# design 1

$ cat src/rtl/uart_rx_module.sv
// UART receiver: 8N1, LSB first, idle-high line, 3-sample majority vote per bit.
// Good frames update rx_data with a one-cycle done strobe. Framing errors
// raise a one-cycle error strobe, and the byte is discarded.
module uart_rx_module #(
    parameter int unsigned CLKS_PER_BIT = 5208
) (
    input  logic       clk,
    input  logic       rstn,
    input  logic       rx_pin_in,
    input  logic       rx_en_sig,
    output logic [7:0] rx_data,
    output logic       rx_done_sig,
    output logic       rx_err_sig,
    output logic       rx_busy
);

    localparam int unsigned CW = $clog2(CLKS_PER_BIT);
    localparam int unsigned H  = CLKS_PER_BIT / 2;

    localparam logic [CW-1:0] C_SMP0 = CW'(H - 1);
    localparam logic [CW-1:0] C_SMP1 = CW'(H);
    localparam logic [CW-1:0] C_DEC  = CW'(H + 1);
    localparam logic [CW-1:0] C_LAST = CW'(CLKS_PER_BIT - 1);

    localparam logic [1:0] S_IDLE  = 2'd0;
    localparam logic [1:0] S_START = 2'd1;
    localparam logic [1:0] S_DATA  = 2'd2;
    localparam logic [1:0] S_STOP  = 2'd3;

    logic          sync1_q, rx_s_q, rx_d_q;
    logic [1:0]    state_q, state_d;
    logic [CW-1:0] cnt_q, cnt_d;
    logic [2:0]    bit_q, bit_d;
    logic [7:0]    shift_q, shift_d;
    logic [1:0]    smp_q, smp_d;
    logic [7:0]    data_q, data_d;
    logic          done_q, done_d;
    logic          err_q, err_d;
    logic          busy_q, busy_d;
    logic          start_edge;
    logic          maj;

    // Two-flop synchronizer plus one delay flop for falling-edge detection
    always_ff @(posedge clk or negedge rstn) begin
        if (!rstn) begin
            sync1_q <= 1'b1;
            rx_s_q  <= 1'b1;
            rx_d_q  <= 1'b1;
        end else begin
            sync1_q <= rx_pin_in;
            rx_s_q  <= sync1_q;
            rx_d_q  <= rx_s_q;
        end
    end

    assign start_edge = rx_d_q & ~rx_s_q;
    // Two stored samples (c=H-1, c=H) vote with the live sample at c=H+1
    assign maj = (smp_q[0] & smp_q[1]) | (smp_q[0] & rx_s_q) | (smp_q[1] & rx_s_q);

    // Receive FSM state and datapath registers
    always_ff @(posedge clk or negedge rstn) begin
        if (!rstn) begin
            state_q <= S_IDLE;
            cnt_q   <= '0;
            bit_q   <= '0;
            shift_q <= '0;
            smp_q   <= '0;
            data_q  <= '0;
            done_q  <= 1'b0;
            err_q   <= 1'b0;
            busy_q  <= 1'b0;
        end else begin
            state_q <= state_d;
            cnt_q   <= cnt_d;
            bit_q   <= bit_d;
            shift_q <= shift_d;
            smp_q   <= smp_d;
            data_q  <= data_d;
            done_q  <= done_d;
            err_q   <= err_d;
            busy_q  <= busy_d;
        end
    end

    // Next-state logic: window counter, sampling, bit decisions, strobes
    always_comb begin
        state_d = state_q;
        cnt_d   = cnt_q;
        bit_d   = bit_q;
        shift_d = shift_q;
        smp_d   = smp_q;
        data_d  = data_q;
        done_d  = 1'b0;
        err_d   = 1'b0;

        if (state_q == S_IDLE) begin
            cnt_d = '0;
            if (start_edge && rx_en_sig) begin
                state_d = S_START;
                cnt_d   = CW'(1);
            end
        end else begin
            cnt_d = (cnt_q == C_LAST) ? '0 : cnt_q + CW'(1);
            if (cnt_q == C_SMP0) smp_d[0] = rx_s_q;
            if (cnt_q == C_SMP1) smp_d[1] = rx_s_q;
            if (cnt_q == C_DEC) begin
                case (state_q)
                    S_START: begin
                        if (maj) begin
                            state_d = S_IDLE;
                        end else begin
                            state_d = S_DATA;
                            bit_d   = 3'd0;
                        end
                    end
                    S_DATA: begin
                        shift_d = {maj, shift_q[7:1]};
                        bit_d   = bit_q + 3'd1;
                        if (bit_q == 3'd7) state_d = S_STOP;
                    end
                    S_STOP: begin
                        state_d = S_IDLE;
                        if (maj) begin
                            data_d = shift_q;
                            done_d = 1'b1;
                        end else begin
                            err_d = 1'b1;
                        end
                    end
                    default: state_d = S_IDLE;
                endcase
            end
        end

        busy_d = (state_d != S_IDLE);
    end

    assign rx_data     = data_q;
    assign rx_done_sig = done_q;
    assign rx_err_sig  = err_q;
    assign rx_busy     = busy_q;

endmodule
$ cat config.mk
export PLATFORM = sky130hd
export DESIGN_NAME = uart_rx_module
export DESIGN_NICKNAME = d
export VERILOG_FILES = /design/src/rtl/uart_rx_module.sv
export SDC_FILE = /design/constraint.sdc
export NUM_CORES = 1
export LEC_CHECK = 0
export CORE_ASPECT_RATIO = 0.75
export CORE_MARGIN = 1.5
export CORE_UTILIZATION = 54
export CTS_BUF_LIST = sky130_fd_sc_hd__clkbuf_4 sky130_fd_sc_hd__clkbuf_8
export DETAILED_ROUTE_END_ITERATION = 10
export PLACE_DENSITY = 0.72
export SLEW_MARGIN = 20
export SYNTH_ARGS = -nofsm -noshare
export SYNTH_HDL_FRONTEND = slang
export SYNTH_SLANG_ARGS = --single-unit
$ cat constraint.sdc
create_clock -name clk -period 2.4 [get_ports clk]
set_clock_uncertainty 0.15 [all_clocks]
set_input_delay 0.72 -clock clk [delete_from_list [all_inputs] [get_ports clk]]
set_output_delay 0.72 -clock clk [all_outputs]
set_load 0.01 [all_outputs]
Figure 1. Met2 routing (design 1).
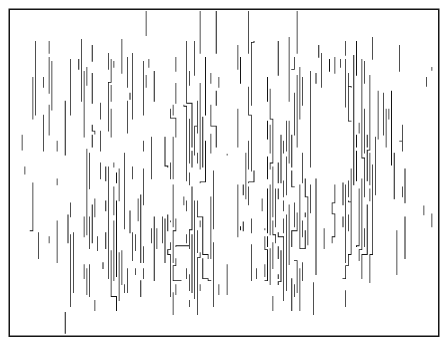
share of all routed wire: 44%
wire length on this layer: 1620 µm
longest straight run: 22.1 µm
nets with wire on the layer: 171
met2 Resource Use GR: 0.275
via count: 1294
DRT Wirelength: 3.66 mm

Figure 2. Placement density heat map (design 1).
Bar = 20 µm. 7 x 6 tiles, from dark blue (low) to red (high), 0 to 100% covered.
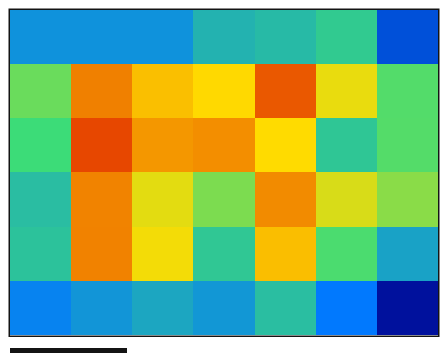
mean over tiles: 55%
fullest tile: 92%
tiles over 75% full: 29%
densest ninth of the die: centre
emptiest ninth of the die: lower right
Core Region: 3400 µm²
utilization after layout: 0.675
fp_density: 0.584

==> changes_impl.md <==
## Implementation

- Status: finished, final reports clean
- Yosys Warn Count: 0
- Least-Margin Pin Slew: 0.412 ns
- Met2 WL: 1.62 mm
- Total die size: ~4100 µm²
- Yosys chip area: 1990 µm²
- Total chip power: 1200 µW
- Cell count after placement: 231
- Tap Count: 50
- Clock power frac: 0.387
- Tot GR Track Use: 0.201
- Setup Total Neg Slack: 0 ns
- Power Density: about 520 nW/µm²
- Synth top cells by count: 39 x dfrtp_1, 19 x mux2_2, 14 x nor2_1
- Crit. Startpoint: rx_data[6]$_DFFE_PN0P_
- Nature of the critical path endpoint: output port
- Max layer used: met4
- Flop-to-flop setup slack: about 0.33 ns
- Fin crit share: 0.868
- Net Count, Synth: 179
- Post-CTS setup buffers: 0
- Setup violations, final: 0
- Slew Limit Fails: 0
- Width of the die: 73.0 µm
- M1 WL: around 1.9 mm
- Worst EP arrival: approximately 1.2 ns
- Worst hold path class: input pin to asynchronous set/reset pin
- CTS-repair resized insts: 0
- Combinational Area: 882 µm²
- Tmin final: 2.08 ns
- Vias in the first global route: 1283
- Lkg Pwr: 0.00107 µW
- Grt met1 use: 0.314
- Hold-fix buffers at CTS: 0
- Vias per cell: 5.41
- Combinational power share: 0.018
- Met3 Usage GRT: 0.0547
- Row count: 18
- Main logic family: simple AND/OR/NAND/NOR gates
- Levels on crit path: 1
- Rel. slew slack: 0.725
- CTS tree: yes

# design 2

Figure 3. Routing congestion map (design 2).
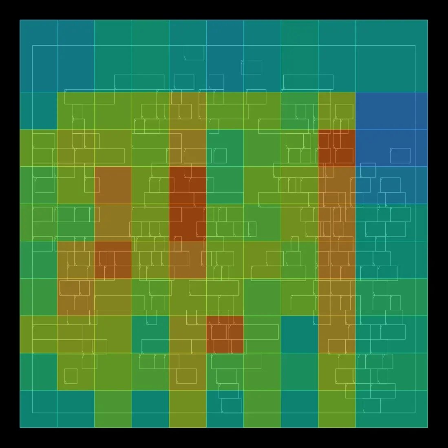
Figure 4. Sizing map (design 2).
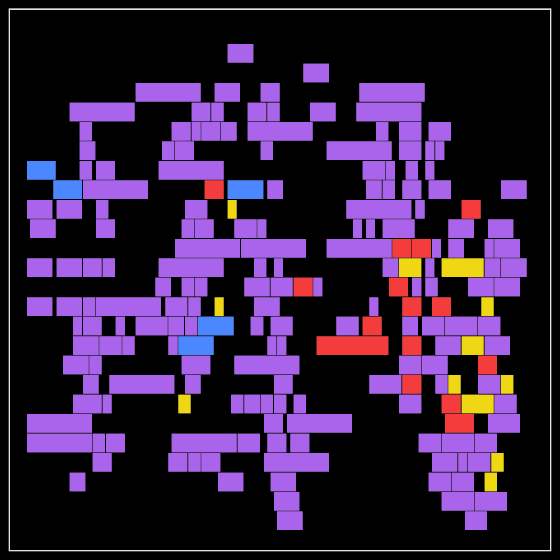
Figure 5. M1 wires (design 2).
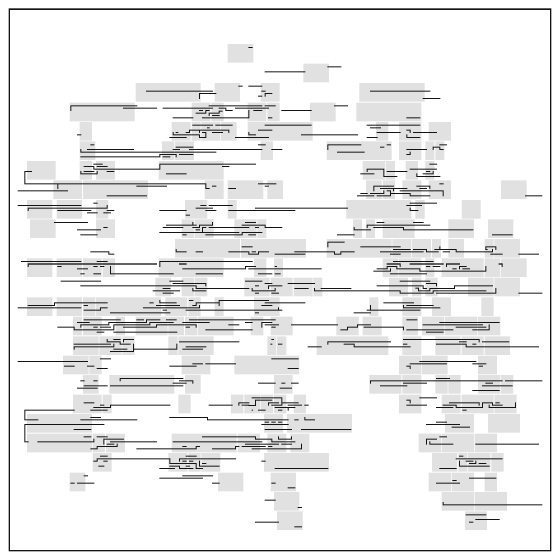
$ cat config.mk
export PLATFORM = sky130hd
export DESIGN_NAME = hazard_ctrl
export DESIGN_NICKNAME = d
export VERILOG_FILES = /design/src/rtl/hazard_ctrl.sv
export SDC_FILE = /design/constraint.sdc
export NUM_CORES = 1
export LEC_CHECK = 0
export CAP_MARGIN = 20
export CELL_PAD_IN_SITES_DETAIL_PLACEMENT = 0
export CELL_PAD_IN_SITES_GLOBAL_PLACEMENT = 2
export CORE_MARGIN = 2
export CORE_UTILIZATION = 27
export CTS_BUF_LIST = sky130_fd_sc_hd__clkbuf_8
export CTS_CLUSTER_DIAMETER = 40
export DETAILED_ROUTE_END_ITERATION = 10
export HOLD_SLACK_MARGIN = 0.08
export PLACE_DENSITY = 0.81
export REMOVE_ABC_BUFFERS = 1
export SLEW_MARGIN = 10
export SYNTH_ARGS = -nofsm -noshare
export SYNTH_HDL_FRONTEND = slang
export SYNTH_SLANG_ARGS = --single-unit
$ cat constraint.sdc
create_clock -name clk -period 4.45 [get_ports clk]
set_clock_uncertainty 0.15 [all_clocks]
set_input_delay 1.335 -clock clk [delete_from_list [all_inputs] [get_ports clk]]
set_output_delay 1.335 -clock clk [all_outputs]
set_load 0.02 [all_outputs]
$ cat src/rtl/hazard_ctrl.sv
// -----------------------------------------------------------------------------
// hazard_ctrl
//
// Pipeline hazard controller for the five-stage core. Lives beside the ID/EX
// pipeline register and produces the load-enable and flush (bubble) controls
// for the PC, IF/ID and ID/EX registers. It resolves:
//   * load-use hazards     (one bubble inserted into ID/EX, PC and IF/ID held)
//   * taken-branch redirect (IF/ID and ID/EX squashed, PC takes the target)
//   * multi-cycle multiply occupancy of EX (front end frozen, EX/MEM bubbled)
// and keeps a saturating count of cycles in which the PC was not written.
//
// Parameters
//   MUL_LAT          total cycles a multiply occupies EX (legal 2..16)
//
// Ports
//   clk              core clock, all state updates on the rising edge
//   reset            asynchronous, active-high; clears all state immediately
//   id_rs1/id_rs2    source register fields of the instruction in ID
//   id_uses_rs2      instruction in ID actually reads rs2
//   id_mul           instruction in ID is a multi-cycle multiply
//   ex_memread       instruction in EX is a load
//   ex_rd            destination register of the instruction in EX
//   ex_branch_taken  branch in EX resolved taken
//   stat_clr         synchronous clear of stall_cycles
//   pc_write         PC load enable
//   ifid_write       IF/ID load enable
//   ifid_flush       IF/ID loads a NOP
//   idex_write       ID/EX load enable
//   idex_flush       ID/EX loads zero control fields
//   exmem_bubble     EX/MEM loads zero control fields
//   busy             a multiply is occupying EX
//   stall_cycles     saturating count of cycles with pc_write = 0
// -----------------------------------------------------------------------------
module hazard_ctrl #(
    parameter int MUL_LAT = 4
) (
    input  logic        clk,
    input  logic        reset,
    input  logic [4:0]  id_rs1,
    input  logic [4:0]  id_rs2,
    input  logic        id_uses_rs2,
    input  logic        id_mul,
    input  logic        ex_memread,
    input  logic [4:0]  ex_rd,
    input  logic        ex_branch_taken,
    input  logic        stat_clr,
    output logic        pc_write,
    output logic        ifid_write,
    output logic        ifid_flush,
    output logic        idex_write,
    output logic        idex_flush,
    output logic        exmem_bubble,
    output logic        busy,
    output logic [15:0] stall_cycles
);

    typedef enum logic {
        RUN = 1'b0,
        MUL = 1'b1
    } state_t;

    // Cycles remaining after the first EX cycle of a multiply. The release
    // cycle is the one where the counter has reached zero.
    localparam logic [3:0] CNT_LOAD = 4'(MUL_LAT - 1);

    localparam logic [15:0] STALL_MAX = 16'hFFFF;

    state_t      state_q, state_d;
    logic [3:0]  cnt_q, cnt_d;
    logic [15:0] stall_q, stall_d;

    logic        load_use;

    // Unforced control values; reset overrides them below.
    logic        pc_write_c;
    logic        ifid_write_c;
    logic        ifid_flush_c;
    logic        idex_write_c;
    logic        idex_flush_c;
    logic        exmem_bubble_c;
    logic        busy_c;

    // -------------------------------------------------------------------------
    // Load-use detection. x0 is hard-wired to zero, so a load targeting it can
    // never create a real dependency. rs2 only matters when ID really reads it.
    // -------------------------------------------------------------------------
    always_comb begin
        load_use = ex_memread
                 & (ex_rd != 5'd0)
                 & ((ex_rd == id_rs1) | (id_uses_rs2 & (ex_rd == id_rs2)));
    end

    // -------------------------------------------------------------------------
    // Next-state and control outputs.
    // -------------------------------------------------------------------------
    always_comb begin
        state_d        = state_q;
        cnt_d          = cnt_q;
        pc_write_c     = 1'b1;
        ifid_write_c   = 1'b1;
        ifid_flush_c   = 1'b0;
        idex_write_c   = 1'b1;
        idex_flush_c   = 1'b0;
        exmem_bubble_c = 1'b0;
        busy_c         = 1'b0;

        case (state_q)
            RUN: begin
                if (ex_branch_taken) begin
                    // Redirect wins: the instructions in IF and ID are on the
                    // wrong path, so any hazard they raise is irrelevant.
                    ifid_flush_c = 1'b1;
                    idex_flush_c = 1'b1;
                end else if (load_use) begin
                    // Hold PC and IF/ID, let a bubble into ID/EX. Next cycle
                    // the load is in MEM and forwarding covers the dependency.
                    pc_write_c   = 1'b0;
                    ifid_write_c = 1'b0;
                    idex_flush_c = 1'b1;
                end else if (id_mul) begin
                    // The multiply advances into EX on this edge.
                    state_d = MUL;
                    cnt_d   = CNT_LOAD;
                end
            end

            MUL: begin
                busy_c = 1'b1;
                if (cnt_q != 4'd0) begin
                    // EX still holds the multiply: freeze the front end and
                    // keep EX/MEM from capturing a partial result.
                    pc_write_c     = 1'b0;
                    ifid_write_c   = 1'b0;
                    idex_write_c   = 1'b0;
                    exmem_bubble_c = 1'b1;
                    cnt_d          = cnt_q - 4'd1;
                end else begin
                    // Release cycle: the result leaves EX on this edge and the
                    // instruction in ID enters EX. A second multiply in ID
                    // starts immediately with no gap.
                    if (id_mul) begin
                        cnt_d = CNT_LOAD;
                    end else begin
                        state_d = RUN;
                    end
                end
            end

            default: begin
                state_d = RUN;
                cnt_d   = 4'd0;
            end
        endcase
    end

    // -------------------------------------------------------------------------
    // Reset forces the pipeline into a safe state: nothing loads, the front
    // registers take NOPs/bubbles.
    // -------------------------------------------------------------------------
    always_comb begin
        if (reset) begin
            pc_write     = 1'b0;
            ifid_write   = 1'b0;
            ifid_flush   = 1'b1;
            idex_write   = 1'b0;
            idex_flush   = 1'b1;
            exmem_bubble = 1'b1;
            busy         = 1'b0;
        end else begin
            pc_write     = pc_write_c;
            ifid_write   = ifid_write_c;
            ifid_flush   = ifid_flush_c;
            idex_write   = idex_write_c;
            idex_flush   = idex_flush_c;
            exmem_bubble = exmem_bubble_c;
            busy         = busy_c;
        end
    end

    // -------------------------------------------------------------------------
    // Stall-cycle counter: clear has priority, then saturating increment on
    // every cycle the PC does not advance.
    // -------------------------------------------------------------------------
    always_comb begin
        stall_d = stall_q;
        if (stat_clr) begin
            stall_d = 16'd0;
        end else if (!pc_write && (stall_q != STALL_MAX)) begin
            stall_d = stall_q + 16'd1;
        end
    end

    assign stall_cycles = stall_q;

    // -------------------------------------------------------------------------
    // State registers.
    // -------------------------------------------------------------------------
    always_ff @(posedge clk or posedge reset) begin
        if (reset) begin
            state_q <= RUN;
            cnt_q   <= 4'd0;
            stall_q <= 16'd0;
        end else begin
            state_q <= state_d;
            cnt_q   <= cnt_d;
            stall_q <= stall_d;
        end
    end

endmodule

==> changes_impl.md <==
## Implementation

- Core Region: just under 5000 µm²
- Final instance area: 2000 µm²
- Clock buf count: 3
- Vias per cell: 5.20
- Most common cell in the netlist: dfrtp_1
- Post-route ant nets: 0
- Grt ovf: 0
- Hold Path End: cnt_q[3]$_DFFE_PP0P_
- Width of the die: 75.4 µm
- Status: finished, final reports clean
- Basic Gates by Area: 0.241
- Global placement routability congestion: between 0.7 and 0.8
- DP HPWL: 2.77 mm
- Combinational power share: 0.446
- Net switching fraction of the power: 0.389
- Setup violations, final: 0
- MUX area fraction: 0.0163
- CP delay by family, top: buffers and inverters
- Clock power frac: 0.184
- Cells after Synth: 153
- CP Cell Sequence: clkbuf_2 > xor2_1 > nor4_2 > a32oi_2 > buf_4 > o41ai_4 > inv_2 > buf_6
- Slew Limit Fails: 0
- H-tree Lvls: 1
- Hold path cells: 1
- DRT Pass-1 Iters: 4
- Clk pwr: 129 µW
- Combinational Area: about 800 µm²
- Highest-power group: combinational cells
- M1 WL: 1.68 mm
Notes on Figure 3 above:
met2 Resource Use GR: 0.250
grt met1 use: 0.167
Tot GR Track Use: 0.139
met3 Usage GRT: 0.0265

Notes on Figure 4 above:
| size | colour | cells | share |
|---|---|---|---|
| _6 and larger | blue | 5 | 2.5% |
| _3 and _4 cells | red | 15 | 7.4% |
| _0 and _1 cells | purple | 172 | 84% |
| _2 cells | yellow | 12 | 5.9% |
Setup WS post-layout: 0.0556 ns
synth-to-layout area growth: 45.5%

Notes on Figure 5 above:
nets with wire on the layer: 194
wire length on this layer: 1680 µm
DRT Wirelength: 3.88 mm
via count: 1409


# design 3

Figure 6. M1 wires (design 3).
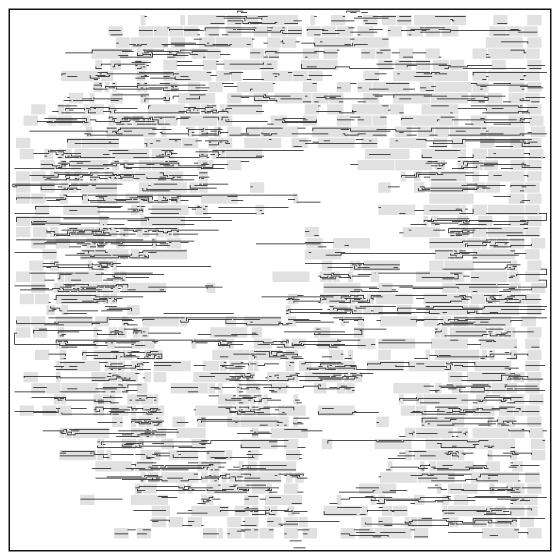
Figure 7. Met2 routing (design 3).
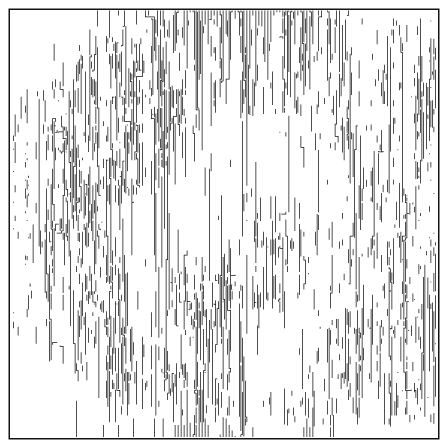
<file path="config.mk">
export PLATFORM = sky130hd
export DESIGN_NAME = amba_ahb_master
export DESIGN_NICKNAME = d
export VERILOG_FILES = /design/src/rtl/amba_ahb_master.sv
export SDC_FILE = /design/constraint.sdc
export NUM_CORES = 1
export LEC_CHECK = 0
export CAP_MARGIN = 20
export CORE_UTILIZATION = 36
export CTS_CLUSTER_SIZE = 10
export DETAILED_ROUTE_END_ITERATION = 7
export PLACE_DENSITY = 0.71
export SYNTH_ARGS = -nofsm -noshare
export SYNTH_HDL_FRONTEND = slang
export SYNTH_SLANG_ARGS = --single-unit
</file>
<file path="constraint.sdc">
create_clock -name hclk -period 7.6 [get_ports hclk]
set_input_delay 1.52 -clock hclk [delete_from_list [all_inputs] [get_ports hclk]]
set_output_delay 1.52 -clock hclk [all_outputs]
set_load 0.05 [all_outputs]
</file>
<file path="src/rtl/amba_ahb_master.sv">
// AHB-Lite initiator: turns command-port requests into SINGLE / INCR bursts.
// Pipelined address and data phases, wait states and two-cycle ERROR handling.
module amba_ahb_master #(
  parameter int ADDR_W = 32,
  parameter int DATA_W = 32
) (
  input  logic              hclk,
  input  logic              hresetn,
  input  logic              cmd_valid,
  output logic              cmd_ready,
  input  logic              cmd_write,
  input  logic [ADDR_W-1:0] cmd_addr,
  input  logic [2:0]        cmd_size,
  input  logic [4:0]        cmd_len,
  input  logic [DATA_W-1:0] wdata,
  output logic              wdata_pop,
  output logic              rsp_valid,
  output logic [DATA_W-1:0] rsp_rdata,
  output logic              rsp_error,
  output logic              rsp_last,
  output logic              busy,
  output logic [ADDR_W-1:0] haddr,
  output logic [1:0]        htrans,
  output logic              hwrite,
  output logic [2:0]        hsize,
  output logic [2:0]        hburst,
  output logic [3:0]        hprot,
  output logic [DATA_W-1:0] hwdata,
  input  logic [DATA_W-1:0] hrdata,
  input  logic              hready,
  input  logic              hresp
);

  localparam int MAXS = $clog2(DATA_W / 8);
  localparam logic [1:0] T_IDLE = 2'b00;
  localparam logic [1:0] T_NSEQ = 2'b10;
  localparam logic [1:0] T_SEQ  = 2'b11;

  typedef enum logic [1:0] {
    S_IDLE,
    S_ADDR,
    S_LAST,
    S_ERR
  } state_t;

  state_t            state;
  logic [3:0]        left;
  logic              dp_act;
  logic              dp_last;
  logic              dp_wr;
  logic [2:0]        size_c;
  logic [4:0]        len_c;
  logic [ADDR_W-1:0] amask;
  logic [ADDR_W-1:0] nxt_addr;

  always_comb begin
    size_c   = (cmd_size > 3'(MAXS)) ? 3'(MAXS) : cmd_size;
    len_c    = (cmd_len == 5'd0) ? 5'd1 :
               (cmd_len > 5'd16) ? 5'd16 : cmd_len;
    amask    = ~((ADDR_W'(1) << size_c) - ADDR_W'(1));
    nxt_addr = haddr + (ADDR_W'(1) << hsize);
  end

  assign cmd_ready = hresetn & (state == S_IDLE);
  assign busy      = (state != S_IDLE);
  assign wdata_pop = (state == S_ADDR) & hwrite & hready;

  always_ff @(posedge hclk or negedge hresetn) begin
    if (!hresetn) begin
      state     <= S_IDLE;
      left      <= '0;
      dp_act    <= 1'b0;
      dp_last   <= 1'b0;
      dp_wr     <= 1'b0;
      haddr     <= '0;
      htrans    <= T_IDLE;
      hwrite    <= 1'b0;
      hsize     <= '0;
      hburst    <= '0;
      hprot     <= '0;
      hwdata    <= '0;
      rsp_valid <= 1'b0;
      rsp_rdata <= '0;
      rsp_error <= 1'b0;
      rsp_last  <= 1'b0;
    end else begin
      hprot     <= 4'b0011;
      rsp_valid <= 1'b0;
      unique case (state)
        S_IDLE: begin
          if (cmd_valid) begin
            state  <= S_ADDR;
            haddr  <= cmd_addr & amask;
            htrans <= T_NSEQ;
            hwrite <= cmd_write;
            hsize  <= size_c;
            hburst <= (len_c == 5'd1) ? 3'b000 : 3'b001;
            left   <= 4'(len_c - 5'd1);
          end
        end
        S_ADDR, S_LAST: begin
          if (dp_act && hresp) begin
            htrans <= T_IDLE;
            if (!hready) begin
              state <= S_ERR;
            end else begin
              rsp_valid <= 1'b1;
              rsp_rdata <= '0;
              rsp_error <= 1'b1;
              rsp_last  <= 1'b1;
              dp_act    <= 1'b0;
              state     <= S_IDLE;
            end
          end else if (hready) begin
            if (dp_act) begin
              rsp_valid <= 1'b1;
              rsp_rdata <= dp_wr ? '0 : hrdata;
              rsp_error <= 1'b0;
              rsp_last  <= dp_last;
            end
            if (state == S_LAST) begin
              dp_act <= 1'b0;
              state  <= S_IDLE;
            end else begin
              dp_act  <= 1'b1;
              dp_last <= (left == 4'd0);
              dp_wr   <= hwrite;
              if (hwrite) hwdata <= wdata;
              if (left == 4'd0) begin
                state  <= S_LAST;
                htrans <= T_IDLE;
              end else begin
                // a beat landing on a 1KB boundary restarts as NONSEQ
                haddr  <= nxt_addr;
                htrans <= (nxt_addr[9:0] == 10'd0) ? T_NSEQ : T_SEQ;
                left   <= left - 4'd1;
              end
            end
          end
        end
        S_ERR: begin
          if (hready) begin
            rsp_valid <= 1'b1;
            rsp_rdata <= '0;
            rsp_error <= 1'b1;
            rsp_last  <= 1'b1;
            dp_act    <= 1'b0;
            state     <= S_IDLE;
          end
        end
        default: state <= S_IDLE;
      endcase
    end
  end

endmodule

</file>
==> changes_impl.md <==
## Implementation

- Worst setup SP type: input pin
- ClkCell Share: 0.0709
- M1 WL: 7.49 mm
- R2R depth: 8
- Setup WS post-layout: 2.83 ns
- Post-synth EDFFs: 0
- Basic Gates by Area: 0.177
- Fin cells: 1047
- R2r endpoint: haddr[17]$_DFFE_PN0P_
- Synth async-reset ratio: 1.00
- CP endpoint: wdata_pop
- Status: finished, final reports clean
- Via count: approximately 5400
- Most numerous logic cell after layout: clkdlybuf4s50_1
- I/O Buffers: between 200 and 250
- DRT Wirelength: 17.0 mm
- Logic inverters: 8
- Initial antenna violation count: 0
- Clock buf count: 17
- Hold path cells: 1
- Cell at the slowest stage of the critical path: clkdlybuf4s50_1
- Nets@finish: 939
- MUX area fraction: 0.0880
- Utilization after layout: 0.549
- Ports: 225
- Seq Cell Count: ~120
- Multi-input gates: about 440
- Register share after synthesis: 0.479
Notes on Figure 6 above:
main direction: horizontal
share of all routed wire: 44%
longest straight run: 50.8 µm
wire length on this layer: 7490 µm
nets with wire on the layer: 797

Notes on Figure 7 above:
share of all routed wire: 49%
main direction: vertical


# design 4

Figure 8. Met2 routing (design 4).
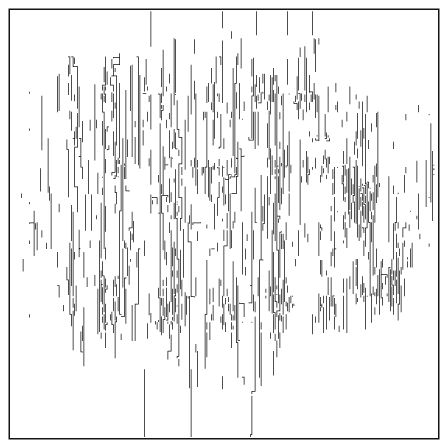
Figure 9. Routing congestion map (design 4).
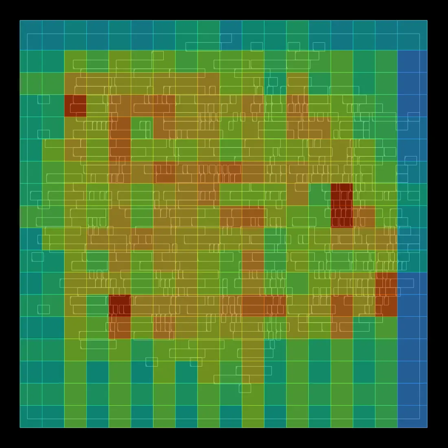
Figure 10. Placement density heat map (design 4).
Bar = 50 µm. 13 x 13 tiles, from dark blue (low) to red (high), 0 to 100% covered.
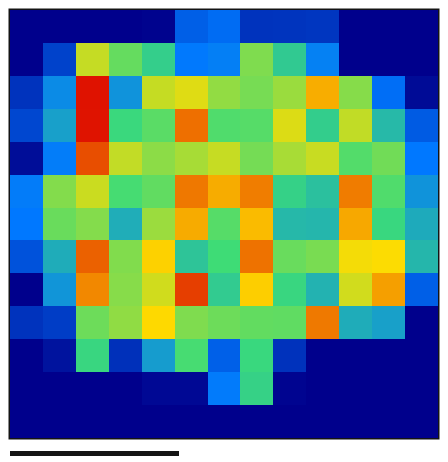
[src/rtl/icode_issue_pkg.sv]
// Shared types and constants for the ICODE issue stage.
// Used by the issue FSM (icode_issue_unit) and by anything modelling host commands.
package icode_issue_pkg;

   localparam int ICODE_W = 8;
   localparam int REP_W_DEF = 4;
   localparam logic [ICODE_W-1:0] NOP_ADDR_DEF = 8'hFF;

   typedef enum logic {
      IDLE  = 1'b0,
      ISSUE = 1'b1
   } issue_state_e;

   typedef struct packed {
      logic [ICODE_W-1:0]   addr;
      logic [REP_W_DEF-1:0] rep;
   } icode_entry_t;

endpackage

[src/rtl/icode_issue_if.sv]
// Host command channel into the issue stage: valid/ready plus {addr, repeat}.
interface icode_issue_if #(
   parameter int REP_W = 4
);
   logic             in_valid;
   logic             in_ready;
   logic [7:0]       in_addr;
   logic [REP_W-1:0] in_rep;

   modport master (output in_valid, output in_addr, output in_rep, input in_ready);
   modport slave  (input in_valid, input in_addr, input in_rep, output in_ready);
endinterface

[src/rtl/icode_fifo.sv]
// Synchronous show-ahead FIFO: head entry is visible on pop_data without a read cycle,
// so the issue FSM can chain entries with no bubble.
module icode_fifo #(
   parameter int DEPTH = 8,
   parameter int W     = 12
) (
   input  logic                     clk,
   input  logic                     rst,
   input  logic                     push,
   input  logic [W-1:0]             push_data,
   input  logic                     pop,
   output logic [W-1:0]             pop_data,
   output logic                     full,
   output logic                     empty,
   output logic [$clog2(DEPTH):0]   level
);
   localparam int AW = $clog2(DEPTH);

   logic [W-1:0]  r_mem [DEPTH];
   logic [AW-1:0] r_wr_ptr;
   logic [AW-1:0] r_rd_ptr;
   logic [AW:0]   r_count;
   logic          w_push_ok;
   logic          w_pop_ok;

   // A push into a full FIFO is refused even if a pop frees a slot at the same edge.
   assign full      = (r_count == (AW+1)'(DEPTH));
   assign empty     = (r_count == '0);
   assign w_push_ok = push && !full;
   assign w_pop_ok  = pop && !empty;
   assign pop_data  = r_mem[r_rd_ptr];
   assign level     = r_count;

   always_ff @(posedge clk) begin
      if (w_push_ok) begin
         r_mem[r_wr_ptr] <= push_data;
      end
   end

   always_ff @(posedge clk) begin
      if (rst) begin
         r_wr_ptr <= '0;
         r_rd_ptr <= '0;
         r_count  <= '0;
      end else begin
         if (w_push_ok) r_wr_ptr <= r_wr_ptr + 1'b1;
         if (w_pop_ok)  r_rd_ptr <= r_rd_ptr + 1'b1;
         case ({w_push_ok, w_pop_ok})
            2'b10:   r_count <= r_count + 1'b1;
            2'b01:   r_count <= r_count - 1'b1;
            default: r_count <= r_count;
         endcase
      end
   end
endmodule

[src/rtl/icode_issue_unit.sv]
// Issue stage feeding the processor's ICODE input every cycle; emits NOP_ADDR when idle/paused.
// Optional ICODE_ISSUE_STATS_EN adds stat_clr / stat_issued / stat_nop counters.
module icode_issue_unit
   import icode_issue_pkg::*;
#(
   parameter int                 DEPTH    = 8,
   parameter int                 REP_W    = REP_W_DEF,
   parameter logic [ICODE_W-1:0] NOP_ADDR = NOP_ADDR_DEF
) (
   input  logic                     clk,
   input  logic                     rst,
   icode_issue_if.slave             host,
   input  logic                     enable,
   output logic [ICODE_W-1:0]       icode,
   output logic                     icode_is_nop,
   output logic                     busy,
`ifdef ICODE_ISSUE_STATS_EN
   input  logic                     stat_clr,
   output logic [15:0]              stat_issued,
   output logic [15:0]              stat_nop,
`endif
   output logic [$clog2(DEPTH):0]   fifo_level
);
   localparam int EW = ICODE_W + REP_W;

   issue_state_e       r_state;
   logic [ICODE_W-1:0] r_addr;
   logic [REP_W-1:0]   r_rem;
   logic [ICODE_W-1:0] r_icode;
   logic               r_is_nop;

   logic               w_full;
   logic               w_empty;
   logic               w_pop;
   logic [EW-1:0]      w_head;
   logic [ICODE_W-1:0] w_head_addr;
   logic [REP_W-1:0]   w_head_rep;

   assign host.in_ready = !w_full && !rst;
   assign w_head_addr   = w_head[REP_W +: ICODE_W];
   assign w_head_rep    = w_head[REP_W-1:0];

   icode_fifo #(
      .DEPTH (DEPTH),
      .W     (EW)
   ) u_fifo (
      .clk       (clk),
      .rst       (rst),
      .push      (host.in_valid && host.in_ready),
      .push_data ({host.in_addr, host.in_rep}),
      .pop       (w_pop),
      .pop_data  (w_head),
      .full      (w_full),
      .empty     (w_empty),
      .level     (fifo_level)
   );

   // Pop when idle, or when the current burst has used its last repeat.
   always_comb begin
      w_pop = 1'b0;
      if (enable && !w_empty) begin
         if (r_state == IDLE || r_rem == '0) w_pop = 1'b1;
      end
   end

   always_ff @(posedge clk) begin
      if (rst) begin
         r_state  <= IDLE;
         r_addr   <= NOP_ADDR;
         r_rem    <= '0;
         r_icode  <= NOP_ADDR;
         r_is_nop <= 1'b1;
      end else begin
         if (w_pop) begin
            r_state  <= ISSUE;
            r_addr   <= w_head_addr;
            r_rem    <= w_head_rep;
            r_icode  <= w_head_addr;
            r_is_nop <= 1'b0;
         end else if (r_state == ISSUE && enable && r_rem != '0) begin
            // Also resumes a paused burst; addr and rem were frozen during the pause.
            r_icode  <= r_addr;
            r_is_nop <= 1'b0;
            r_rem    <= r_rem - 1'b1;
         end else begin
            r_icode  <= NOP_ADDR;
            r_is_nop <= 1'b1;
            if (r_state == ISSUE && enable) r_state <= IDLE;
         end
      end
   end

   assign icode        = r_icode;
   assign icode_is_nop = r_is_nop;
   assign busy         = (r_state == ISSUE) || (fifo_level != '0);

`ifdef ICODE_ISSUE_STATS_EN
   logic [15:0] r_stat_issued;
   logic [15:0] r_stat_nop;

   always_ff @(posedge clk) begin
      if (rst || stat_clr) begin
         r_stat_issued <= '0;
         r_stat_nop    <= '0;
      end else if (r_is_nop) begin
         if (r_stat_nop != 16'hFFFF) r_stat_nop <= r_stat_nop + 1'b1;
      end else begin
         if (r_stat_issued != 16'hFFFF) r_stat_issued <= r_stat_issued + 1'b1;
      end
   end

   assign stat_issued = r_stat_issued;
   assign stat_nop    = r_stat_nop;
`endif
endmodule

[src/flat_wrapper.sv]
// flat-port wrapper written by rule: the top's interface ports become plain ports
module icode_issue_unit_flat import icode_issue_pkg::*;
#(
   parameter int                 DEPTH    = 8,
   parameter int                 REP_W    = REP_W_DEF,
   parameter logic [ICODE_W-1:0] NOP_ADDR = NOP_ADDR_DEF
)
  (clk, rst, enable, icode, icode_is_nop, busy, fifo_level, host_in_valid, host_in_addr, host_in_rep, host_in_ready);
  icode_issue_if #(.REP_W(REP_W)) host_i ();
  input  logic clk;
  input  logic rst;
  input  logic enable;
  output logic [ICODE_W-1:0] icode;
  output logic icode_is_nop;
  output logic busy;
  output logic [$clog2(DEPTH):0] fifo_level;
  input wire logic [$bits(host_i.in_valid)-1:0] host_in_valid;
  input wire logic [$bits(host_i.in_addr)-1:0] host_in_addr;
  input wire logic [$bits(host_i.in_rep)-1:0] host_in_rep;
  output wire logic [$bits(host_i.in_ready)-1:0] host_in_ready;
  assign host_i.in_valid = host_in_valid;
  assign host_i.in_addr = host_in_addr;
  assign host_i.in_rep = host_in_rep;
  assign host_in_ready = host_i.in_ready;
  icode_issue_unit #(.DEPTH(DEPTH), .REP_W(REP_W), .NOP_ADDR(NOP_ADDR)) u_core (.clk(clk), .rst(rst), .host(host_i), .enable(enable), .icode(icode), .icode_is_nop(icode_is_nop), .busy(busy), .fifo_level(fifo_level));
endmodule
[config.mk]
export PLATFORM = sky130hd
export DESIGN_NAME = icode_issue_unit_flat
export DESIGN_NICKNAME = d
export VERILOG_FILES = /design/src/rtl/icode_issue_pkg.sv /design/src/rtl/icode_issue_if.sv /design/src/rtl/icode_fifo.sv /design/src/rtl/icode_issue_unit.sv /design/src/flat_wrapper.sv
export SDC_FILE = /design/constraint.sdc
export NUM_CORES = 1
export LEC_CHECK = 0
export ABC_AREA = 1
export CORE_MARGIN = 2
export CORE_UTILIZATION = 35
export DETAILED_ROUTE_END_ITERATION = 7
export HOLD_SLACK_MARGIN = 0.08
export SYNTH_ARGS = -nofsm -noshare
export SYNTH_HDL_FRONTEND = slang
export SYNTH_SLANG_ARGS = --single-unit
[constraint.sdc]
create_clock -name clk -period 6.65 [get_ports clk]
set_input_delay 1.33 -clock clk [delete_from_list [all_inputs] [get_ports clk]]
set_output_delay 1.33 -clock clk [all_outputs]
set_load 0.03 [all_outputs]
==> changes_impl.md <==
## Implementation

- Status: finished, final reports clean
- Clock buffer count from CTS: 17
- Largest net degree at the start of global routing: 50
- FMAX: 0.228 GHz
- Net switching fraction of the power: 0.333
- Met2 Resource Use GR: 0.203
- Most common cell in the netlist: edfxtp_1
- R2r endpoint: u_core.u_fifo.level[2]$_SDFFE_PP0P_
- Basic Gates by Area: 0.153
- Seq Cell Count: roughly 130
- CTS tree: yes
- I/O Buffers: 30
- Crit path top cell by count: clkdlybuf4s50_1
- Power Density: about 420 nW/µm²
- Multi-input gates: 293
- Required @ worst endpoint: 5.32 ns
- CP delay by family, top: buffers and inverters
- Lkg Pwr: 0.00220 µW
- Register share after synthesis: 0.682
- Largest register FFs: 96
- Post-synth EDFFs: 96
- Clock buf count: 19
- Grt ovf: 0
- Comb. pwr: between 700 and 800 µW
- Largest Register: u_core.u_fifo.r_mem
- Least-Margin Pin Slew: 1.08 ns
- Hold_ws: 0.463 ns
- OpenROAD warnings: 27
- Fin Clk Skew: 0.0106 ns
- Synth-to-layout area growth: 18.8%
- Via count: between 3000 and 4000
- Flop-to-flop setup slack: 4.15 ns
- Core Region: 14600 µm²
- Sw Pwr: a little under 900 µW
- Total chip power: 2620 µW
- Fp_density: 0.360
- Global placement routability congestion: about 0.8
- Clock-pin slew on the worst setup and hold paths: 0.05 ns
- Synth Cell Area: 5260 µm²
- Levels on crit path: 3
- DP HPWL: between 7 and 8 mm
## Picture notes: Figure 8
share of all routed wire: 44%
wire length on this layer: 4850 µm
main direction: vertical

## Picture notes: Figure 9
utilization after layout: 0.428
Tot GR Track Use: 0.142
busiest grt layer: met2

## Picture notes: Figure 10
fullest tile: 98%
emptiest ninth of the die: lower right
mean over tiles: 38%
tiles over 75% full: 12%


# design 5

Figure 11. M1 wires (design 5).
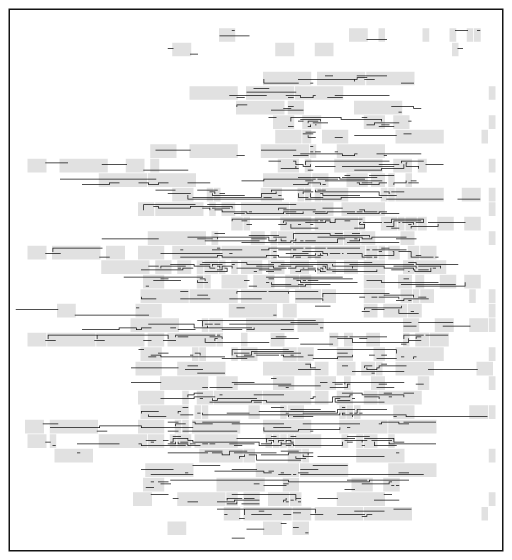
Figure 12. Met2 routing (design 5).
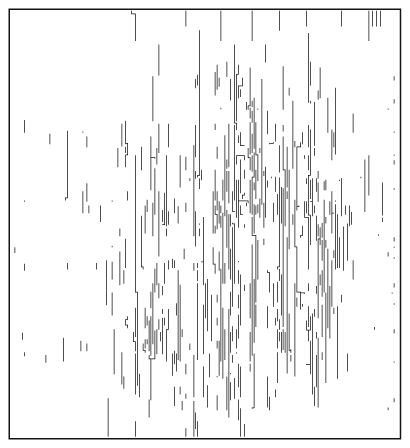
### src/rtl/irq_ctrl_pkg.sv
// Shared register map and ID-word layout for the irq_ctrl interrupt controller.
package irq_ctrl_pkg;

    localparam logic [2:0] REG_MASK = 3'd0;
    localparam logic [2:0] REG_MODE = 3'd1;
    localparam logic [2:0] REG_POL  = 3'd2;
    localparam logic [2:0] REG_PEND = 3'd3;
    localparam logic [2:0] REG_ID   = 3'd4;

    localparam int ID_VALID_BIT = 31;
    localparam int ID_W         = 5;

    function automatic logic [31:0] id_word(input logic valid, input logic [ID_W-1:0] id);
        id_word               = '0;
        id_word[ID_VALID_BIT] = valid;
        id_word[ID_W-1:0]     = id;
    endfunction

endpackage

### src/rtl/irq_sync.sv
// One interrupt channel front end: synchroniser, polarity correction and rise detect.
module irq_sync #(
    parameter int SYNC_STAGES = 2
) (
    input  logic clk_i,
    input  logic rst_i,
    input  logic src_i,
    input  logic pol_i,
    output logic s_o,
    output logic rise_o
);

    logic [SYNC_STAGES-1:0] sync_q;
    logic                   prev_q;

    always_ff @(posedge clk_i or posedge rst_i) begin
        if (rst_i) begin
            sync_q <= '0;
            prev_q <= 1'b0;
        end else begin
            sync_q <= {sync_q[SYNC_STAGES-2:0], src_i};
            prev_q <= s_o;
        end
    end

    // prev tracks the polarity-corrected level, so a POL flip can look like an edge.
    assign s_o    = sync_q[SYNC_STAGES-1] ^ pol_i;
    assign rise_o = s_o & ~prev_q;

endmodule

### src/rtl/irq_ctrl.sv
// Interrupt controller: per-channel mask/mode/polarity, pending latch, lowest-index claim ID, registered Irq.
module irq_ctrl
    import irq_ctrl_pkg::*;
#(
    parameter int NUM_SRC     = 8,
    parameter int SYNC_STAGES = 2
) (
    input  logic               Clock,
    input  logic               Reset,
    input  logic [NUM_SRC-1:0] Src,
    input  logic [2:0]         PrAddr,
    input  logic               PrWe,
    input  logic               PrRe,
    input  logic [31:0]        PrWd,
    output logic [31:0]        PrRd,
    output logic               Irq
);

    logic [NUM_SRC-1:0] mask_q, mask_d;
    logic [NUM_SRC-1:0] mode_q, mode_d;
    logic [NUM_SRC-1:0] pol_q,  pol_d;
    logic [NUM_SRC-1:0] pend_q, pend_d;
    logic               irq_q,  irq_d;

    logic [NUM_SRC-1:0] s_w;
    logic [NUM_SRC-1:0] rise_w;
    logic [NUM_SRC-1:0] wd_w;
    logic [NUM_SRC-1:0] act_w;
    logic               id_valid_w;
    logic [ID_W-1:0]    id_w;
    logic               claim_w;
    logic               wr_mask_w, wr_mode_w, wr_pol_w, wr_pend_w;
    logic               unused_wd;

    generate
        for (genvar g = 0; g < NUM_SRC; g++) begin : g_chan
            irq_sync #(
                .SYNC_STAGES(SYNC_STAGES)
            ) u_sync (
                .clk_i  (Clock),
                .rst_i  (Reset),
                .src_i  (Src[g]),
                .pol_i  (pol_q[g]),
                .s_o    (s_w[g]),
                .rise_o (rise_w[g])
            );
        end
    endgenerate

    assign wd_w      = PrWd[NUM_SRC-1:0];
    assign unused_wd = ^PrWd;
    assign wr_mask_w = PrWe && (PrAddr == REG_MASK);
    assign wr_mode_w = PrWe && (PrAddr == REG_MODE);
    assign wr_pol_w  = PrWe && (PrAddr == REG_POL);
    assign wr_pend_w = PrWe && (PrAddr == REG_PEND);
    assign act_w     = pend_q & mask_q;

    // Lowest index wins: scan downwards so the last hit is the smallest.
    always_comb begin
        id_valid_w = 1'b0;
        id_w       = '0;
        for (int i = NUM_SRC - 1; i >= 0; i--) begin
            if (act_w[i]) begin
                id_valid_w = 1'b1;
                id_w       = ID_W'(i);
            end
        end
    end

    assign claim_w = PrRe && (PrAddr == REG_ID) && id_valid_w;

    always_comb begin
        mask_d = wr_mask_w ? wd_w : mask_q;
        mode_d = wr_mode_w ? wd_w : mode_q;
        pol_d  = wr_pol_w  ? wd_w : pol_q;
        irq_d  = |act_w;
        pend_d = pend_q;
        for (int i = 0; i < NUM_SRC; i++) begin
            if (!mode_q[i]) begin
                // Entering edge mode discards the level-derived pending state.
                if (wr_mode_w && wd_w[i]) begin
                    pend_d[i] = 1'b0;
                end else begin
                    pend_d[i] = s_w[i];
                end
            end else begin
                pend_d[i] = rise_w[i] |
                            (pend_q[i] & ~((wr_pend_w & wd_w[i]) |
                                           (claim_w & (id_w == ID_W'(i)))));
            end
        end
    end

    always_ff @(posedge Clock or posedge Reset) begin
        if (Reset) begin
            mask_q <= '0;
            mode_q <= '0;
            pol_q  <= '0;
            pend_q <= '0;
            irq_q  <= 1'b0;
        end else begin
            mask_q <= mask_d;
            mode_q <= mode_d;
            pol_q  <= pol_d;
            pend_q <= pend_d;
            irq_q  <= irq_d;
        end
    end

    always_comb begin
        PrRd = '0;
        case (PrAddr)
            REG_MASK: PrRd = 32'(mask_q);
            REG_MODE: PrRd = 32'(mode_q);
            REG_POL:  PrRd = 32'(pol_q);
            REG_PEND: PrRd = 32'(pend_q);
            REG_ID:   PrRd = id_word(id_valid_w, id_w);
            default:  PrRd = '0;
        endcase
    end

    assign Irq = irq_q;

endmodule

### config.mk
export PLATFORM = sky130hd
export DESIGN_NAME = irq_ctrl
export DESIGN_NICKNAME = d
export VERILOG_FILES = /design/src/rtl/irq_ctrl_pkg.sv /design/src/rtl/irq_sync.sv /design/src/rtl/irq_ctrl.sv
export SDC_FILE = /design/constraint.sdc
export NUM_CORES = 1
export LEC_CHECK = 0
export CAP_MARGIN = 20
export CORE_ASPECT_RATIO = 1.1
export CORE_UTILIZATION = 30
export DETAILED_ROUTE_END_ITERATION = 7
export SLEW_MARGIN = 20
export SYNTH_ARGS = -nofsm -noshare
export SYNTH_HDL_FRONTEND = slang
export SYNTH_SLANG_ARGS = --single-unit
### constraint.sdc
create_clock -name Clock -period 2.1 [get_ports Clock]
set_input_delay 0.315 -clock Clock [delete_from_list [all_inputs] [get_ports Clock]]
set_output_delay 0.315 -clock Clock [all_outputs]
set_load 0.01 [all_outputs]
==> changes_impl.md <==
## Implementation

- Clock buffer count from CTS: 9
- Setup violations, final: 0
- Cell at the slowest stage of the critical path: dfrtp_1
- I/O Buffers: 32
- Fin cells: 397
- Hold Fails Final Rpt: 0
- Power Density: 1010 nW/µm²
- Global placement routability congestion: 0.848
- Lkg Pwr: 0.00154 µW
- R2R Path Start: pend_q[0]$_DFF_PP0_
- Unrepaired setup endpoints after global routing: true
- Status: finished, final reports clean
- Worst setup SP type: flip-flop
- Synth Cell Area: 2690 µm²
- Main logic family: multiplexers
- Fp_density: 0.315
- Basic Gates by Area: 0.123
- Width of the die: 92.2 µm
- Clock buf count: 13
- Yosys reg bits: 57
- Share of power burned in registers: 0.435
- Combinational Area: 1130 µm²
- Syn avg cell area: 12.0 µm²
- Slew Limit Fails: 0
- Post-synth top area cell: dfrtp_1
## Picture notes: Figure 11
wire length on this layer: 2640 µm
longest straight run: 25.8 µm
main direction: horizontal
share of all routed wire: 46%
nets with wire on the layer: 249
grt met1 use: 0.177
DRT Wirelength: 5.77 mm
via count: 1849

## Picture notes: Figure 12
share of all routed wire: 45%
longest straight run: 34.3 µm
wire length on this layer: 2570 µm


# design 6

Figure 13. M1 wires (design 6).
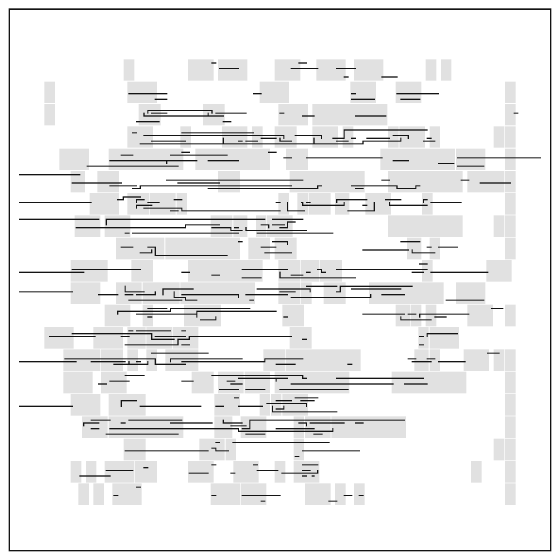
Figure 14. Sizing map (design 6).
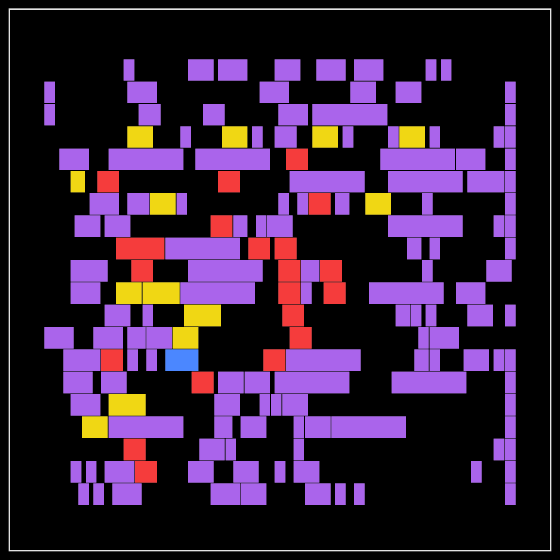
Figure 15. Met2 routing (design 6).
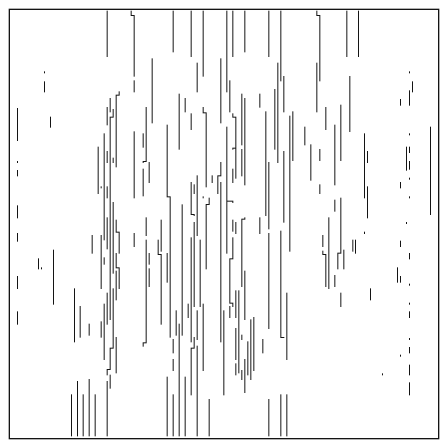
==> src/rtl/pipe_stage_ctl_reg.sv <==
// ID->EX control pipeline register with stall hold, flush bubble and load-use bubble insertion.
// Optional saturating stall/bubble counters are built when PIPE_STAGE_PERF_CNT_EN is defined.
module pipe_stage_ctl_reg #(
  parameter int CTL_W = 5,
  parameter int OP_W = 4,
  parameter int RA_W = 3,
  parameter int MEMREAD_BIT = 4,
  parameter logic [OP_W-1:0] NOP_OP = 4'b0000
) (
  input  logic             clk,
  input  logic             rst_n,
  input  logic             stall_i,
  input  logic             flush_i,
  input  logic             valid_i,
  input  logic [CTL_W-1:0] ctl_i,
  input  logic [OP_W-1:0]  opcode_i,
  input  logic [RA_W-1:0]  ra_i,
  input  logic [RA_W-1:0]  rb_i,
  input  logic             use_ra_i,
  input  logic             use_rb_i,
  output logic             valid_o,
  output logic [CTL_W-1:0] ctl_o,
  output logic [OP_W-1:0]  opcode_o,
  output logic [RA_W-1:0]  ra_o,
  output logic [RA_W-1:0]  rb_o,
  output logic             hazard_o,
  output logic [15:0]      stall_cnt_o,
  output logic [15:0]      bubble_cnt_o
);

  logic             valid_r;
  logic [CTL_W-1:0] ctl_r;
  logic [OP_W-1:0]  opcode_r;
  logic [RA_W-1:0]  ra_r;
  logic [RA_W-1:0]  rb_r;
  logic             hazard_s;
  logic             src_match_s;

  // Load-use detection: a load in EX whose destination is read by the instruction in decode.
  always_comb begin
    src_match_s = 1'b0;
    if ((use_ra_i && (ra_i == ra_r)) || (use_rb_i && (rb_i == ra_r))) begin
      src_match_s = 1'b1;
    end else begin
      src_match_s = 1'b0;
    end
    hazard_s = valid_r & ctl_r[MEMREAD_BIT] & valid_i & src_match_s;
  end

  // Pipeline register: flush > stall > hazard bubble > load.
  always_ff @(posedge clk or negedge rst_n) begin
    if (!rst_n) begin
      valid_r  <= 1'b0;
      ctl_r    <= {CTL_W{1'b0}};
      opcode_r <= NOP_OP;
      ra_r     <= {RA_W{1'b0}};
      rb_r     <= {RA_W{1'b0}};
    end else if (flush_i || (!stall_i && hazard_s)) begin
      valid_r  <= 1'b0;
      ctl_r    <= {CTL_W{1'b0}};
      opcode_r <= NOP_OP;
      ra_r     <= {RA_W{1'b0}};
      rb_r     <= {RA_W{1'b0}};
    end else if (stall_i) begin
      valid_r  <= valid_r;
      ctl_r    <= ctl_r;
      opcode_r <= opcode_r;
      ra_r     <= ra_r;
      rb_r     <= rb_r;
    end else begin
      valid_r  <= valid_i;
      // Invalid slots must never carry MemRead into EX.
      ctl_r    <= valid_i ? ctl_i : {CTL_W{1'b0}};
      opcode_r <= opcode_i;
      ra_r     <= ra_i;
      rb_r     <= rb_i;
    end
  end

`ifdef PIPE_STAGE_PERF_CNT_EN
  logic [15:0] stall_cnt_r;
  logic [15:0] bubble_cnt_r;

  // Saturating performance counters, cleared only by reset.
  always_ff @(posedge clk or negedge rst_n) begin
    if (!rst_n) begin
      stall_cnt_r  <= 16'h0000;
      bubble_cnt_r <= 16'h0000;
    end else begin
      if (!flush_i && stall_i && (stall_cnt_r != 16'hFFFF)) begin
        stall_cnt_r <= stall_cnt_r + 16'h0001;
      end else begin
        stall_cnt_r <= stall_cnt_r;
      end
      if (!flush_i && !stall_i && hazard_s && (bubble_cnt_r != 16'hFFFF)) begin
        bubble_cnt_r <= bubble_cnt_r + 16'h0001;
      end else begin
        bubble_cnt_r <= bubble_cnt_r;
      end
    end
  end

  assign stall_cnt_o  = stall_cnt_r;
  assign bubble_cnt_o = bubble_cnt_r;
`else
  assign stall_cnt_o  = 16'h0000;
  assign bubble_cnt_o = 16'h0000;
`endif

  assign valid_o  = valid_r;
  assign ctl_o    = ctl_r;
  assign opcode_o = opcode_r;
  assign ra_o     = ra_r;
  assign rb_o     = rb_r;
  assign hazard_o = hazard_s;

endmodule

==> config.mk <==
export PLATFORM = sky130hd
export DESIGN_NAME = pipe_stage_ctl_reg
export DESIGN_NICKNAME = d
export VERILOG_FILES = /design/src/rtl/pipe_stage_ctl_reg.sv
export SDC_FILE = /design/constraint.sdc
export NUM_CORES = 1
export LEC_CHECK = 0
export CAP_MARGIN = 20
export CORE_MARGIN = 4
export CORE_UTILIZATION = 32
export CTS_CLUSTER_DIAMETER = 200
export DETAILED_ROUTE_END_ITERATION = 12
export PLACE_DENSITY_LB_ADDON = 0.05
export SYNTH_ARGS = -nofsm -noshare
export SYNTH_HDL_FRONTEND = slang
export SYNTH_SLANG_ARGS = --single-unit
==> constraint.sdc <==
create_clock -name clk -period 1.61 [get_ports clk]
set_clock_uncertainty 0.15 [all_clocks]
set_input_delay 0.322 -clock clk [delete_from_list [all_inputs] [get_ports clk]]
set_output_delay 0.322 -clock clk [all_outputs]
set_load 0.005 [all_outputs]
==> changes_impl.md <==
## Implementation

- Status: complete, but fails checks
- Failing checks: negative setup slack
- H-tree Lvls: 1
- Power Density: 574 nW/µm²
- Setup WS post-layout: -0.281 ns
- Initial antenna violation count: 0
- MUX area fraction: 0
- Unrepaired setup endpoints after global routing: true
- Seq Cell Count: 16
- Clk pwr: 206 µW
- Comb. pwr: around 210 µW
- R2R Path Start: ra_o[1]$_DFFE_PN0P_
- Synth Cell Area: 1070 µm²
- Total chip power: 852 µW
- Most numerous logic cells after layout: 32 x conb_1, 20 x nand2_1, 19 x clkdlybuf4s50_1
- Ports: 71
- Crit Path Category: input pin to output port
- Row count: 20
- Met3 Usage GRT: 0.0272
- Peak supply drop: 0.258 mV
- Flop share of the area: 0.270
- Residual DRC: 0
- CP endpoint: hazard_o
- Fillcell total: 331
- Clock buffer count from CTS: 3
- Vias in the first global route: 842
- Cell at the slowest stage of the critical path: clkdlybuf4s50_1
- Syn avg cell area: 9.37 µm²
- Synth unique cells: 20
- Complex Gates by Area: 0.146
- Pre-CTS setup slack: -0.714 ns
- Tap Count: 44
- Yosys Warn Count: 0
- Setup violations, final: 18
- Hold-fix buffers at CTS: 0
## Picture notes: Figure 13
nets with wire on the layer: 147
main direction: horizontal
longest straight run: 27.1 µm
wire length on this layer: 1100 µm
DRT Wirelength: 2.53 mm
grt met1 use: 0.158
via count: 850

## Picture notes: Figure 14
| size | colour | cells | share |
|---|---|---|---|
| _2 cells | yellow | 13 | 7.8% |
| _0 and _1 cells | purple | 133 | 80% |
| _6 and larger | blue | 1 | 0.60% |
| _3 and _4 cells | red | 20 | 12% |

## Picture notes: Figure 15
main direction: vertical
wire length on this layer: 1200 µm
share of all routed wire: 47%
met2 Resource Use GR: 0.188


# design 7

Figure 16. M1 wires (design 7).
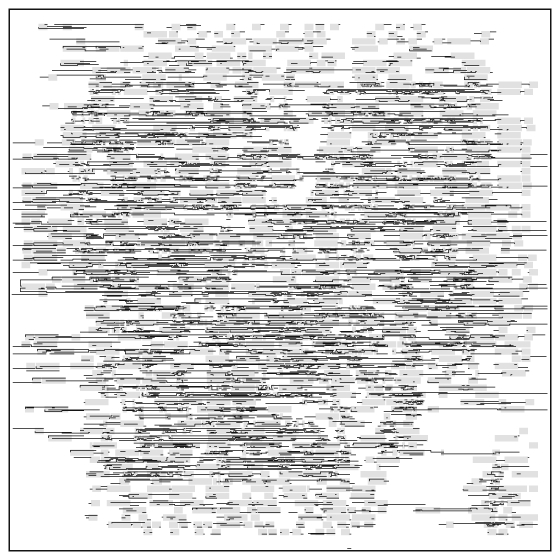
Figure 17. Met2 routing (design 7).
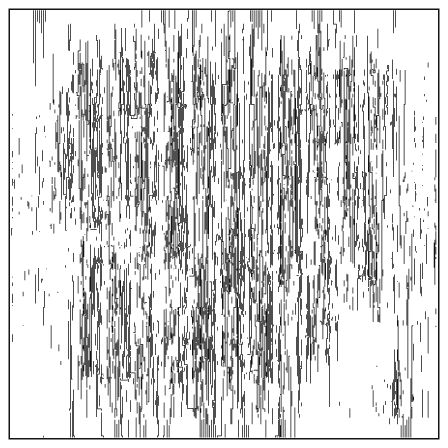
--- src/rtl/fft4_input_framer.sv ---
// Ping-pong input framer for the 4-point FFT: packs four serial complex samples
// into one parallel frame, collecting into one bank while the other is held.
module fft4_input_framer #(
  parameter int unsigned W = 16
) (
  input  logic         clk_i,
  input  logic         rst_ni,
  input  logic         in_valid_i,
  output logic         in_ready_o,
  input  logic [W-1:0] in_re_i,
  input  logic [W-1:0] in_im_i,
  input  logic         flush_i,
  output logic [W-1:0] x0_re_o,
  output logic [W-1:0] x0_im_o,
  output logic [W-1:0] x1_re_o,
  output logic [W-1:0] x1_im_o,
  output logic [W-1:0] x2_re_o,
  output logic [W-1:0] x2_im_o,
  output logic [W-1:0] x3_re_o,
  output logic [W-1:0] x3_im_o,
  output logic         frame_valid_o,
  input  logic         frame_ready_i,
  output logic [7:0]   frame_cnt_o
);

  localparam int unsigned NB = 2;
  localparam int unsigned NS = 4;
  localparam int unsigned IW = 2;
  localparam int unsigned CW = 8;

  logic [NB-1:0][NS-1:0][W-1:0] re_q, re_d, im_q, im_d;
  logic [NB-1:0]                full_q, full_d;
  logic                         wr_bank_q, wr_bank_d;
  logic                         rd_bank_q, rd_bank_d;
  logic [IW-1:0]                wr_idx_q, wr_idx_d;
  logic [CW-1:0]                cnt_q, cnt_d;
  logic [NS-1:0][W-1:0]         xre_q, xre_d, xim_q, xim_d;
  logic                         in_ready_q, in_ready_d;
  logic                         frame_valid_q, frame_valid_d;
  logic                         accept_c, handoff_c;

  // Next-state: hand-off and write completion always touch different banks.
  always_comb begin
    re_d      = re_q;
    im_d      = im_q;
    full_d    = full_q;
    wr_bank_d = wr_bank_q;
    rd_bank_d = rd_bank_q;
    wr_idx_d  = wr_idx_q;
    cnt_d     = cnt_q;

    accept_c  = in_valid_i && !full_q[wr_bank_q];
    handoff_c = full_q[rd_bank_q] && frame_ready_i;

    if (handoff_c) begin
      full_d[rd_bank_q] = 1'b0;
      rd_bank_d         = ~rd_bank_q;
      cnt_d             = cnt_q + CW'(1);
    end

    if (flush_i) begin
      wr_idx_d = '0;
    end else if (accept_c) begin
      re_d[wr_bank_q][wr_idx_q] = in_re_i;
      im_d[wr_bank_q][wr_idx_q] = in_im_i;
      if (wr_idx_q == IW'(NS - 1)) begin
        full_d[wr_bank_q] = 1'b1;
        wr_bank_d         = ~wr_bank_q;
        wr_idx_d          = '0;
      end else begin
        wr_idx_d = wr_idx_q + IW'(1);
      end
    end

    // Outputs are registered copies of what the next state will present.
    in_ready_d    = !full_d[wr_bank_d];
    frame_valid_d = full_d[rd_bank_d];
    xre_d         = re_d[rd_bank_d];
    xim_d         = im_d[rd_bank_d];
  end

  always_ff @(posedge clk_i or negedge rst_ni) begin
    if (!rst_ni) begin
      re_q          <= '0;
      im_q          <= '0;
      full_q        <= '0;
      wr_bank_q     <= 1'b0;
      rd_bank_q     <= 1'b0;
      wr_idx_q      <= '0;
      cnt_q         <= '0;
      xre_q         <= '0;
      xim_q         <= '0;
      in_ready_q    <= 1'b1;
      frame_valid_q <= 1'b0;
    end else begin
      re_q          <= re_d;
      im_q          <= im_d;
      full_q        <= full_d;
      wr_bank_q     <= wr_bank_d;
      rd_bank_q     <= rd_bank_d;
      wr_idx_q      <= wr_idx_d;
      cnt_q         <= cnt_d;
      xre_q         <= xre_d;
      xim_q         <= xim_d;
      in_ready_q    <= in_ready_d;
      frame_valid_q <= frame_valid_d;
    end
  end

  assign in_ready_o    = in_ready_q;
  assign frame_valid_o = frame_valid_q;
  assign frame_cnt_o   = cnt_q;
  assign x0_re_o       = xre_q[0];
  assign x0_im_o       = xim_q[0];
  assign x1_re_o       = xre_q[1];
  assign x1_im_o       = xim_q[1];
  assign x2_re_o       = xre_q[2];
  assign x2_im_o       = xim_q[2];
  assign x3_re_o       = xre_q[3];
  assign x3_im_o       = xim_q[3];

endmodule
--- config.mk ---
export PLATFORM = sky130hd
export DESIGN_NAME = fft4_input_framer
export DESIGN_NICKNAME = d
export VERILOG_FILES = /design/src/rtl/fft4_input_framer.sv
export SDC_FILE = /design/constraint.sdc
export NUM_CORES = 1
export LEC_CHECK = 0
export CORE_MARGIN = 4
export CORE_UTILIZATION = 41
export CTS_CLUSTER_SIZE = 20
export DETAILED_ROUTE_END_ITERATION = 16
export GPL_TIMING_DRIVEN = 0
export PLACE_DENSITY = 0.6
export SLEW_MARGIN = 20
export SYNTH_ARGS = -nofsm -noshare
export SYNTH_HDL_FRONTEND = slang
export SYNTH_SLANG_ARGS = --single-unit
--- constraint.sdc ---
create_clock -name clk_i -period 2.13 [get_ports clk_i]
set_input_delay 0.426 -clock clk_i [delete_from_list [all_inputs] [get_ports clk_i]]
set_output_delay 0.426 -clock clk_i [all_outputs]
set_load 0.03 [all_outputs]
==> changes_impl.md <==
## Implementation

- Combinational Area: approximately 5200 µm²
- Hold Path End: wr_idx_q[1]$_DFFE_PN0P_
- Status: finished, final reports clean
- Final instance area: between 15000 and 20000 µm²
- Tot GR Track Use: 0.218
- I/O Buffers: 174
- Multi-input gates: about 770
- Max-cap violations: 0
- Most numerous logic cell after layout: dfrtp_1
- Maximum root-to-sink buffer count: 3
- Clock network latency to the later pin of the worst-skew pair: 0.54 ns
- Synth async-reset ratio: 1.00
- Required @ worst endpoint: 2.58 ns
- Lkg Pwr: 0.00907 µW
- Critical path's largest stage delay: 0.53 ns
- Pre-CTS setup slack: -0.938 ns
- MUX area fraction: 0.0533
- Tap Count: slightly above 500
- Initial antenna violation count: 1
- Hold-fix buffers at CTS: 2
- Fin cells: 2070
- Worst hold path class: input pin to flip-flop
- Rel. slew slack: 0.564
- Routed wl met3: 2.45 mm
- Area-dominant class: sequential cells
- Total die size: a little over 40000 µm²
- Logic inverters: 38
- Most common cell in the netlist: dfrtp_1
- Global placement routability congestion: 0.808
- Width of the die: 204 µm
- Yosys Warn Count: 0
- Combinational share of cell area: 0.260
- Nature of the critical path endpoint: flip-flop
- Post-route ant nets: 0
- R2R depth: 7
- DP HPWL: between 30 and 40 mm
## Picture notes: Figure 16
nets with wire on the layer: 1474
main direction: horizontal
share of all routed wire: 44%
longest straight run: 58.9 µm
wire length on this layer: 20000 µm
via count: 11114
grt met1 use: 0.307
DRT Wirelength: 45.1 mm

## Picture notes: Figure 17
nets with wire on the layer: 1315
wire length on this layer: 21.7 mm


# design 8

Figure 18. M1 wires (design 8).
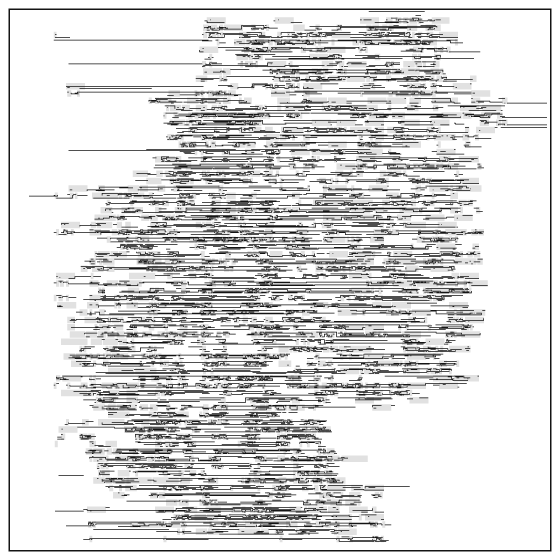
Figure 19. Met2 routing (design 8).
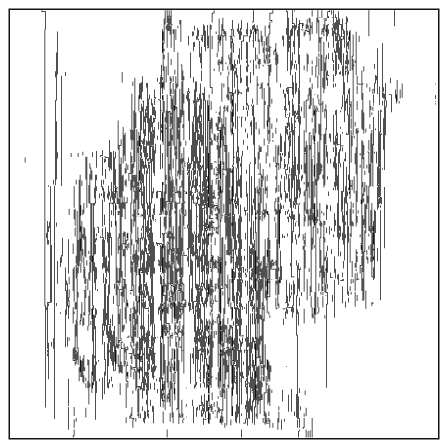
Figure 20. Signal wires on met4 (design 8).
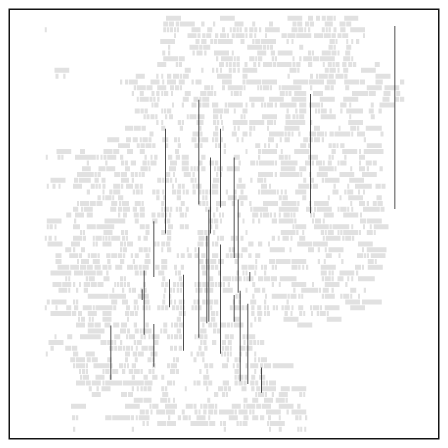
`config.mk`:
```
export PLATFORM = sky130hd
export DESIGN_NAME = buffer_pick_engine
export DESIGN_NICKNAME = d
export VERILOG_FILES = /design/src/rtl/esm_sel_pkg.sv /design/src/rtl/buffer_pick_engine_compactor.sv /design/src/rtl/buffer_pick_engine.sv
export SDC_FILE = /design/constraint.sdc
export NUM_CORES = 1
export LEC_CHECK = 0
export CAP_MARGIN = 20
export CORE_UTILIZATION = 30
export CTS_BUF_LIST = sky130_fd_sc_hd__clkbuf_4 sky130_fd_sc_hd__clkbuf_8
export CTS_CLUSTER_SIZE = 28
export DETAILED_ROUTE_END_ITERATION = 8
export DONT_BUFFER_PORTS = 1
export PLACE_DENSITY = 0.54
export SLEW_MARGIN = 20
export SYNTH_ARGS = -nofsm -noshare
export SYNTH_HDL_FRONTEND = slang
export SYNTH_HIERARCHICAL = 1
export SYNTH_SLANG_ARGS = --single-unit
```
`constraint.sdc`:
```
create_clock -name clk -period 30.7 [get_ports clk]
set_input_delay 7.675 -clock clk [delete_from_list [all_inputs] [get_ports clk]]
set_output_delay 7.675 -clock clk [all_outputs]
set_load 0.01 [all_outputs]
```
`src/rtl/esm_sel_pkg.sv`:
```
// Shared definitions for the ESM buffer-selection blocks: FSM state encoding
// and the width helpers used to size index and pick-count fields.
package esm_sel_pkg;

  typedef enum logic [2:0] {
    ST_IDLE   = 3'd0,
    ST_LOAD   = 3'd1,
    ST_RAND   = 3'd2,
    ST_REDUCE = 3'd3,
    ST_EMIT   = 3'd4
  } selState_t;

  // Bits needed to index one of bs buffers.
  function automatic int calcRw(input int bs);
    return $clog2(bs);
  endfunction

  // Bits needed to hold a pick count from 0 up to picks inclusive.
  function automatic int calcPw(input int picks);
    return $clog2(picks + 1);
  endfunction

endpackage

```
`src/rtl/buffer_pick_engine_compactor.sv`:
```
// Combinational bitmap compactor: entry k of the table is the index of the
// k-th set bit counting upward from bit 0, and the count is the popcount.
module candidate_compactor
  import esm_sel_pkg::*;
#(
  parameter  int BS = 16,
  localparam int RW = calcRw(BS),
  localparam int CW = RW + 1
) (
  input  logic [BS-1:0]         i_bitmap,
  output logic [BS-1:0][RW-1:0] o_table,
  output logic [CW-1:0]         o_count
);

  logic [CW-1:0] w_count;

  // Walk the bitmap from bit 0 upward, appending each set index to the table.
  always_comb begin
    o_table = '0;
    w_count = '0;
    for (int i = 0; i < BS; i++) begin
      if (i_bitmap[i]) begin
        o_table[w_count[RW-1:0]] = RW'(i);
        w_count = w_count + CW'(1);
      end
    end
  end

  assign o_count = w_count;

endmodule

```
`src/rtl/buffer_pick_engine.sv`:
```
// Sequential buffer pick engine: draws up to PICKS distinct buffers from a
// candidate bitmap, one random word per draw, reducing each word modulo the
// remaining candidate count by repeated subtraction.
module buffer_pick_engine
  import esm_sel_pkg::*;
#(
  parameter  int BS    = 16,
  parameter  int PICKS = 4,
  localparam int RW    = calcRw(BS),
  localparam int PW    = calcPw(PICKS),
  localparam int CW    = RW + 1
) (
  input  logic          clk,
  input  logic          rst,
  input  logic          req_valid,
  output logic          req_ready,
  input  logic [BS-1:0] candidate_list,
  input  logic [PW-1:0] num_picks,
  input  logic          rand_valid,
  output logic          rand_ready,
  input  logic [RW-1:0] rand_data,
  output logic          out_valid,
  input  logic          out_ready,
  output logic [RW-1:0] out_index,
  output logic          out_none,
  output logic          out_last
);

  selState_t             r_state;
  selState_t             w_nextState;
  logic [BS-1:0]         r_cand;
  logic [PW-1:0]         r_picks;
  logic [PW-1:0]         r_remaining;
  logic [BS-1:0][RW-1:0] r_table;
  logic [BS-1:0][RW-1:0] w_table;
  logic [CW-1:0]         r_count;
  logic [CW-1:0]         w_count;
  logic [RW-1:0]         r_rand;
  logic [RW-1:0]         r_outIndex;
  logic                  r_outNone;
  logic [PW-1:0]         w_clipped;
  logic [PW-1:0]         w_loadRemaining;
  logic                  w_reduceDone;
  logic                  w_lastBeat;

  candidate_compactor #(.BS(BS)) uCompactor (
    .i_bitmap (r_cand),
    .o_table  (w_table),
    .o_count  (w_count)
  );

  assign w_clipped       = (int'(num_picks) > PICKS) ? PW'(PICKS) : num_picks;
  assign w_loadRemaining = (int'(r_picks) < int'(w_count)) ? r_picks : PW'(w_count);
  assign w_reduceDone    = (CW'(r_rand) < r_count);
  assign w_lastBeat      = r_outNone || (r_remaining == PW'(1));

  // State register; reset returns to IDLE from anywhere.
  always_ff @(posedge clk) begin
    if (rst) begin
      r_state <= ST_IDLE;
    end else begin
      r_state <= w_nextState;
    end
  end

  // Next-state selection from the current state and the three handshakes.
  always_comb begin
    w_nextState = r_state;
    case (r_state)
      ST_IDLE: begin
        if (req_valid) w_nextState = ST_LOAD;
      end
      ST_LOAD: begin
        if (w_count == '0)              w_nextState = ST_EMIT;
        else if (w_loadRemaining == '0) w_nextState = ST_IDLE;
        else                            w_nextState = ST_RAND;
      end
      ST_RAND: begin
        if (rand_valid) w_nextState = ST_REDUCE;
      end
      ST_REDUCE: begin
        if (w_reduceDone) w_nextState = ST_EMIT;
      end
      ST_EMIT: begin
        if (out_ready) w_nextState = w_lastBeat ? ST_IDLE : ST_RAND;
      end
      default: w_nextState = ST_IDLE;
    endcase
  end

  // Output decode; everything is forced low while reset is held.
  always_comb begin
    req_ready  = 1'b0;
    rand_ready = 1'b0;
    out_valid  = 1'b0;
    out_index  = '0;
    out_none   = 1'b0;
    out_last   = 1'b0;
    if (!rst) begin
      req_ready  = (r_state == ST_IDLE);
      rand_ready = (r_state == ST_RAND);
      out_valid  = (r_state == ST_EMIT);
      if (r_state == ST_EMIT) begin
        out_index = r_outIndex;
        out_none  = r_outNone;
        out_last  = w_lastBeat;
      end
    end
  end

  // Datapath: capture the request, snapshot the compacted table, reduce the
  // random word, and on each accepted beat close the gap left by the pick.
  always_ff @(posedge clk) begin
    if (rst) begin
      r_cand      <= '0;
      r_picks     <= '0;
      r_remaining <= '0;
      r_table     <= '0;
      r_count     <= '0;
      r_rand      <= '0;
      r_outIndex  <= '0;
      r_outNone   <= 1'b0;
    end else begin
      case (r_state)
        ST_IDLE: begin
          if (req_valid) begin
            r_cand    <= candidate_list;
            r_picks   <= w_clipped;
            r_outNone <= 1'b0;
          end
        end
        ST_LOAD: begin
          r_table     <= w_table;
          r_count     <= w_count;
          r_remaining <= w_loadRemaining;
          r_rand      <= '0;
          r_outIndex  <= '0;
          r_outNone   <= (w_count == '0);
        end
        ST_RAND: begin
          if (rand_valid) r_rand <= rand_data;
        end
        ST_REDUCE: begin
          if (!w_reduceDone) r_rand     <= r_rand - r_count[RW-1:0];
          else               r_outIndex <= r_table[r_rand];
        end
        ST_EMIT: begin
          if (out_ready && !r_outNone) begin
            for (int k = 0; k < BS - 1; k++) begin
              if (k >= int'(r_rand)) r_table[k] <= r_table[k+1];
            end
            r_table[BS-1] <= '0;
            r_count       <= r_count - CW'(1);
            r_remaining   <= r_remaining - PW'(1);
          end
        end
        default: ;
      endcase
    end
  end

endmodule

```
==> changes_impl.md <==
## Implementation

- Status: finished, final reports clean
- Cells after Synth: 1652
- Hold_ws: around 0.48 ns
- Clock power frac: 0.080
- R2r endpoint: r_state[1]$_SDFFE_PP0P_
- Tap Count: between 500 and 600
- Cell count after placement: 2085
- Net Count, Synth: 1748
- Fillcell total: 4171
- Pre-CTS setup slack: 14.75 ns
- Clk pwr: 93.1 µW
- Synth Cell Area: 11900 µm²
- Worst setup SP type: input pin
- Setup violations, final: 0
- Multi-input gates: 1398
- Top cells by area: dfxtp_1 17%, nand2_1 9.9%, ha_1 6.9%, nor2_1 6.9%, a21oi_1 4.4%
- Register share after synthesis: 0.173
- Most numerous logic cell after layout: nand2_1
- Logic inverters: 52
- Layout cells sized above 1: 0.0701
- Combinational share of cell area: 0.741
- Crit. Startpoint: rst
- Residual DRC: 0
- Worst EP arrival: ~8.3 ns
- Vias per cell: 5.67
- Fp_density: 0.306
- CTS tree: yes
- Net switching fraction of the power: 0.568
- Worst hold path class: flip-flop to flip-flop
- Grt ovf: 0
- Post-Synth XOR/XNOR Area: 0.0753
- Slew Limit Fails: 0
- Routed len/inst: 20.3 µm
- Basic Gates by Area: 0.279
- Top-area cell share: 0.173
- Clock network latency to the later pin of the worst-skew pair: roughly 0.43 ns
- Rel. slew slack: 0.288
- Post-synth top area cell: dfxtp_1
About Figure 18:
wire length on this layer: 20000 µm
main direction: horizontal

About Figure 19:
longest straight run: 130 µm
nets with wire on the layer: 1329
share of all routed wire: 45%
wire length on this layer: 19300 µm
main direction: vertical

About Figure 20:
nets with wire on the layer: 22
wire length on this layer: 849 µm
share of all routed wire: 2.0%


# design 9

Figure 21. Placement density heat map (design 9).
Bar = 50 µm. 17 x 17 tiles, from dark blue (low) to red (high), 0 to 100% covered.
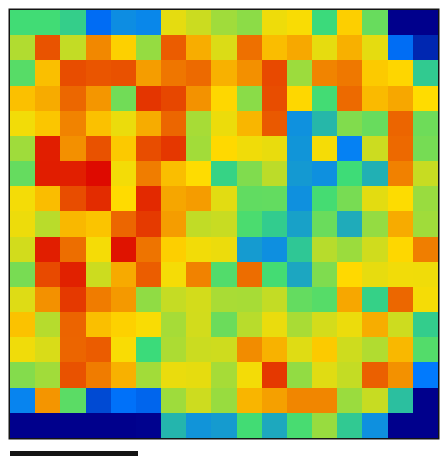
Figure 22. M1 wires (design 9).
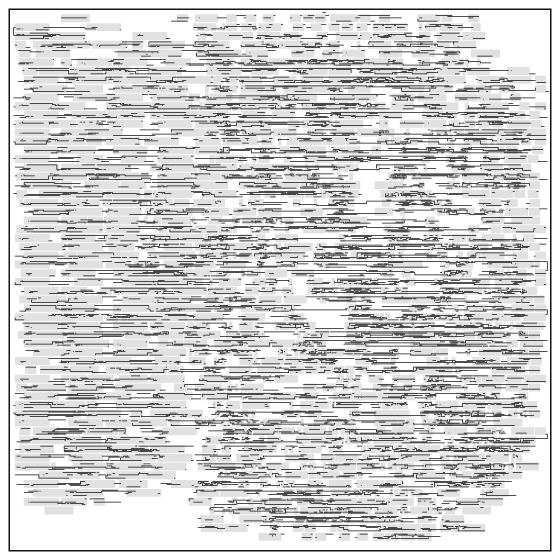
## config.mk

```make
export PLATFORM = sky130hd
export DESIGN_NAME = pool_writeback_packer
export DESIGN_NICKNAME = d
export VERILOG_FILES = /design/src/rtl/pool_writeback_packer.sv
export SDC_FILE = /design/constraint.sdc
export NUM_CORES = 1
export LEC_CHECK = 0
export CAP_MARGIN = 10
export CORE_UTILIZATION = 60
export CTS_CLUSTER_SIZE = 20
export DETAILED_ROUTE_END_ITERATION = 7
export HOLD_SLACK_MARGIN = 0.12
export PLACE_DENSITY_LB_ADDON = 0.3
export SETUP_SLACK_MARGIN = 0.15
export SKIP_LAST_GASP = 1
export SLEW_MARGIN = 20
export SYNTH_ARGS = -nofsm -noshare
export SYNTH_HDL_FRONTEND = slang
export SYNTH_SLANG_ARGS = --single-unit
```

## constraint.sdc

```tcl
create_clock -name clk -period 28.8 [get_ports clk]
set_input_delay 4.32 -clock clk [delete_from_list [all_inputs] [get_ports clk]]
set_output_delay 4.32 -clock clk [all_outputs]
set_load 0.005 [all_outputs]
```

## src/rtl/pool_writeback_packer.sv

```systemverilog
`default_nettype none
// ============================================================================
// Module      : pool_writeback_packer
// Description : Buffers pooled int8 pixels in a small FIFO and packs them
//               into byte-strobed 32-bit row-major writes to the activation
//               SRAM, 4 pixels per word. Pulses done when the whole pooled
//               map has been written.
//               Build option POOL_WB_RELU_EN clamps negative pixels to 0
//               before they enter the FIFO.
// Revision    : 1.0 - initial release
// ============================================================================
module pool_writeback_packer #(
    parameter int MAX_N      = 64,
    parameter int N_BITS     = $clog2(MAX_N),
    parameter int FIFO_DEPTH = 8,
    parameter int ADDR_W     = 16
) (
    input  logic              clk,
    input  logic              reset,
    input  logic              start,
    input  logic [N_BITS-1:0] img_w,
    input  logic [N_BITS-1:0] img_h,
    input  logic [ADDR_W-1:0] base_addr,
    input  logic              in_valid,
    input  logic [N_BITS-1:0] in_row,
    input  logic [N_BITS-1:0] in_col,
    input  logic [7:0]        in_data,
    output logic              mem_wr_valid,
    input  logic              mem_wr_ready,
    output logic [ADDR_W-1:0] mem_wr_addr,
    output logic [31:0]       mem_wr_data,
    output logic [3:0]        mem_wr_strb,
    output logic              busy,
    output logic              done,
    output logic              overflow,
    output logic              coord_err
);

    localparam logic [1:0] c_S_IDLE  = 2'd0;
    localparam logic [1:0] c_S_RUN   = 2'd1;
    localparam logic [1:0] c_S_FLUSH = 2'd2;
    localparam logic [1:0] c_S_DONE  = 2'd3;

    localparam int c_LIN_W = 2 * N_BITS;
    localparam int c_PTR_W = $clog2(FIFO_DEPTH);
    localparam int c_ENT_W = 2 * N_BITS + 8;
    localparam logic [c_PTR_W:0] c_FIFO_FULL = (c_PTR_W + 1)'(FIFO_DEPTH);

    // Control state and per-layer configuration
    logic [1:0]         r_state;
    logic [1:0]         w_state_nxt;
    logic [N_BITS-1:0]  r_img_w;
    logic [N_BITS-1:0]  r_img_h;
    logic [ADDR_W-1:0]  r_base_addr;
    logic [c_LIN_W-1:0] r_total;
    logic [c_LIN_W-1:0] r_count;
    logic               r_overflow;
    logic               r_coord_err;

    // Input FIFO: each entry is {row, col, data}
    logic [c_ENT_W-1:0] r_fifo_mem [FIFO_DEPTH];
    logic [c_PTR_W:0]   r_wr_ptr;
    logic [c_PTR_W:0]   r_rd_ptr;
    logic [c_PTR_W:0]   w_fifo_count;
    logic               w_fifo_full;
    logic               w_fifo_empty;
    logic               w_push;
    logic [7:0]         w_push_data;

    // Head-of-FIFO decode
    logic [c_ENT_W-1:0] w_head;
    logic [N_BITS-1:0]  w_head_row;
    logic [N_BITS-1:0]  w_head_col;
    logic [7:0]         w_head_data;
    logic [c_LIN_W-1:0] w_linear;
    logic [ADDR_W-1:0]  w_word;
    logic [1:0]         w_lane;
    logic [3:0]         w_lane_bit;
    logic [31:0]        w_lane_data;
    logic               w_in_range;
    logic               w_conflict;
    logic               w_out_free;
    logic               w_head_avail;

    // Pop / move decisions
    logic               w_pop;
    logic               w_pop_good;
    logic               w_pop_bad;
    logic               w_pend_move;
    logic               w_start_ok;
    logic [c_LIN_W-1:0] w_start_total;

    // Pend (word being assembled) and out (word on the SRAM port) registers
    logic               r_pend_valid;
    logic [ADDR_W-1:0]  r_pend_addr;
    logic [31:0]        r_pend_data;
    logic [3:0]         r_pend_strb;
    logic               r_out_valid;
    logic [ADDR_W-1:0]  r_out_addr;
    logic [31:0]        r_out_data;
    logic [3:0]         r_out_strb;

`ifdef POOL_WB_RELU_EN
    assign w_push_data = in_data[7] ? 8'h00 : in_data;
`else
    assign w_push_data = in_data;
`endif

    assign w_start_ok    = start && ((r_state == c_S_IDLE) || (r_state == c_S_DONE));
    assign w_start_total = c_LIN_W'(img_w) * c_LIN_W'(img_h);

    assign w_fifo_count = r_wr_ptr - r_rd_ptr;
    assign w_fifo_full  = (w_fifo_count == c_FIFO_FULL);
    assign w_fifo_empty = (r_wr_ptr == r_rd_ptr);
    // A full FIFO still accepts a pixel when the head leaves in the same cycle
    assign w_push       = (r_state == c_S_RUN) && in_valid && (!w_fifo_full || w_pop);

    assign w_head      = r_fifo_mem[r_rd_ptr[c_PTR_W-1:0]];
    assign w_head_row  = w_head[c_ENT_W-1 -: N_BITS];
    assign w_head_col  = w_head[8 +: N_BITS];
    assign w_head_data = w_head[7:0];

    assign w_linear    = c_LIN_W'(w_head_row) * c_LIN_W'(r_img_w) + c_LIN_W'(w_head_col);
    assign w_word      = r_base_addr + ADDR_W'(w_linear[c_LIN_W-1:2]);
    assign w_lane      = w_linear[1:0];
    assign w_lane_bit  = 4'b0001 << w_lane;
    assign w_lane_data = {24'h000000, w_head_data} << {w_lane, 3'b000};

    assign w_in_range   = (w_head_row < r_img_h) && (w_head_col < r_img_w);
    assign w_conflict   = r_pend_valid &&
                          ((r_pend_addr != w_word) || ((r_pend_strb & w_lane_bit) != 4'b0000));
    assign w_out_free   = !r_out_valid || mem_wr_ready;
    assign w_head_avail = (r_state == c_S_RUN) && !w_fifo_empty;

    // Pop decision and pend-to-out transfer; a conflicting pixel waits for the out slot
    always_comb begin
        w_pop       = 1'b0;
        w_pop_good  = 1'b0;
        w_pop_bad   = 1'b0;
        w_pend_move = 1'b0;
        if (w_head_avail) begin
            if (!w_in_range) begin
                w_pop     = 1'b1;
                w_pop_bad = 1'b1;
            end else if (!w_conflict || w_out_free) begin
                w_pop      = 1'b1;
                w_pop_good = 1'b1;
            end
        end
        if (r_pend_valid && w_out_free &&
            ((r_pend_strb == 4'hF) || (r_state == c_S_FLUSH) ||
             (w_head_avail && w_in_range && w_conflict))) begin
            w_pend_move = 1'b1;
        end
    end

    // Next-state logic for the layer controller
    always_comb begin
        w_state_nxt = r_state;
        case (r_state)
            c_S_IDLE, c_S_DONE: begin
                if (start) begin
                    w_state_nxt = (w_start_total == '0) ? c_S_DONE : c_S_RUN;
                end else if (r_state == c_S_DONE) begin
                    w_state_nxt = c_S_IDLE;
                end
            end
            c_S_RUN: begin
                if (r_count == r_total) w_state_nxt = c_S_FLUSH;
            end
            c_S_FLUSH: begin
                if (!r_pend_valid && !r_out_valid) w_state_nxt = c_S_DONE;
            end
            default: w_state_nxt = c_S_IDLE;
        endcase
    end

    // State register, layer configuration, pixel count and sticky error flags
    always_ff @(posedge clk) begin
        if (reset) begin
            r_state     <= c_S_IDLE;
            r_img_w     <= '0;
            r_img_h     <= '0;
            r_base_addr <= '0;
            r_total     <= '0;
            r_count     <= '0;
            r_overflow  <= 1'b0;
            r_coord_err <= 1'b0;
        end else begin
            r_state <= w_state_nxt;
            if (w_start_ok) begin
                r_img_w     <= img_w;
                r_img_h     <= img_h;
                r_base_addr <= base_addr;
                r_total     <= w_start_total;
                r_count     <= '0;
                r_overflow  <= 1'b0;
                r_coord_err <= 1'b0;
            end else begin
                if (w_pop_good) r_count <= r_count + 1'b1;
                if ((r_state == c_S_RUN) && in_valid && w_fifo_full && !w_pop) r_overflow <= 1'b1;
                if (w_pop_bad) r_coord_err <= 1'b1;
            end
        end
    end

    // FIFO pointers; a new layer starts from an empty FIFO
    always_ff @(posedge clk) begin
        if (reset || w_start_ok) begin
            r_wr_ptr <= '0;
            r_rd_ptr <= '0;
        end else begin
            if (w_push) r_wr_ptr <= r_wr_ptr + 1'b1;
            if (w_pop)  r_rd_ptr <= r_rd_ptr + 1'b1;
        end
    end

    // FIFO storage
    always_ff @(posedge clk) begin
        if (w_push) r_fifo_mem[r_wr_ptr[c_PTR_W-1:0]] <= {in_row, in_col, w_push_data};
    end

    // Pend register: load a fresh word or merge a byte into the current word
    always_ff @(posedge clk) begin
        if (reset) begin
            r_pend_valid <= 1'b0;
            r_pend_addr  <= '0;
            r_pend_data  <= '0;
            r_pend_strb  <= '0;
        end else if (w_pop_good) begin
            r_pend_valid <= 1'b1;
            if (w_pend_move || !r_pend_valid) begin
                r_pend_addr <= w_word;
                r_pend_data <= w_lane_data;
                r_pend_strb <= w_lane_bit;
            end else begin
                r_pend_data <= r_pend_data | w_lane_data;
                r_pend_strb <= r_pend_strb | w_lane_bit;
            end
        end else if (w_pend_move) begin
            r_pend_valid <= 1'b0;
        end
    end

    // Out register: holds the write stable until the SRAM accepts it
    always_ff @(posedge clk) begin
        if (reset) begin
            r_out_valid <= 1'b0;
            r_out_addr  <= '0;
            r_out_data  <= '0;
            r_out_strb  <= '0;
        end else if (w_pend_move) begin
            r_out_valid <= 1'b1;
            r_out_addr  <= r_pend_addr;
            r_out_data  <= r_pend_data;
            r_out_strb  <= r_pend_strb;
        end else if (mem_wr_ready) begin
            r_out_valid <= 1'b0;
        end
    end

    assign mem_wr_valid = r_out_valid;
    assign mem_wr_addr  = r_out_addr;
    assign mem_wr_data  = r_out_data;
    assign mem_wr_strb  = r_out_strb;
    assign busy         = (r_state == c_S_RUN) || (r_state == c_S_FLUSH);
    assign done         = (r_state == c_S_DONE);
    assign overflow     = r_overflow;
    assign coord_err    = r_coord_err;

endmodule
`default_nettype wire

```

==> changes_impl.md <==
## Implementation

- Status: finished, final reports clean
- DP HPWL: 24.9 mm
- Syn avg cell area: about 12 µm²
- CTS Sinks: 333
- Tmin final: 9.07 ns
- CTS-repair resized insts: 0
- Maximum root-to-sink buffer count: 3
- Clock-pin slew on the worst setup and hold paths: 0.06 ns
- Least-Margin Pin Slew: 0.900 ns
- Ys cells: roughly 1400
- CP endpoint: r_pend_strb[2]$_SDFFE_PP0P_
- Fin crit share: 0.315
- CP delay by family, top: adder cells
- Tot GR Track Use: 0.264
- Unrepaired setup endpoints after global routing: false
- Peak supply drop: 0.0660 mV
- Setup WS post-layout: 19.73 ns
- Hold-fix buffers at CTS: 0
- Hold Path End: r_pend_data[2]$_SDFFE_PP0P_
- Crit Path Category: flip-flop to flip-flop
- Root buf cell: clkbuf_16
- Power Density: 72.2 nW/µm²
- Most used DFF post-synth: dfxtp_1
- Iter 0 DRT Violations: 828
- Flop share of the area: 0.437
- Grt met1 use: 0.363
- Buffers & Inverters on Critical Path: 5
- Synth async-reset ratio: 0
- Flop-to-flop setup slack: 19.73 ns
- Initial antenna violation count: 0
- Synth top cells by count: 173 x dfxtp_1, 160 x edfxtp_1, 149 x nor2_1
- Clock network latency to the later pin of the worst-skew pair: 0.52 ns
- Yosys reg bits: 333
- Basic Gates by Area: 0.100
- Worst setup SP type: flip-flop
- Lkg Pwr: between 0.007 and 0.008 µW
- Area-dominant class: sequential cells
- Hold_ws: between 0.4 and 0.5 ns
- Fin cells: 1826
- Final non-clock buffer share: 0.0645
- Sequential power: approximately 530 µW
About Figure 21:
fullest tile: 99%
nearly empty tiles: 3.8%
tiles over 75% full: 39%
mean over tiles: 66%

About Figure 22:
share of all routed wire: 45%
nets with wire on the layer: 1542
main direction: horizontal


# design 10

Figure 23. M1 wires (design 10).
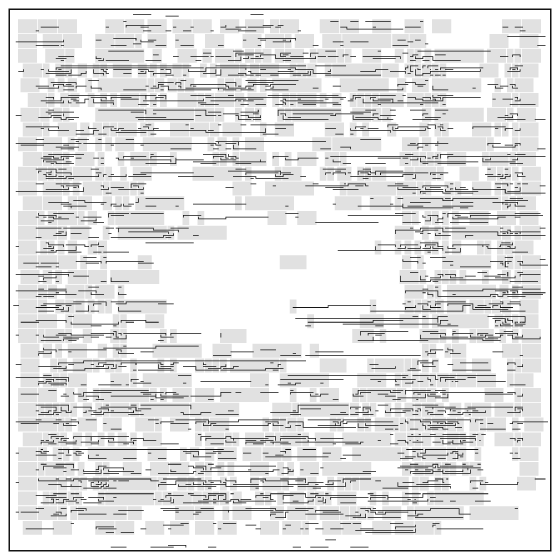
Figure 24. Met2 routing (design 10).
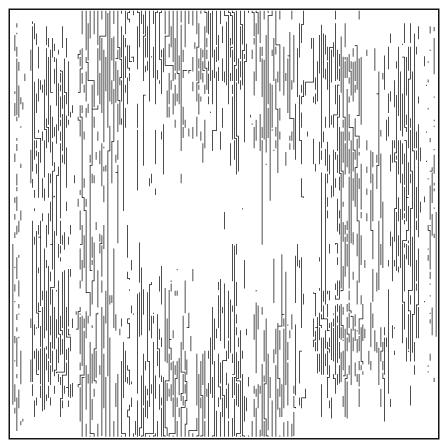
[src/rtl/regfile_wb_arbiter_pkg.sv]
// Shared constants and helpers for the register-file write-back arbiter.
package regfile_wb_arbiter_pkg;

    localparam int NREGS      = 32;
    localparam int AW         = 5;
    localparam int DW         = 32;
    localparam int DROP_CNT_W = 8;
    localparam int GID_W      = 3;

    localparam logic [AW-1:0] ZERO_REG = '0;

    // Saturating increment: the drop counter sticks at all-ones instead of wrapping.
    function automatic logic [DROP_CNT_W-1:0] sat_inc(input logic [DROP_CNT_W-1:0] v);
        return (&v) ? v : v + 1'b1;
    endfunction

endpackage

[src/rtl/regfile_wb_arbiter_dec.sv]
// 5-to-32 one-hot decoder with enable; drives the register file write-enable lines.
module onehot_dec5
    import regfile_wb_arbiter_pkg::*;
(
    input  logic             en_i,
    input  logic [AW-1:0]    addr_i,
    output logic [NREGS-1:0] dec_o
);

    always_comb begin
        dec_o = '0;
        if (en_i) begin
            dec_o[addr_i] = 1'b1;
        end
    end

endmodule

[src/rtl/regfile_wb_arbiter.sv]
// Round-robin arbiter sharing the register file's single write port among NREQ
// write-back requesters; writes to r0 are accepted but suppressed and counted.
module regfile_wb_arbiter #(
    parameter int NREQ = 4,
    parameter int DW   = regfile_wb_arbiter_pkg::DW,
    parameter int AW   = regfile_wb_arbiter_pkg::AW
) (
    input  logic                                          clk,
    input  logic                                          clrn,
    input  logic                                          stall,
    input  logic [NREQ-1:0]                               req_valid,
    input  logic [NREQ*AW-1:0]                            req_addr,
    input  logic [NREQ*DW-1:0]                            req_data,
    output logic [NREQ-1:0]                               req_ready,
    output logic [regfile_wb_arbiter_pkg::NREGS-1:0]      we,
    output logic [AW-1:0]                                 wa,
    output logic [DW-1:0]                                 wd,
    output logic                                          wr_valid,
    output logic [regfile_wb_arbiter_pkg::GID_W-1:0]      grant_id,
    output logic [regfile_wb_arbiter_pkg::DROP_CNT_W-1:0] drop_cnt
);
    import regfile_wb_arbiter_pkg::GID_W;
    import regfile_wb_arbiter_pkg::DROP_CNT_W;
    import regfile_wb_arbiter_pkg::ZERO_REG;
    import regfile_wb_arbiter_pkg::sat_inc;

    logic [GID_W-1:0]      rr_ptr_q, rr_ptr_d;
    logic [GID_W-1:0]      win_idx;
    logic                  win_found;
    logic                  xfer;
    logic [AW-1:0]         win_addr;
    logic [DW-1:0]         win_data;
    logic [7:0]            valid_ext;
    logic                  wr_valid_q;
    logic [AW-1:0]         wa_q;
    logic [DW-1:0]         wd_q;
    logic [GID_W-1:0]      grant_id_q;
    logic [DROP_CNT_W-1:0] drop_cnt_q, drop_cnt_d;

    function automatic logic [GID_W-1:0] wrap_add(input logic [GID_W-1:0] p, input int i);
        int s;
        s = int'(p) + i;
        if (s >= NREQ) begin
            s = s - NREQ;
        end
        return GID_W'(s);
    endfunction

    // Zero-padded to 8 so slots at or above NREQ can never win the search.
    assign valid_ext = 8'(req_valid);

    always_comb begin
        win_found = 1'b0;
        win_idx   = '0;
        for (int i = 0; i < NREQ; i++) begin
            if (!win_found && valid_ext[wrap_add(rr_ptr_q, i)]) begin
                win_found = 1'b1;
                win_idx   = wrap_add(rr_ptr_q, i);
            end
        end
    end

    always_comb begin
        win_addr = '0;
        win_data = '0;
        for (int k = 0; k < NREQ; k++) begin
            if (win_idx == GID_W'(k)) begin
                win_addr = req_addr[k*AW +: AW];
                win_data = req_data[k*DW +: DW];
            end
        end
    end

    assign xfer = win_found && !stall;

    always_comb begin
        req_ready = '0;
        for (int k = 0; k < NREQ; k++) begin
            if (xfer && clrn && (win_idx == GID_W'(k))) begin
                req_ready[k] = 1'b1;
            end
        end
    end

    assign rr_ptr_d   = !xfer ? rr_ptr_q :
                        (win_idx == GID_W'(NREQ - 1)) ? '0 : win_idx + 1'b1;
    assign drop_cnt_d = (xfer && (win_addr == ZERO_REG)) ? sat_inc(drop_cnt_q) : drop_cnt_q;

    always_ff @(posedge clk or negedge clrn) begin
        if (!clrn) begin
            rr_ptr_q   <= '0;
            wr_valid_q <= 1'b0;
            wa_q       <= '0;
            wd_q       <= '0;
            grant_id_q <= '0;
            drop_cnt_q <= '0;
        end else begin
            rr_ptr_q   <= rr_ptr_d;
            wr_valid_q <= xfer;
            drop_cnt_q <= drop_cnt_d;
            if (xfer) begin
                wa_q       <= win_addr;
                wd_q       <= win_data;
                grant_id_q <= win_idx;
            end
        end
    end

    onehot_dec5 u_dec (
        .en_i   (wr_valid_q && (wa_q != ZERO_REG)),
        .addr_i (wa_q),
        .dec_o  (we)
    );

    assign wa       = wa_q;
    assign wd       = wd_q;
    assign wr_valid = wr_valid_q;
    assign grant_id = grant_id_q;
    assign drop_cnt = drop_cnt_q;

endmodule

[config.mk]
export PLATFORM = sky130hd
export DESIGN_NAME = regfile_wb_arbiter
export DESIGN_NICKNAME = d
export VERILOG_FILES = /design/src/rtl/regfile_wb_arbiter_pkg.sv /design/src/rtl/regfile_wb_arbiter_dec.sv /design/src/rtl/regfile_wb_arbiter.sv
export SDC_FILE = /design/constraint.sdc
export NUM_CORES = 1
export LEC_CHECK = 0
export ABC_AREA = 1
export CORE_UTILIZATION = 40
export CTS_CLUSTER_DIAMETER = 40
export CTS_CLUSTER_SIZE = 25
export DETAILED_ROUTE_END_ITERATION = 7
export PLACE_DENSITY = 0.95
export SLEW_MARGIN = 20
export SYNTH_ARGS = -nofsm -noshare
export SYNTH_HDL_FRONTEND = slang
export SYNTH_HIERARCHICAL = 1
export SYNTH_SLANG_ARGS = --single-unit
[constraint.sdc]
create_clock -name clk -period 4.9 [get_ports clk]
set_clock_uncertainty 0.05 [all_clocks]
set_input_delay 0.49 -clock clk [delete_from_list [all_inputs] [get_ports clk]]
set_output_delay 0.49 -clock clk [all_outputs]
set_load 0.05 [all_outputs]
==> changes_impl.md <==
## Implementation

- Status: finished, final reports clean
- Pre-CTS setup slack: 0.826 ns
- Crit. Startpoint: rr_ptr_q[0]$_DFFE_PN0P_
- Clock network latency to the later pin of the worst-skew pair: slightly below 0.3 ns
- Hold Fails Final Rpt: 0
- Tot GR Track Use: 0.262
- Unrepaired setup endpoints after global routing: false
- Most common cell in the netlist: nand2_1
- Die Y: 99.6 µm
- Net Count, Synth: approximately 780
- Hold_ws: 0.252 ns
- DP HPWL: 9.77 mm
- Adder share: 0.0230
- Cells after Synth: 616
- Ys cells: 616
- Main logic family: simple AND/OR/NAND/NOR gates
- Logic inverters: 29
- Largest net degree at the start of global routing: 57
- Met3 Usage GRT: 0.0457
- Row count: 35
- Layout cells sized above 1: 0.0348
- Synth-to-layout area growth: 65.0%
- Setup WS post-layout: 0.786 ns
- R2r endpoint: drop_cnt[5]$_DFFE_PN0P_
- Post-CTS setup buffers: 0
- Worst EP arrival: 4.26 ns
- Top cells by area: dfrtp_1 34%, nand2_1 27%, o21ai_0 8.0%, nor2_1 5.5%, a21oi_1 5.0%
- Largest register FFs: 32
- Rel. slew slack: 0.400
- Total inserted antenna cells: 0
- Post-Synth XOR/XNOR Area: 0.0138
- OpenROAD warnings: 30
- Seq Cell Count: 52
- Post-synth EDFFs: 0
- Routed len/inst: between 10 and 15 µm
- M1 WL: between 4 and 5 mm
About Figure 23:
share of all routed wire: 38%
main direction: horizontal
grt met1 use: 0.287
DRT Wirelength: 12.9 mm
via count: 4791

About Figure 24:
longest straight run: 52.4 µm
share of all routed wire: 53%


# design 11

Figure 25. Routing congestion map (design 11).
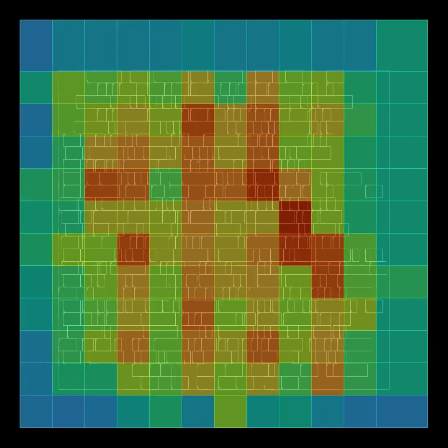
Figure 26. Placement density heat map (design 11).
Bar = 20 µm. 9 x 9 tiles, from dark blue (low) to red (high), 0 to 100% covered.
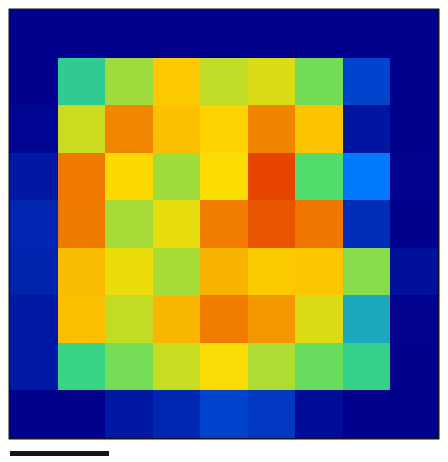
$ cat src/rtl/bcd_pkg.sv
// Shared types and helpers for the digit-serial BCD adder.
// Contents:
//   BCD_W        width of one BCD digit
//   bcd_digit_t  one packed BCD digit
//   ctrl_state_t controller states
//   is_bcd()     true when a digit is a legal decimal digit (0..9)
package bcd_pkg;

    localparam int BCD_W = 4;

    typedef logic [BCD_W-1:0] bcd_digit_t;

    typedef enum logic [1:0] {
        IDLE = 2'd0,
        RUN  = 2'd1,
        DONE = 2'd2
    } ctrl_state_t;

    function automatic logic is_bcd(input bcd_digit_t d);
        return d <= 4'd9;
    endfunction

endpackage

$ cat src/rtl/bcd_digit_add.sv
// One-digit BCD add cell, purely combinational.
// Ports:
//   a, b   in   BCD digits (values above 9 are accepted, result not meaningful)
//   cin    in   decimal carry-in
//   digit  out  BCD result digit
//   cout   out  decimal carry-out
module bcd_digit_add
    import bcd_pkg::*;
(
    input  bcd_digit_t a,
    input  bcd_digit_t b,
    input  logic       cin,
    output bcd_digit_t digit,
    output logic       cout
);

    logic [4:0] raw;

    always_comb begin
        raw = {1'b0, a} + {1'b0, b} + {4'b0000, cin};
        // Adding 6 modulo 16 skips the six unused codes A..F.
        if (raw > 5'd9) begin
            digit = raw[3:0] + 4'd6;
            cout  = 1'b1;
        end else begin
            digit = raw[3:0];
            cout  = 1'b0;
        end
    end

endmodule

$ cat src/rtl/bcd_serial_add_ctrl.sv
// Digit-serial controller for multi-digit BCD addition. Operands are taken
// through a valid/ready handshake, walked LSD first through one shared
// bcd_digit_add cell (one digit per clock), and the result is offered
// through a second valid/ready handshake.
// Ports:
//   clk        in   rising-edge clock
//   rst_n      in   synchronous active-low reset
//   in_valid   in   operand beat valid
//   in_ready   out  controller idle, operands accepted
//   a, b       in   packed BCD operands, digit 0 in bits [3:0]
//   cin        in   decimal carry-in
//   out_valid  out  result valid
//   out_ready  in   consumer takes the result
//   sum        out  packed BCD sum
//   cout       out  decimal carry-out of the most significant digit
//   err        out  some operand digit was greater than 9
//
// state | meaning
// IDLE  | waiting for operands, in_ready=1
// RUN   | one digit per cycle through the add cell
// DONE  | result held, out_valid=1
module bcd_serial_add_ctrl
    import bcd_pkg::*;
#(
    parameter int DIGITS = 4
) (
    input  logic                  clk,
    input  logic                  rst_n,
    input  logic                  in_valid,
    output logic                  in_ready,
    input  logic [4*DIGITS-1:0]   a,
    input  logic [4*DIGITS-1:0]   b,
    input  logic                  cin,
    output logic                  out_valid,
    input  logic                  out_ready,
    output logic [4*DIGITS-1:0]   sum,
    output logic                  cout,
    output logic                  err
);

    localparam int W     = BCD_W * DIGITS;
    localparam int IDX_W = (DIGITS > 1) ? $clog2(DIGITS) : 1;
    localparam logic [IDX_W-1:0] IDX_LAST = IDX_W'(DIGITS - 1);

    ctrl_state_t      state;
    ctrl_state_t      state_nxt;
    logic [W-1:0]     a_sh;
    logic [W-1:0]     b_sh;
    logic [W-1:0]     sum_nxt;
    logic             carry;
    logic [IDX_W-1:0] idx;
    bcd_digit_t       cell_digit;
    logic             cell_cout;
    logic             accept;
    logic             last;

    bcd_digit_add u_cell (
        .a     (a_sh[BCD_W-1:0]),
        .b     (b_sh[BCD_W-1:0]),
        .cin   (carry),
        .digit (cell_digit),
        .cout  (cell_cout)
    );

    assign accept = in_valid && (state == IDLE);
    assign last   = (state == RUN) && (idx == IDX_LAST);

    always_ff @(posedge clk) begin
        if (!rst_n) begin
            state <= IDLE;
        end else begin
            state <= state_nxt;
        end
    end

    always_comb begin
        state_nxt = state;
        case (state)
            IDLE:    if (accept)    state_nxt = RUN;
            RUN:     if (last)      state_nxt = DONE;
            DONE:    if (out_ready) state_nxt = IDLE;
            default:                state_nxt = IDLE;
        endcase
    end

    always_comb begin
        in_ready  = (state == IDLE);
        out_valid = (state == DONE);
    end

    // New digit enters at the MSD end so digit 0 ends up in sum[3:0].
    always_comb begin
        sum_nxt                 = sum >> BCD_W;
        sum_nxt[W-1 -: BCD_W]   = cell_digit;
    end

    always_ff @(posedge clk) begin
        if (!rst_n) begin
            a_sh  <= '0;
            b_sh  <= '0;
            carry <= 1'b0;
            idx   <= '0;
            sum   <= '0;
            cout  <= 1'b0;
            err   <= 1'b0;
        end else if (accept) begin
            a_sh  <= a;
            b_sh  <= b;
            carry <= cin;
            idx   <= '0;
            sum   <= '0;
            cout  <= 1'b0;
            err   <= 1'b0;
        end else if (state == RUN) begin
            a_sh  <= a_sh >> BCD_W;
            b_sh  <= b_sh >> BCD_W;
            carry <= cell_cout;
            idx   <= idx + IDX_W'(1);
            sum   <= sum_nxt;
            err   <= err | !is_bcd(a_sh[BCD_W-1:0]) | !is_bcd(b_sh[BCD_W-1:0]);
            if (last) begin
                cout <= cell_cout;
            end
        end
    end

endmodule

$ cat config.mk
export PLATFORM = sky130hd
export DESIGN_NAME = bcd_serial_add_ctrl
export DESIGN_NICKNAME = d
export VERILOG_FILES = /design/src/rtl/bcd_pkg.sv /design/src/rtl/bcd_digit_add.sv /design/src/rtl/bcd_serial_add_ctrl.sv
export SDC_FILE = /design/constraint.sdc
export NUM_CORES = 1
export LEC_CHECK = 0
export ABC_AREA = 1
export CAP_MARGIN = 20
export CORE_MARGIN = 8
export CORE_UTILIZATION = 49
export DETAILED_ROUTE_END_ITERATION = 10
export HOLD_SLACK_MARGIN = 0.08
export PLACE_DENSITY_LB_ADDON = 0.3
export SLEW_MARGIN = 5
export SYNTH_ARGS = -nofsm -noshare
export SYNTH_HDL_FRONTEND = slang
export SYNTH_SLANG_ARGS = --single-unit
export TNS_END_PERCENT = 5
$ cat constraint.sdc
create_clock -name clk -period 2.4 [get_ports clk]
set_input_delay 0.36 -clock clk [delete_from_list [all_inputs] [get_ports clk]]
set_output_delay 0.36 -clock clk [all_outputs]
set_load 0.005 [all_outputs]
==> changes_impl.md <==
## Implementation

- Slew Limit Fails: 0
- Rel. slew slack: 0.600
- Root buf cell: clkbuf_8
- Layout cells sized above 1: 0.140
- FF+latch area: 1100 µm²
- Lkg Pwr: ~0.0012 µW
- Max-cap violations: 0
- OpenROAD warnings: 26
- Max layer used: met4
- CTS-repair resized insts: 2
- Hold Fails Final Rpt: 0
- Post-route ant nets: 0
- Hold_ws: around 0.47 ns
- Row count: 25
- Buffers & Inverters on Critical Path: 2
- Fin Clk Skew: 0.00601 ns
- Post-synth top area cell: dfxtp_1
- Status: finished, final reports clean
- ClkCell Share: 0.0275
- CTS tree: yes
- Sequential power: 992 µW
- Worst setup SP type: flip-flop
About Figure 25:
routed len/inst: 12.7 µm
Tot GR Track Use: 0.154
grt met1 use: 0.189
met3 Usage GRT: 0.0425
busiest grt layer: met2

About Figure 26:
nearly empty tiles: 26%
densest ninth of the die: centre
emptiest ninth of the die: upper right
Core Region: 4790 µm²
utilization after layout: 0.666


# design 12

Figure 27. M1 wires (design 12).
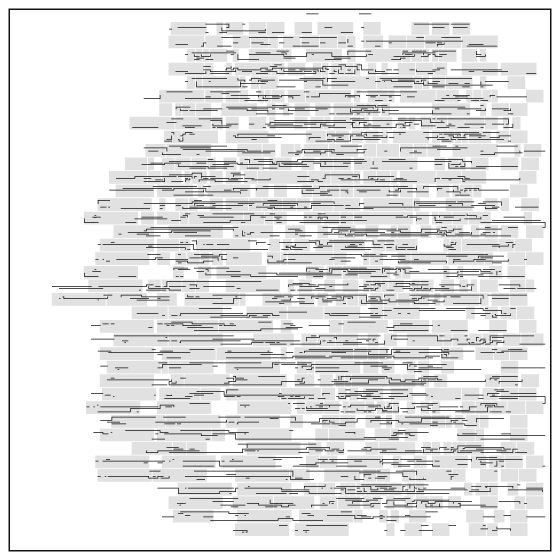
`config.mk`:
```
export PLATFORM = sky130hd
export DESIGN_NAME = control_path_seq
export DESIGN_NICKNAME = d
export VERILOG_FILES = /design/src/rtl/control_path_seq.sv
export SDC_FILE = /design/constraint.sdc
export NUM_CORES = 1
export LEC_CHECK = 0
export CAP_MARGIN = 30
export CORE_UTILIZATION = 40
export DETAILED_ROUTE_END_ITERATION = 8
export MAX_ROUTING_LAYER = met4
export PLACE_DENSITY = 0.74
export SLEW_MARGIN = 10
export SYNTH_ARGS = -nofsm -noshare
export SYNTH_HDL_FRONTEND = slang
export SYNTH_SLANG_ARGS = --single-unit
```
`constraint.sdc`:
```
create_clock -name clk -period 2.77 [get_ports clk]
set_input_delay 0.554 -clock clk [delete_from_list [all_inputs] [get_ports clk]]
set_output_delay 0.554 -clock clk [all_outputs]
set_load 0.01 [all_outputs]
```
`src/rtl/control_path_seq.sv`:
```
// Control-path sequencer: fetch/decode of a small accumulator ISA with a return stack,
// stall slots for datapath load/store and a UART vector that saves the pc before jumping.
module control_path_seq #(
  parameter int AW = 12,
  parameter int DW = 16,
  parameter int OPW = 4,
  parameter int STK_DEPTH = 4,
  parameter logic [AW-1:0] BOOT_ADDR = {AW{1'b0}},
  parameter logic [AW-1:0] VEC_ADDR = 12'h7F6,
  parameter logic [AW-1:0] VEC_SAVE = 12'h7FF
) (
  input  logic          clk,
  input  logic          rst,
  input  logic [DW-1:0] mem_rdata,
  output logic [AW-1:0] mem_addr,
  output logic          mem_we,
  output logic [DW-1:0] mem_wdata,
  input  logic [AW-1:0] ls_addr,
  input  logic          ls_we,
  input  logic [DW-1:0] ls_wdata,
  input  logic          flag_z,
  input  logic          flag_n,
  input  logic          byte_ready,
  output logic          byte_ack,
  output logic [DW-1:0] ir,
  output logic          st_normal,
  output logic          st_exec1,
  output logic          st_exec2,
  output logic          is_jmp,
  output logic          is_jmi,
  output logic          is_jeq,
  output logic          is_stp,
  output logic          is_uart,
  output logic          float_mode,
  output logic          halted,
  output logic          stk_err
);

  localparam int SPW = $clog2(STK_DEPTH + 1);
  localparam int IW  = (STK_DEPTH > 1) ? $clog2(STK_DEPTH) : 1;
  localparam logic [SPW-1:0] SP_FULL  = SPW'(STK_DEPTH);
  localparam logic [SPW-1:0] SP_EMPTY = SPW'(0);
  localparam logic [SPW-1:0] SP_ONE   = SPW'(1);

  localparam logic [OPW-1:0] OP_STL0 = OPW'(0);
  localparam logic [OPW-1:0] OP_STL1 = OPW'(1);
  localparam logic [OPW-1:0] OP_FLT  = OPW'(2);
  localparam logic [OPW-1:0] OP_UART = OPW'(3);
  localparam logic [OPW-1:0] OP_JMP  = OPW'(4);
  localparam logic [OPW-1:0] OP_JMI  = OPW'(5);
  localparam logic [OPW-1:0] OP_JEQ  = OPW'(6);
  localparam logic [OPW-1:0] OP_STP  = OPW'(7);
  localparam logic [OPW-1:0] OP_CALL = OPW'(8);
  localparam logic [OPW-1:0] OP_RET  = OPW'(9);

  typedef enum logic [1:0] {
    S_FETCH  = 2'd0,
    S_NORMAL = 2'd1,
    S_EXEC1  = 2'd2,
    S_EXEC2  = 2'd3
  } state_t;

  state_t          state, next_state;
  logic [AW-1:0]   pc, next_pc, pc_inc, target;
  logic [OPW-1:0]  opcode, ir_op;
  logic [AW-1:0]   stk [STK_DEPTH];
  logic [SPW-1:0]  sp;
  logic [IW-1:0]   top_idx;
  logic            we_c, ack_c;
  logic            load_ir, do_float, do_stp, do_push, do_pop, do_err;

  always_comb begin
    opcode     = mem_rdata[DW-1 -: OPW];
    target     = mem_rdata[AW-1:0];
    pc_inc     = pc + AW'(1);
    top_idx    = IW'(sp - SP_ONE);
    next_state = state;
    next_pc    = pc;
    mem_addr   = pc;
    we_c       = 1'b0;
    ack_c      = 1'b0;
    mem_wdata  = {DW{1'b0}};
    load_ir    = 1'b0;
    do_float   = 1'b0;
    do_stp     = 1'b0;
    do_push    = 1'b0;
    do_pop     = 1'b0;
    do_err     = 1'b0;
    case (state)
      S_FETCH: next_state = S_NORMAL;
      S_NORMAL: begin
        if (halted) begin
          next_state = S_NORMAL;
        end else if (byte_ready) begin
          // The fetched word is dropped; pc is saved so the handler can resume it.
          we_c       = 1'b1;
          ack_c      = 1'b1;
          mem_addr   = VEC_SAVE;
          mem_wdata  = {pc, {(DW-AW){1'b0}}};
          next_pc    = VEC_ADDR;
          next_state = S_FETCH;
        end else begin
          load_ir = 1'b1;
          next_pc = pc_inc;
          case (opcode)
            OP_STL0, OP_STL1, OP_UART: next_state = S_EXEC1;
            OP_FLT:  do_float = 1'b1;
            OP_JMP:  next_pc = target;
            OP_JMI:  if (flag_n) next_pc = target; else next_pc = pc_inc;
            OP_JEQ:  if (flag_z) next_pc = target; else next_pc = pc_inc;
            OP_STP: begin
              do_stp  = 1'b1;
              next_pc = pc;
            end
            OP_CALL: begin
              next_pc = target;
              if (sp == SP_FULL) do_err = 1'b1; else do_push = 1'b1;
            end
            OP_RET: begin
              if (sp == SP_EMPTY) begin
                do_err = 1'b1;
              end else begin
                do_pop  = 1'b1;
                next_pc = stk[top_idx];
              end
            end
            default: next_pc = pc_inc;
          endcase
          mem_addr = next_pc;
        end
      end
      S_EXEC1: begin
        mem_addr   = ls_addr;
        we_c       = ls_we;
        mem_wdata  = ls_wdata;
        next_state = S_EXEC2;
      end
      S_EXEC2: next_state = S_NORMAL;
      default: next_state = S_FETCH;
    endcase
  end

  // Reset must also squash a store or vector write already decoded this cycle.
  assign mem_we   = we_c & ~rst;
  assign byte_ack = ack_c & ~rst;

  assign st_normal = (state == S_NORMAL);
  assign st_exec1  = (state == S_EXEC1);
  assign st_exec2  = (state == S_EXEC2);
  assign ir_op     = ir[DW-1 -: OPW];
  assign is_jmp    = (ir_op == OP_JMP);
  assign is_jmi    = (ir_op == OP_JMI);
  assign is_jeq    = (ir_op == OP_JEQ);
  assign is_stp    = (ir_op == OP_STP);
  assign is_uart   = (ir_op == OP_UART);

  always_ff @(posedge clk) begin
    if (rst) begin
      state      <= S_FETCH;
      pc         <= BOOT_ADDR;
      ir         <= {DW{1'b0}};
      float_mode <= 1'b0;
      halted     <= 1'b0;
      stk_err    <= 1'b0;
      sp         <= SP_EMPTY;
    end else begin
      state <= next_state;
      pc    <= next_pc;
      if (load_ir)  ir <= mem_rdata;
      if (do_float) float_mode <= ~float_mode;
      if (do_stp)   halted <= 1'b1;
      if (do_err)   stk_err <= 1'b1;
      if (do_push) begin
        stk[IW'(sp)] <= pc_inc;
        sp           <= sp + SP_ONE;
      end else if (do_pop) begin
        sp <= sp - SP_ONE;
      end
    end
  end

endmodule

```
==> changes_impl.md <==
## Implementation

- Top cells by area: edfxtp_1 32%, dfxtp_1 16%, nand2_1 4.1%, mux4_2 4.0%, a21oi_1 3.8%
- Met2 Resource Use GR: 0.412
- Required @ worst endpoint: between 2 and 2.5 ns
- Synth top cells by count: 49 x nand2_1, 48 x edfxtp_1, 36 x dfxtp_1
- Combinational Area: 2330 µm²
- Yosys reg bits: 84
- Global placement routability congestion: approximately 0.9
- Int Power: 2510 µW
- Cell count after placement: 711
- Flop-to-flop setup slack: 0.25 ns
- Setup violations, final: 12
- Die Y: between 100 and 150 µm
- Fp_density: 0.414
- Fillcell total: 828
- Tot GR Track Use: 0.247
- Buffers & Inverters on Critical Path: 4
- Vias in the first global route: ~4100
- Nature of the critical path endpoint: output port
- Flop share of the area: 0.311
- Worst setup SP type: flip-flop
- Hold-fix buffers at CTS: 0
- I/O Buffers: 106
- Fin Clk Skew: 0.0101 ns
- Sw Pwr: 976 µW
- Status: complete, but fails checks
- Residual DRC: 0
- Setup WS post-layout: -0.128 ns
- Crit. Startpoint: sp[0]$_SDFFE_PP0P_
- Failing checks: negative setup slack
About Figure 27:
wire length on this layer: 5550 µm
nets with wire on the layer: 580
longest straight run: 30.8 µm
main direction: horizontal
grt met1 use: 0.292
via count: 4177



==> notes/layouts.md <==
Pictures saved along the way, in no particular order.

Signal wires on met4.
shot_01.png
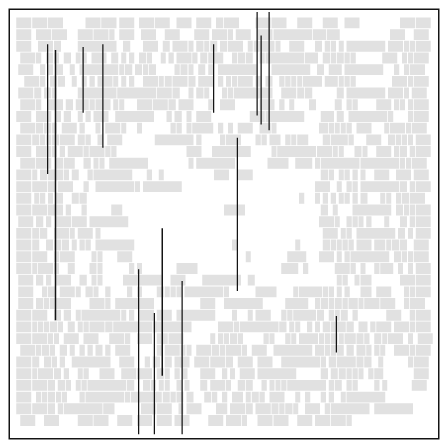
shot_02.png
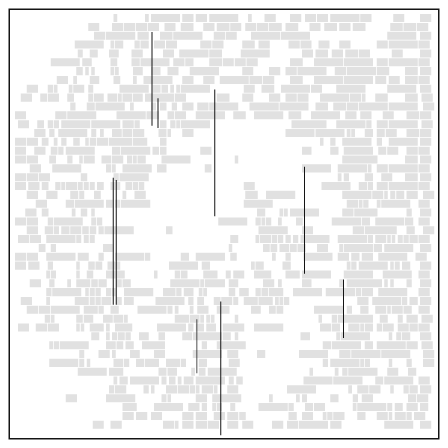
shot_03.png
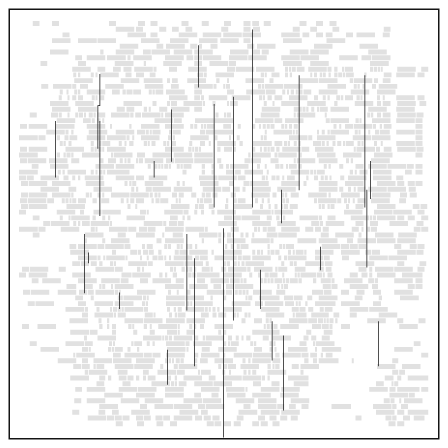
shot_04.png
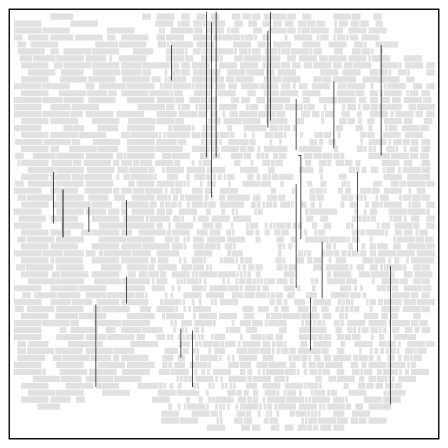
shot_05.png
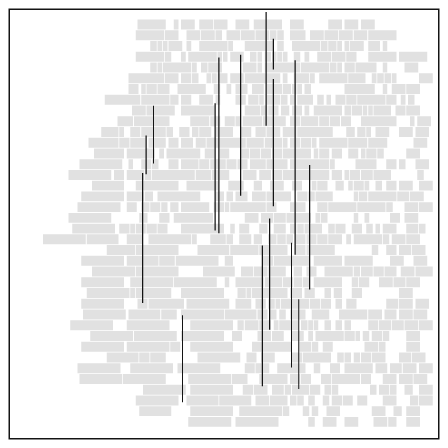
shot_06.png
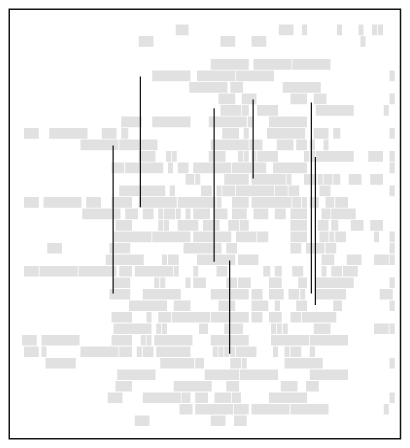
- shot_04.png = design 9
- shot_06.png = design 5
- shot_01.png = design 10
- shot_03.png = design 7
- shot_02.png = design 3
- shot_05.png = design 12


## Gallery

Met2 routing.
(a)
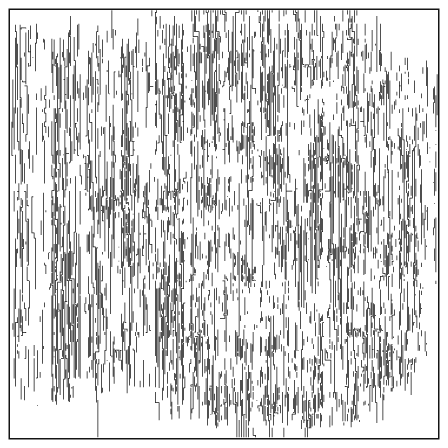
(b)
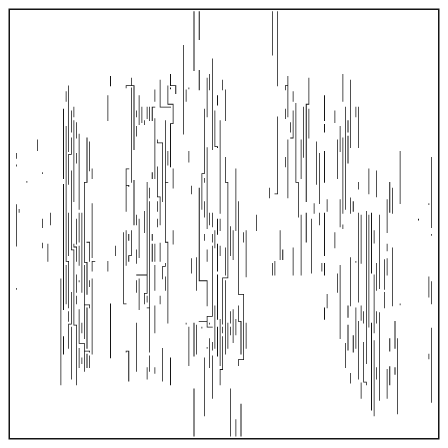
(c)
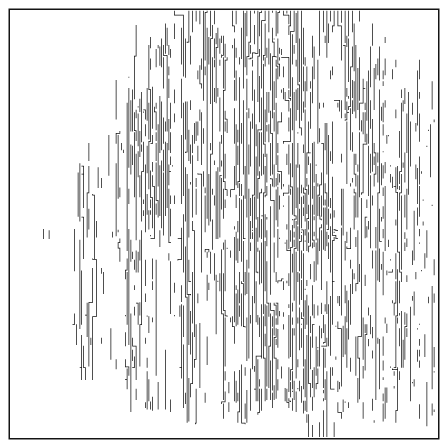
(d)
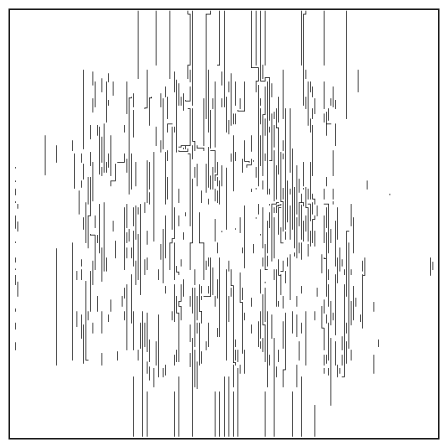
(c): design 12
(a): design 9
(b): design 2
(d): design 11

No activity file was given, so power comes from the tool's default toggle rates.
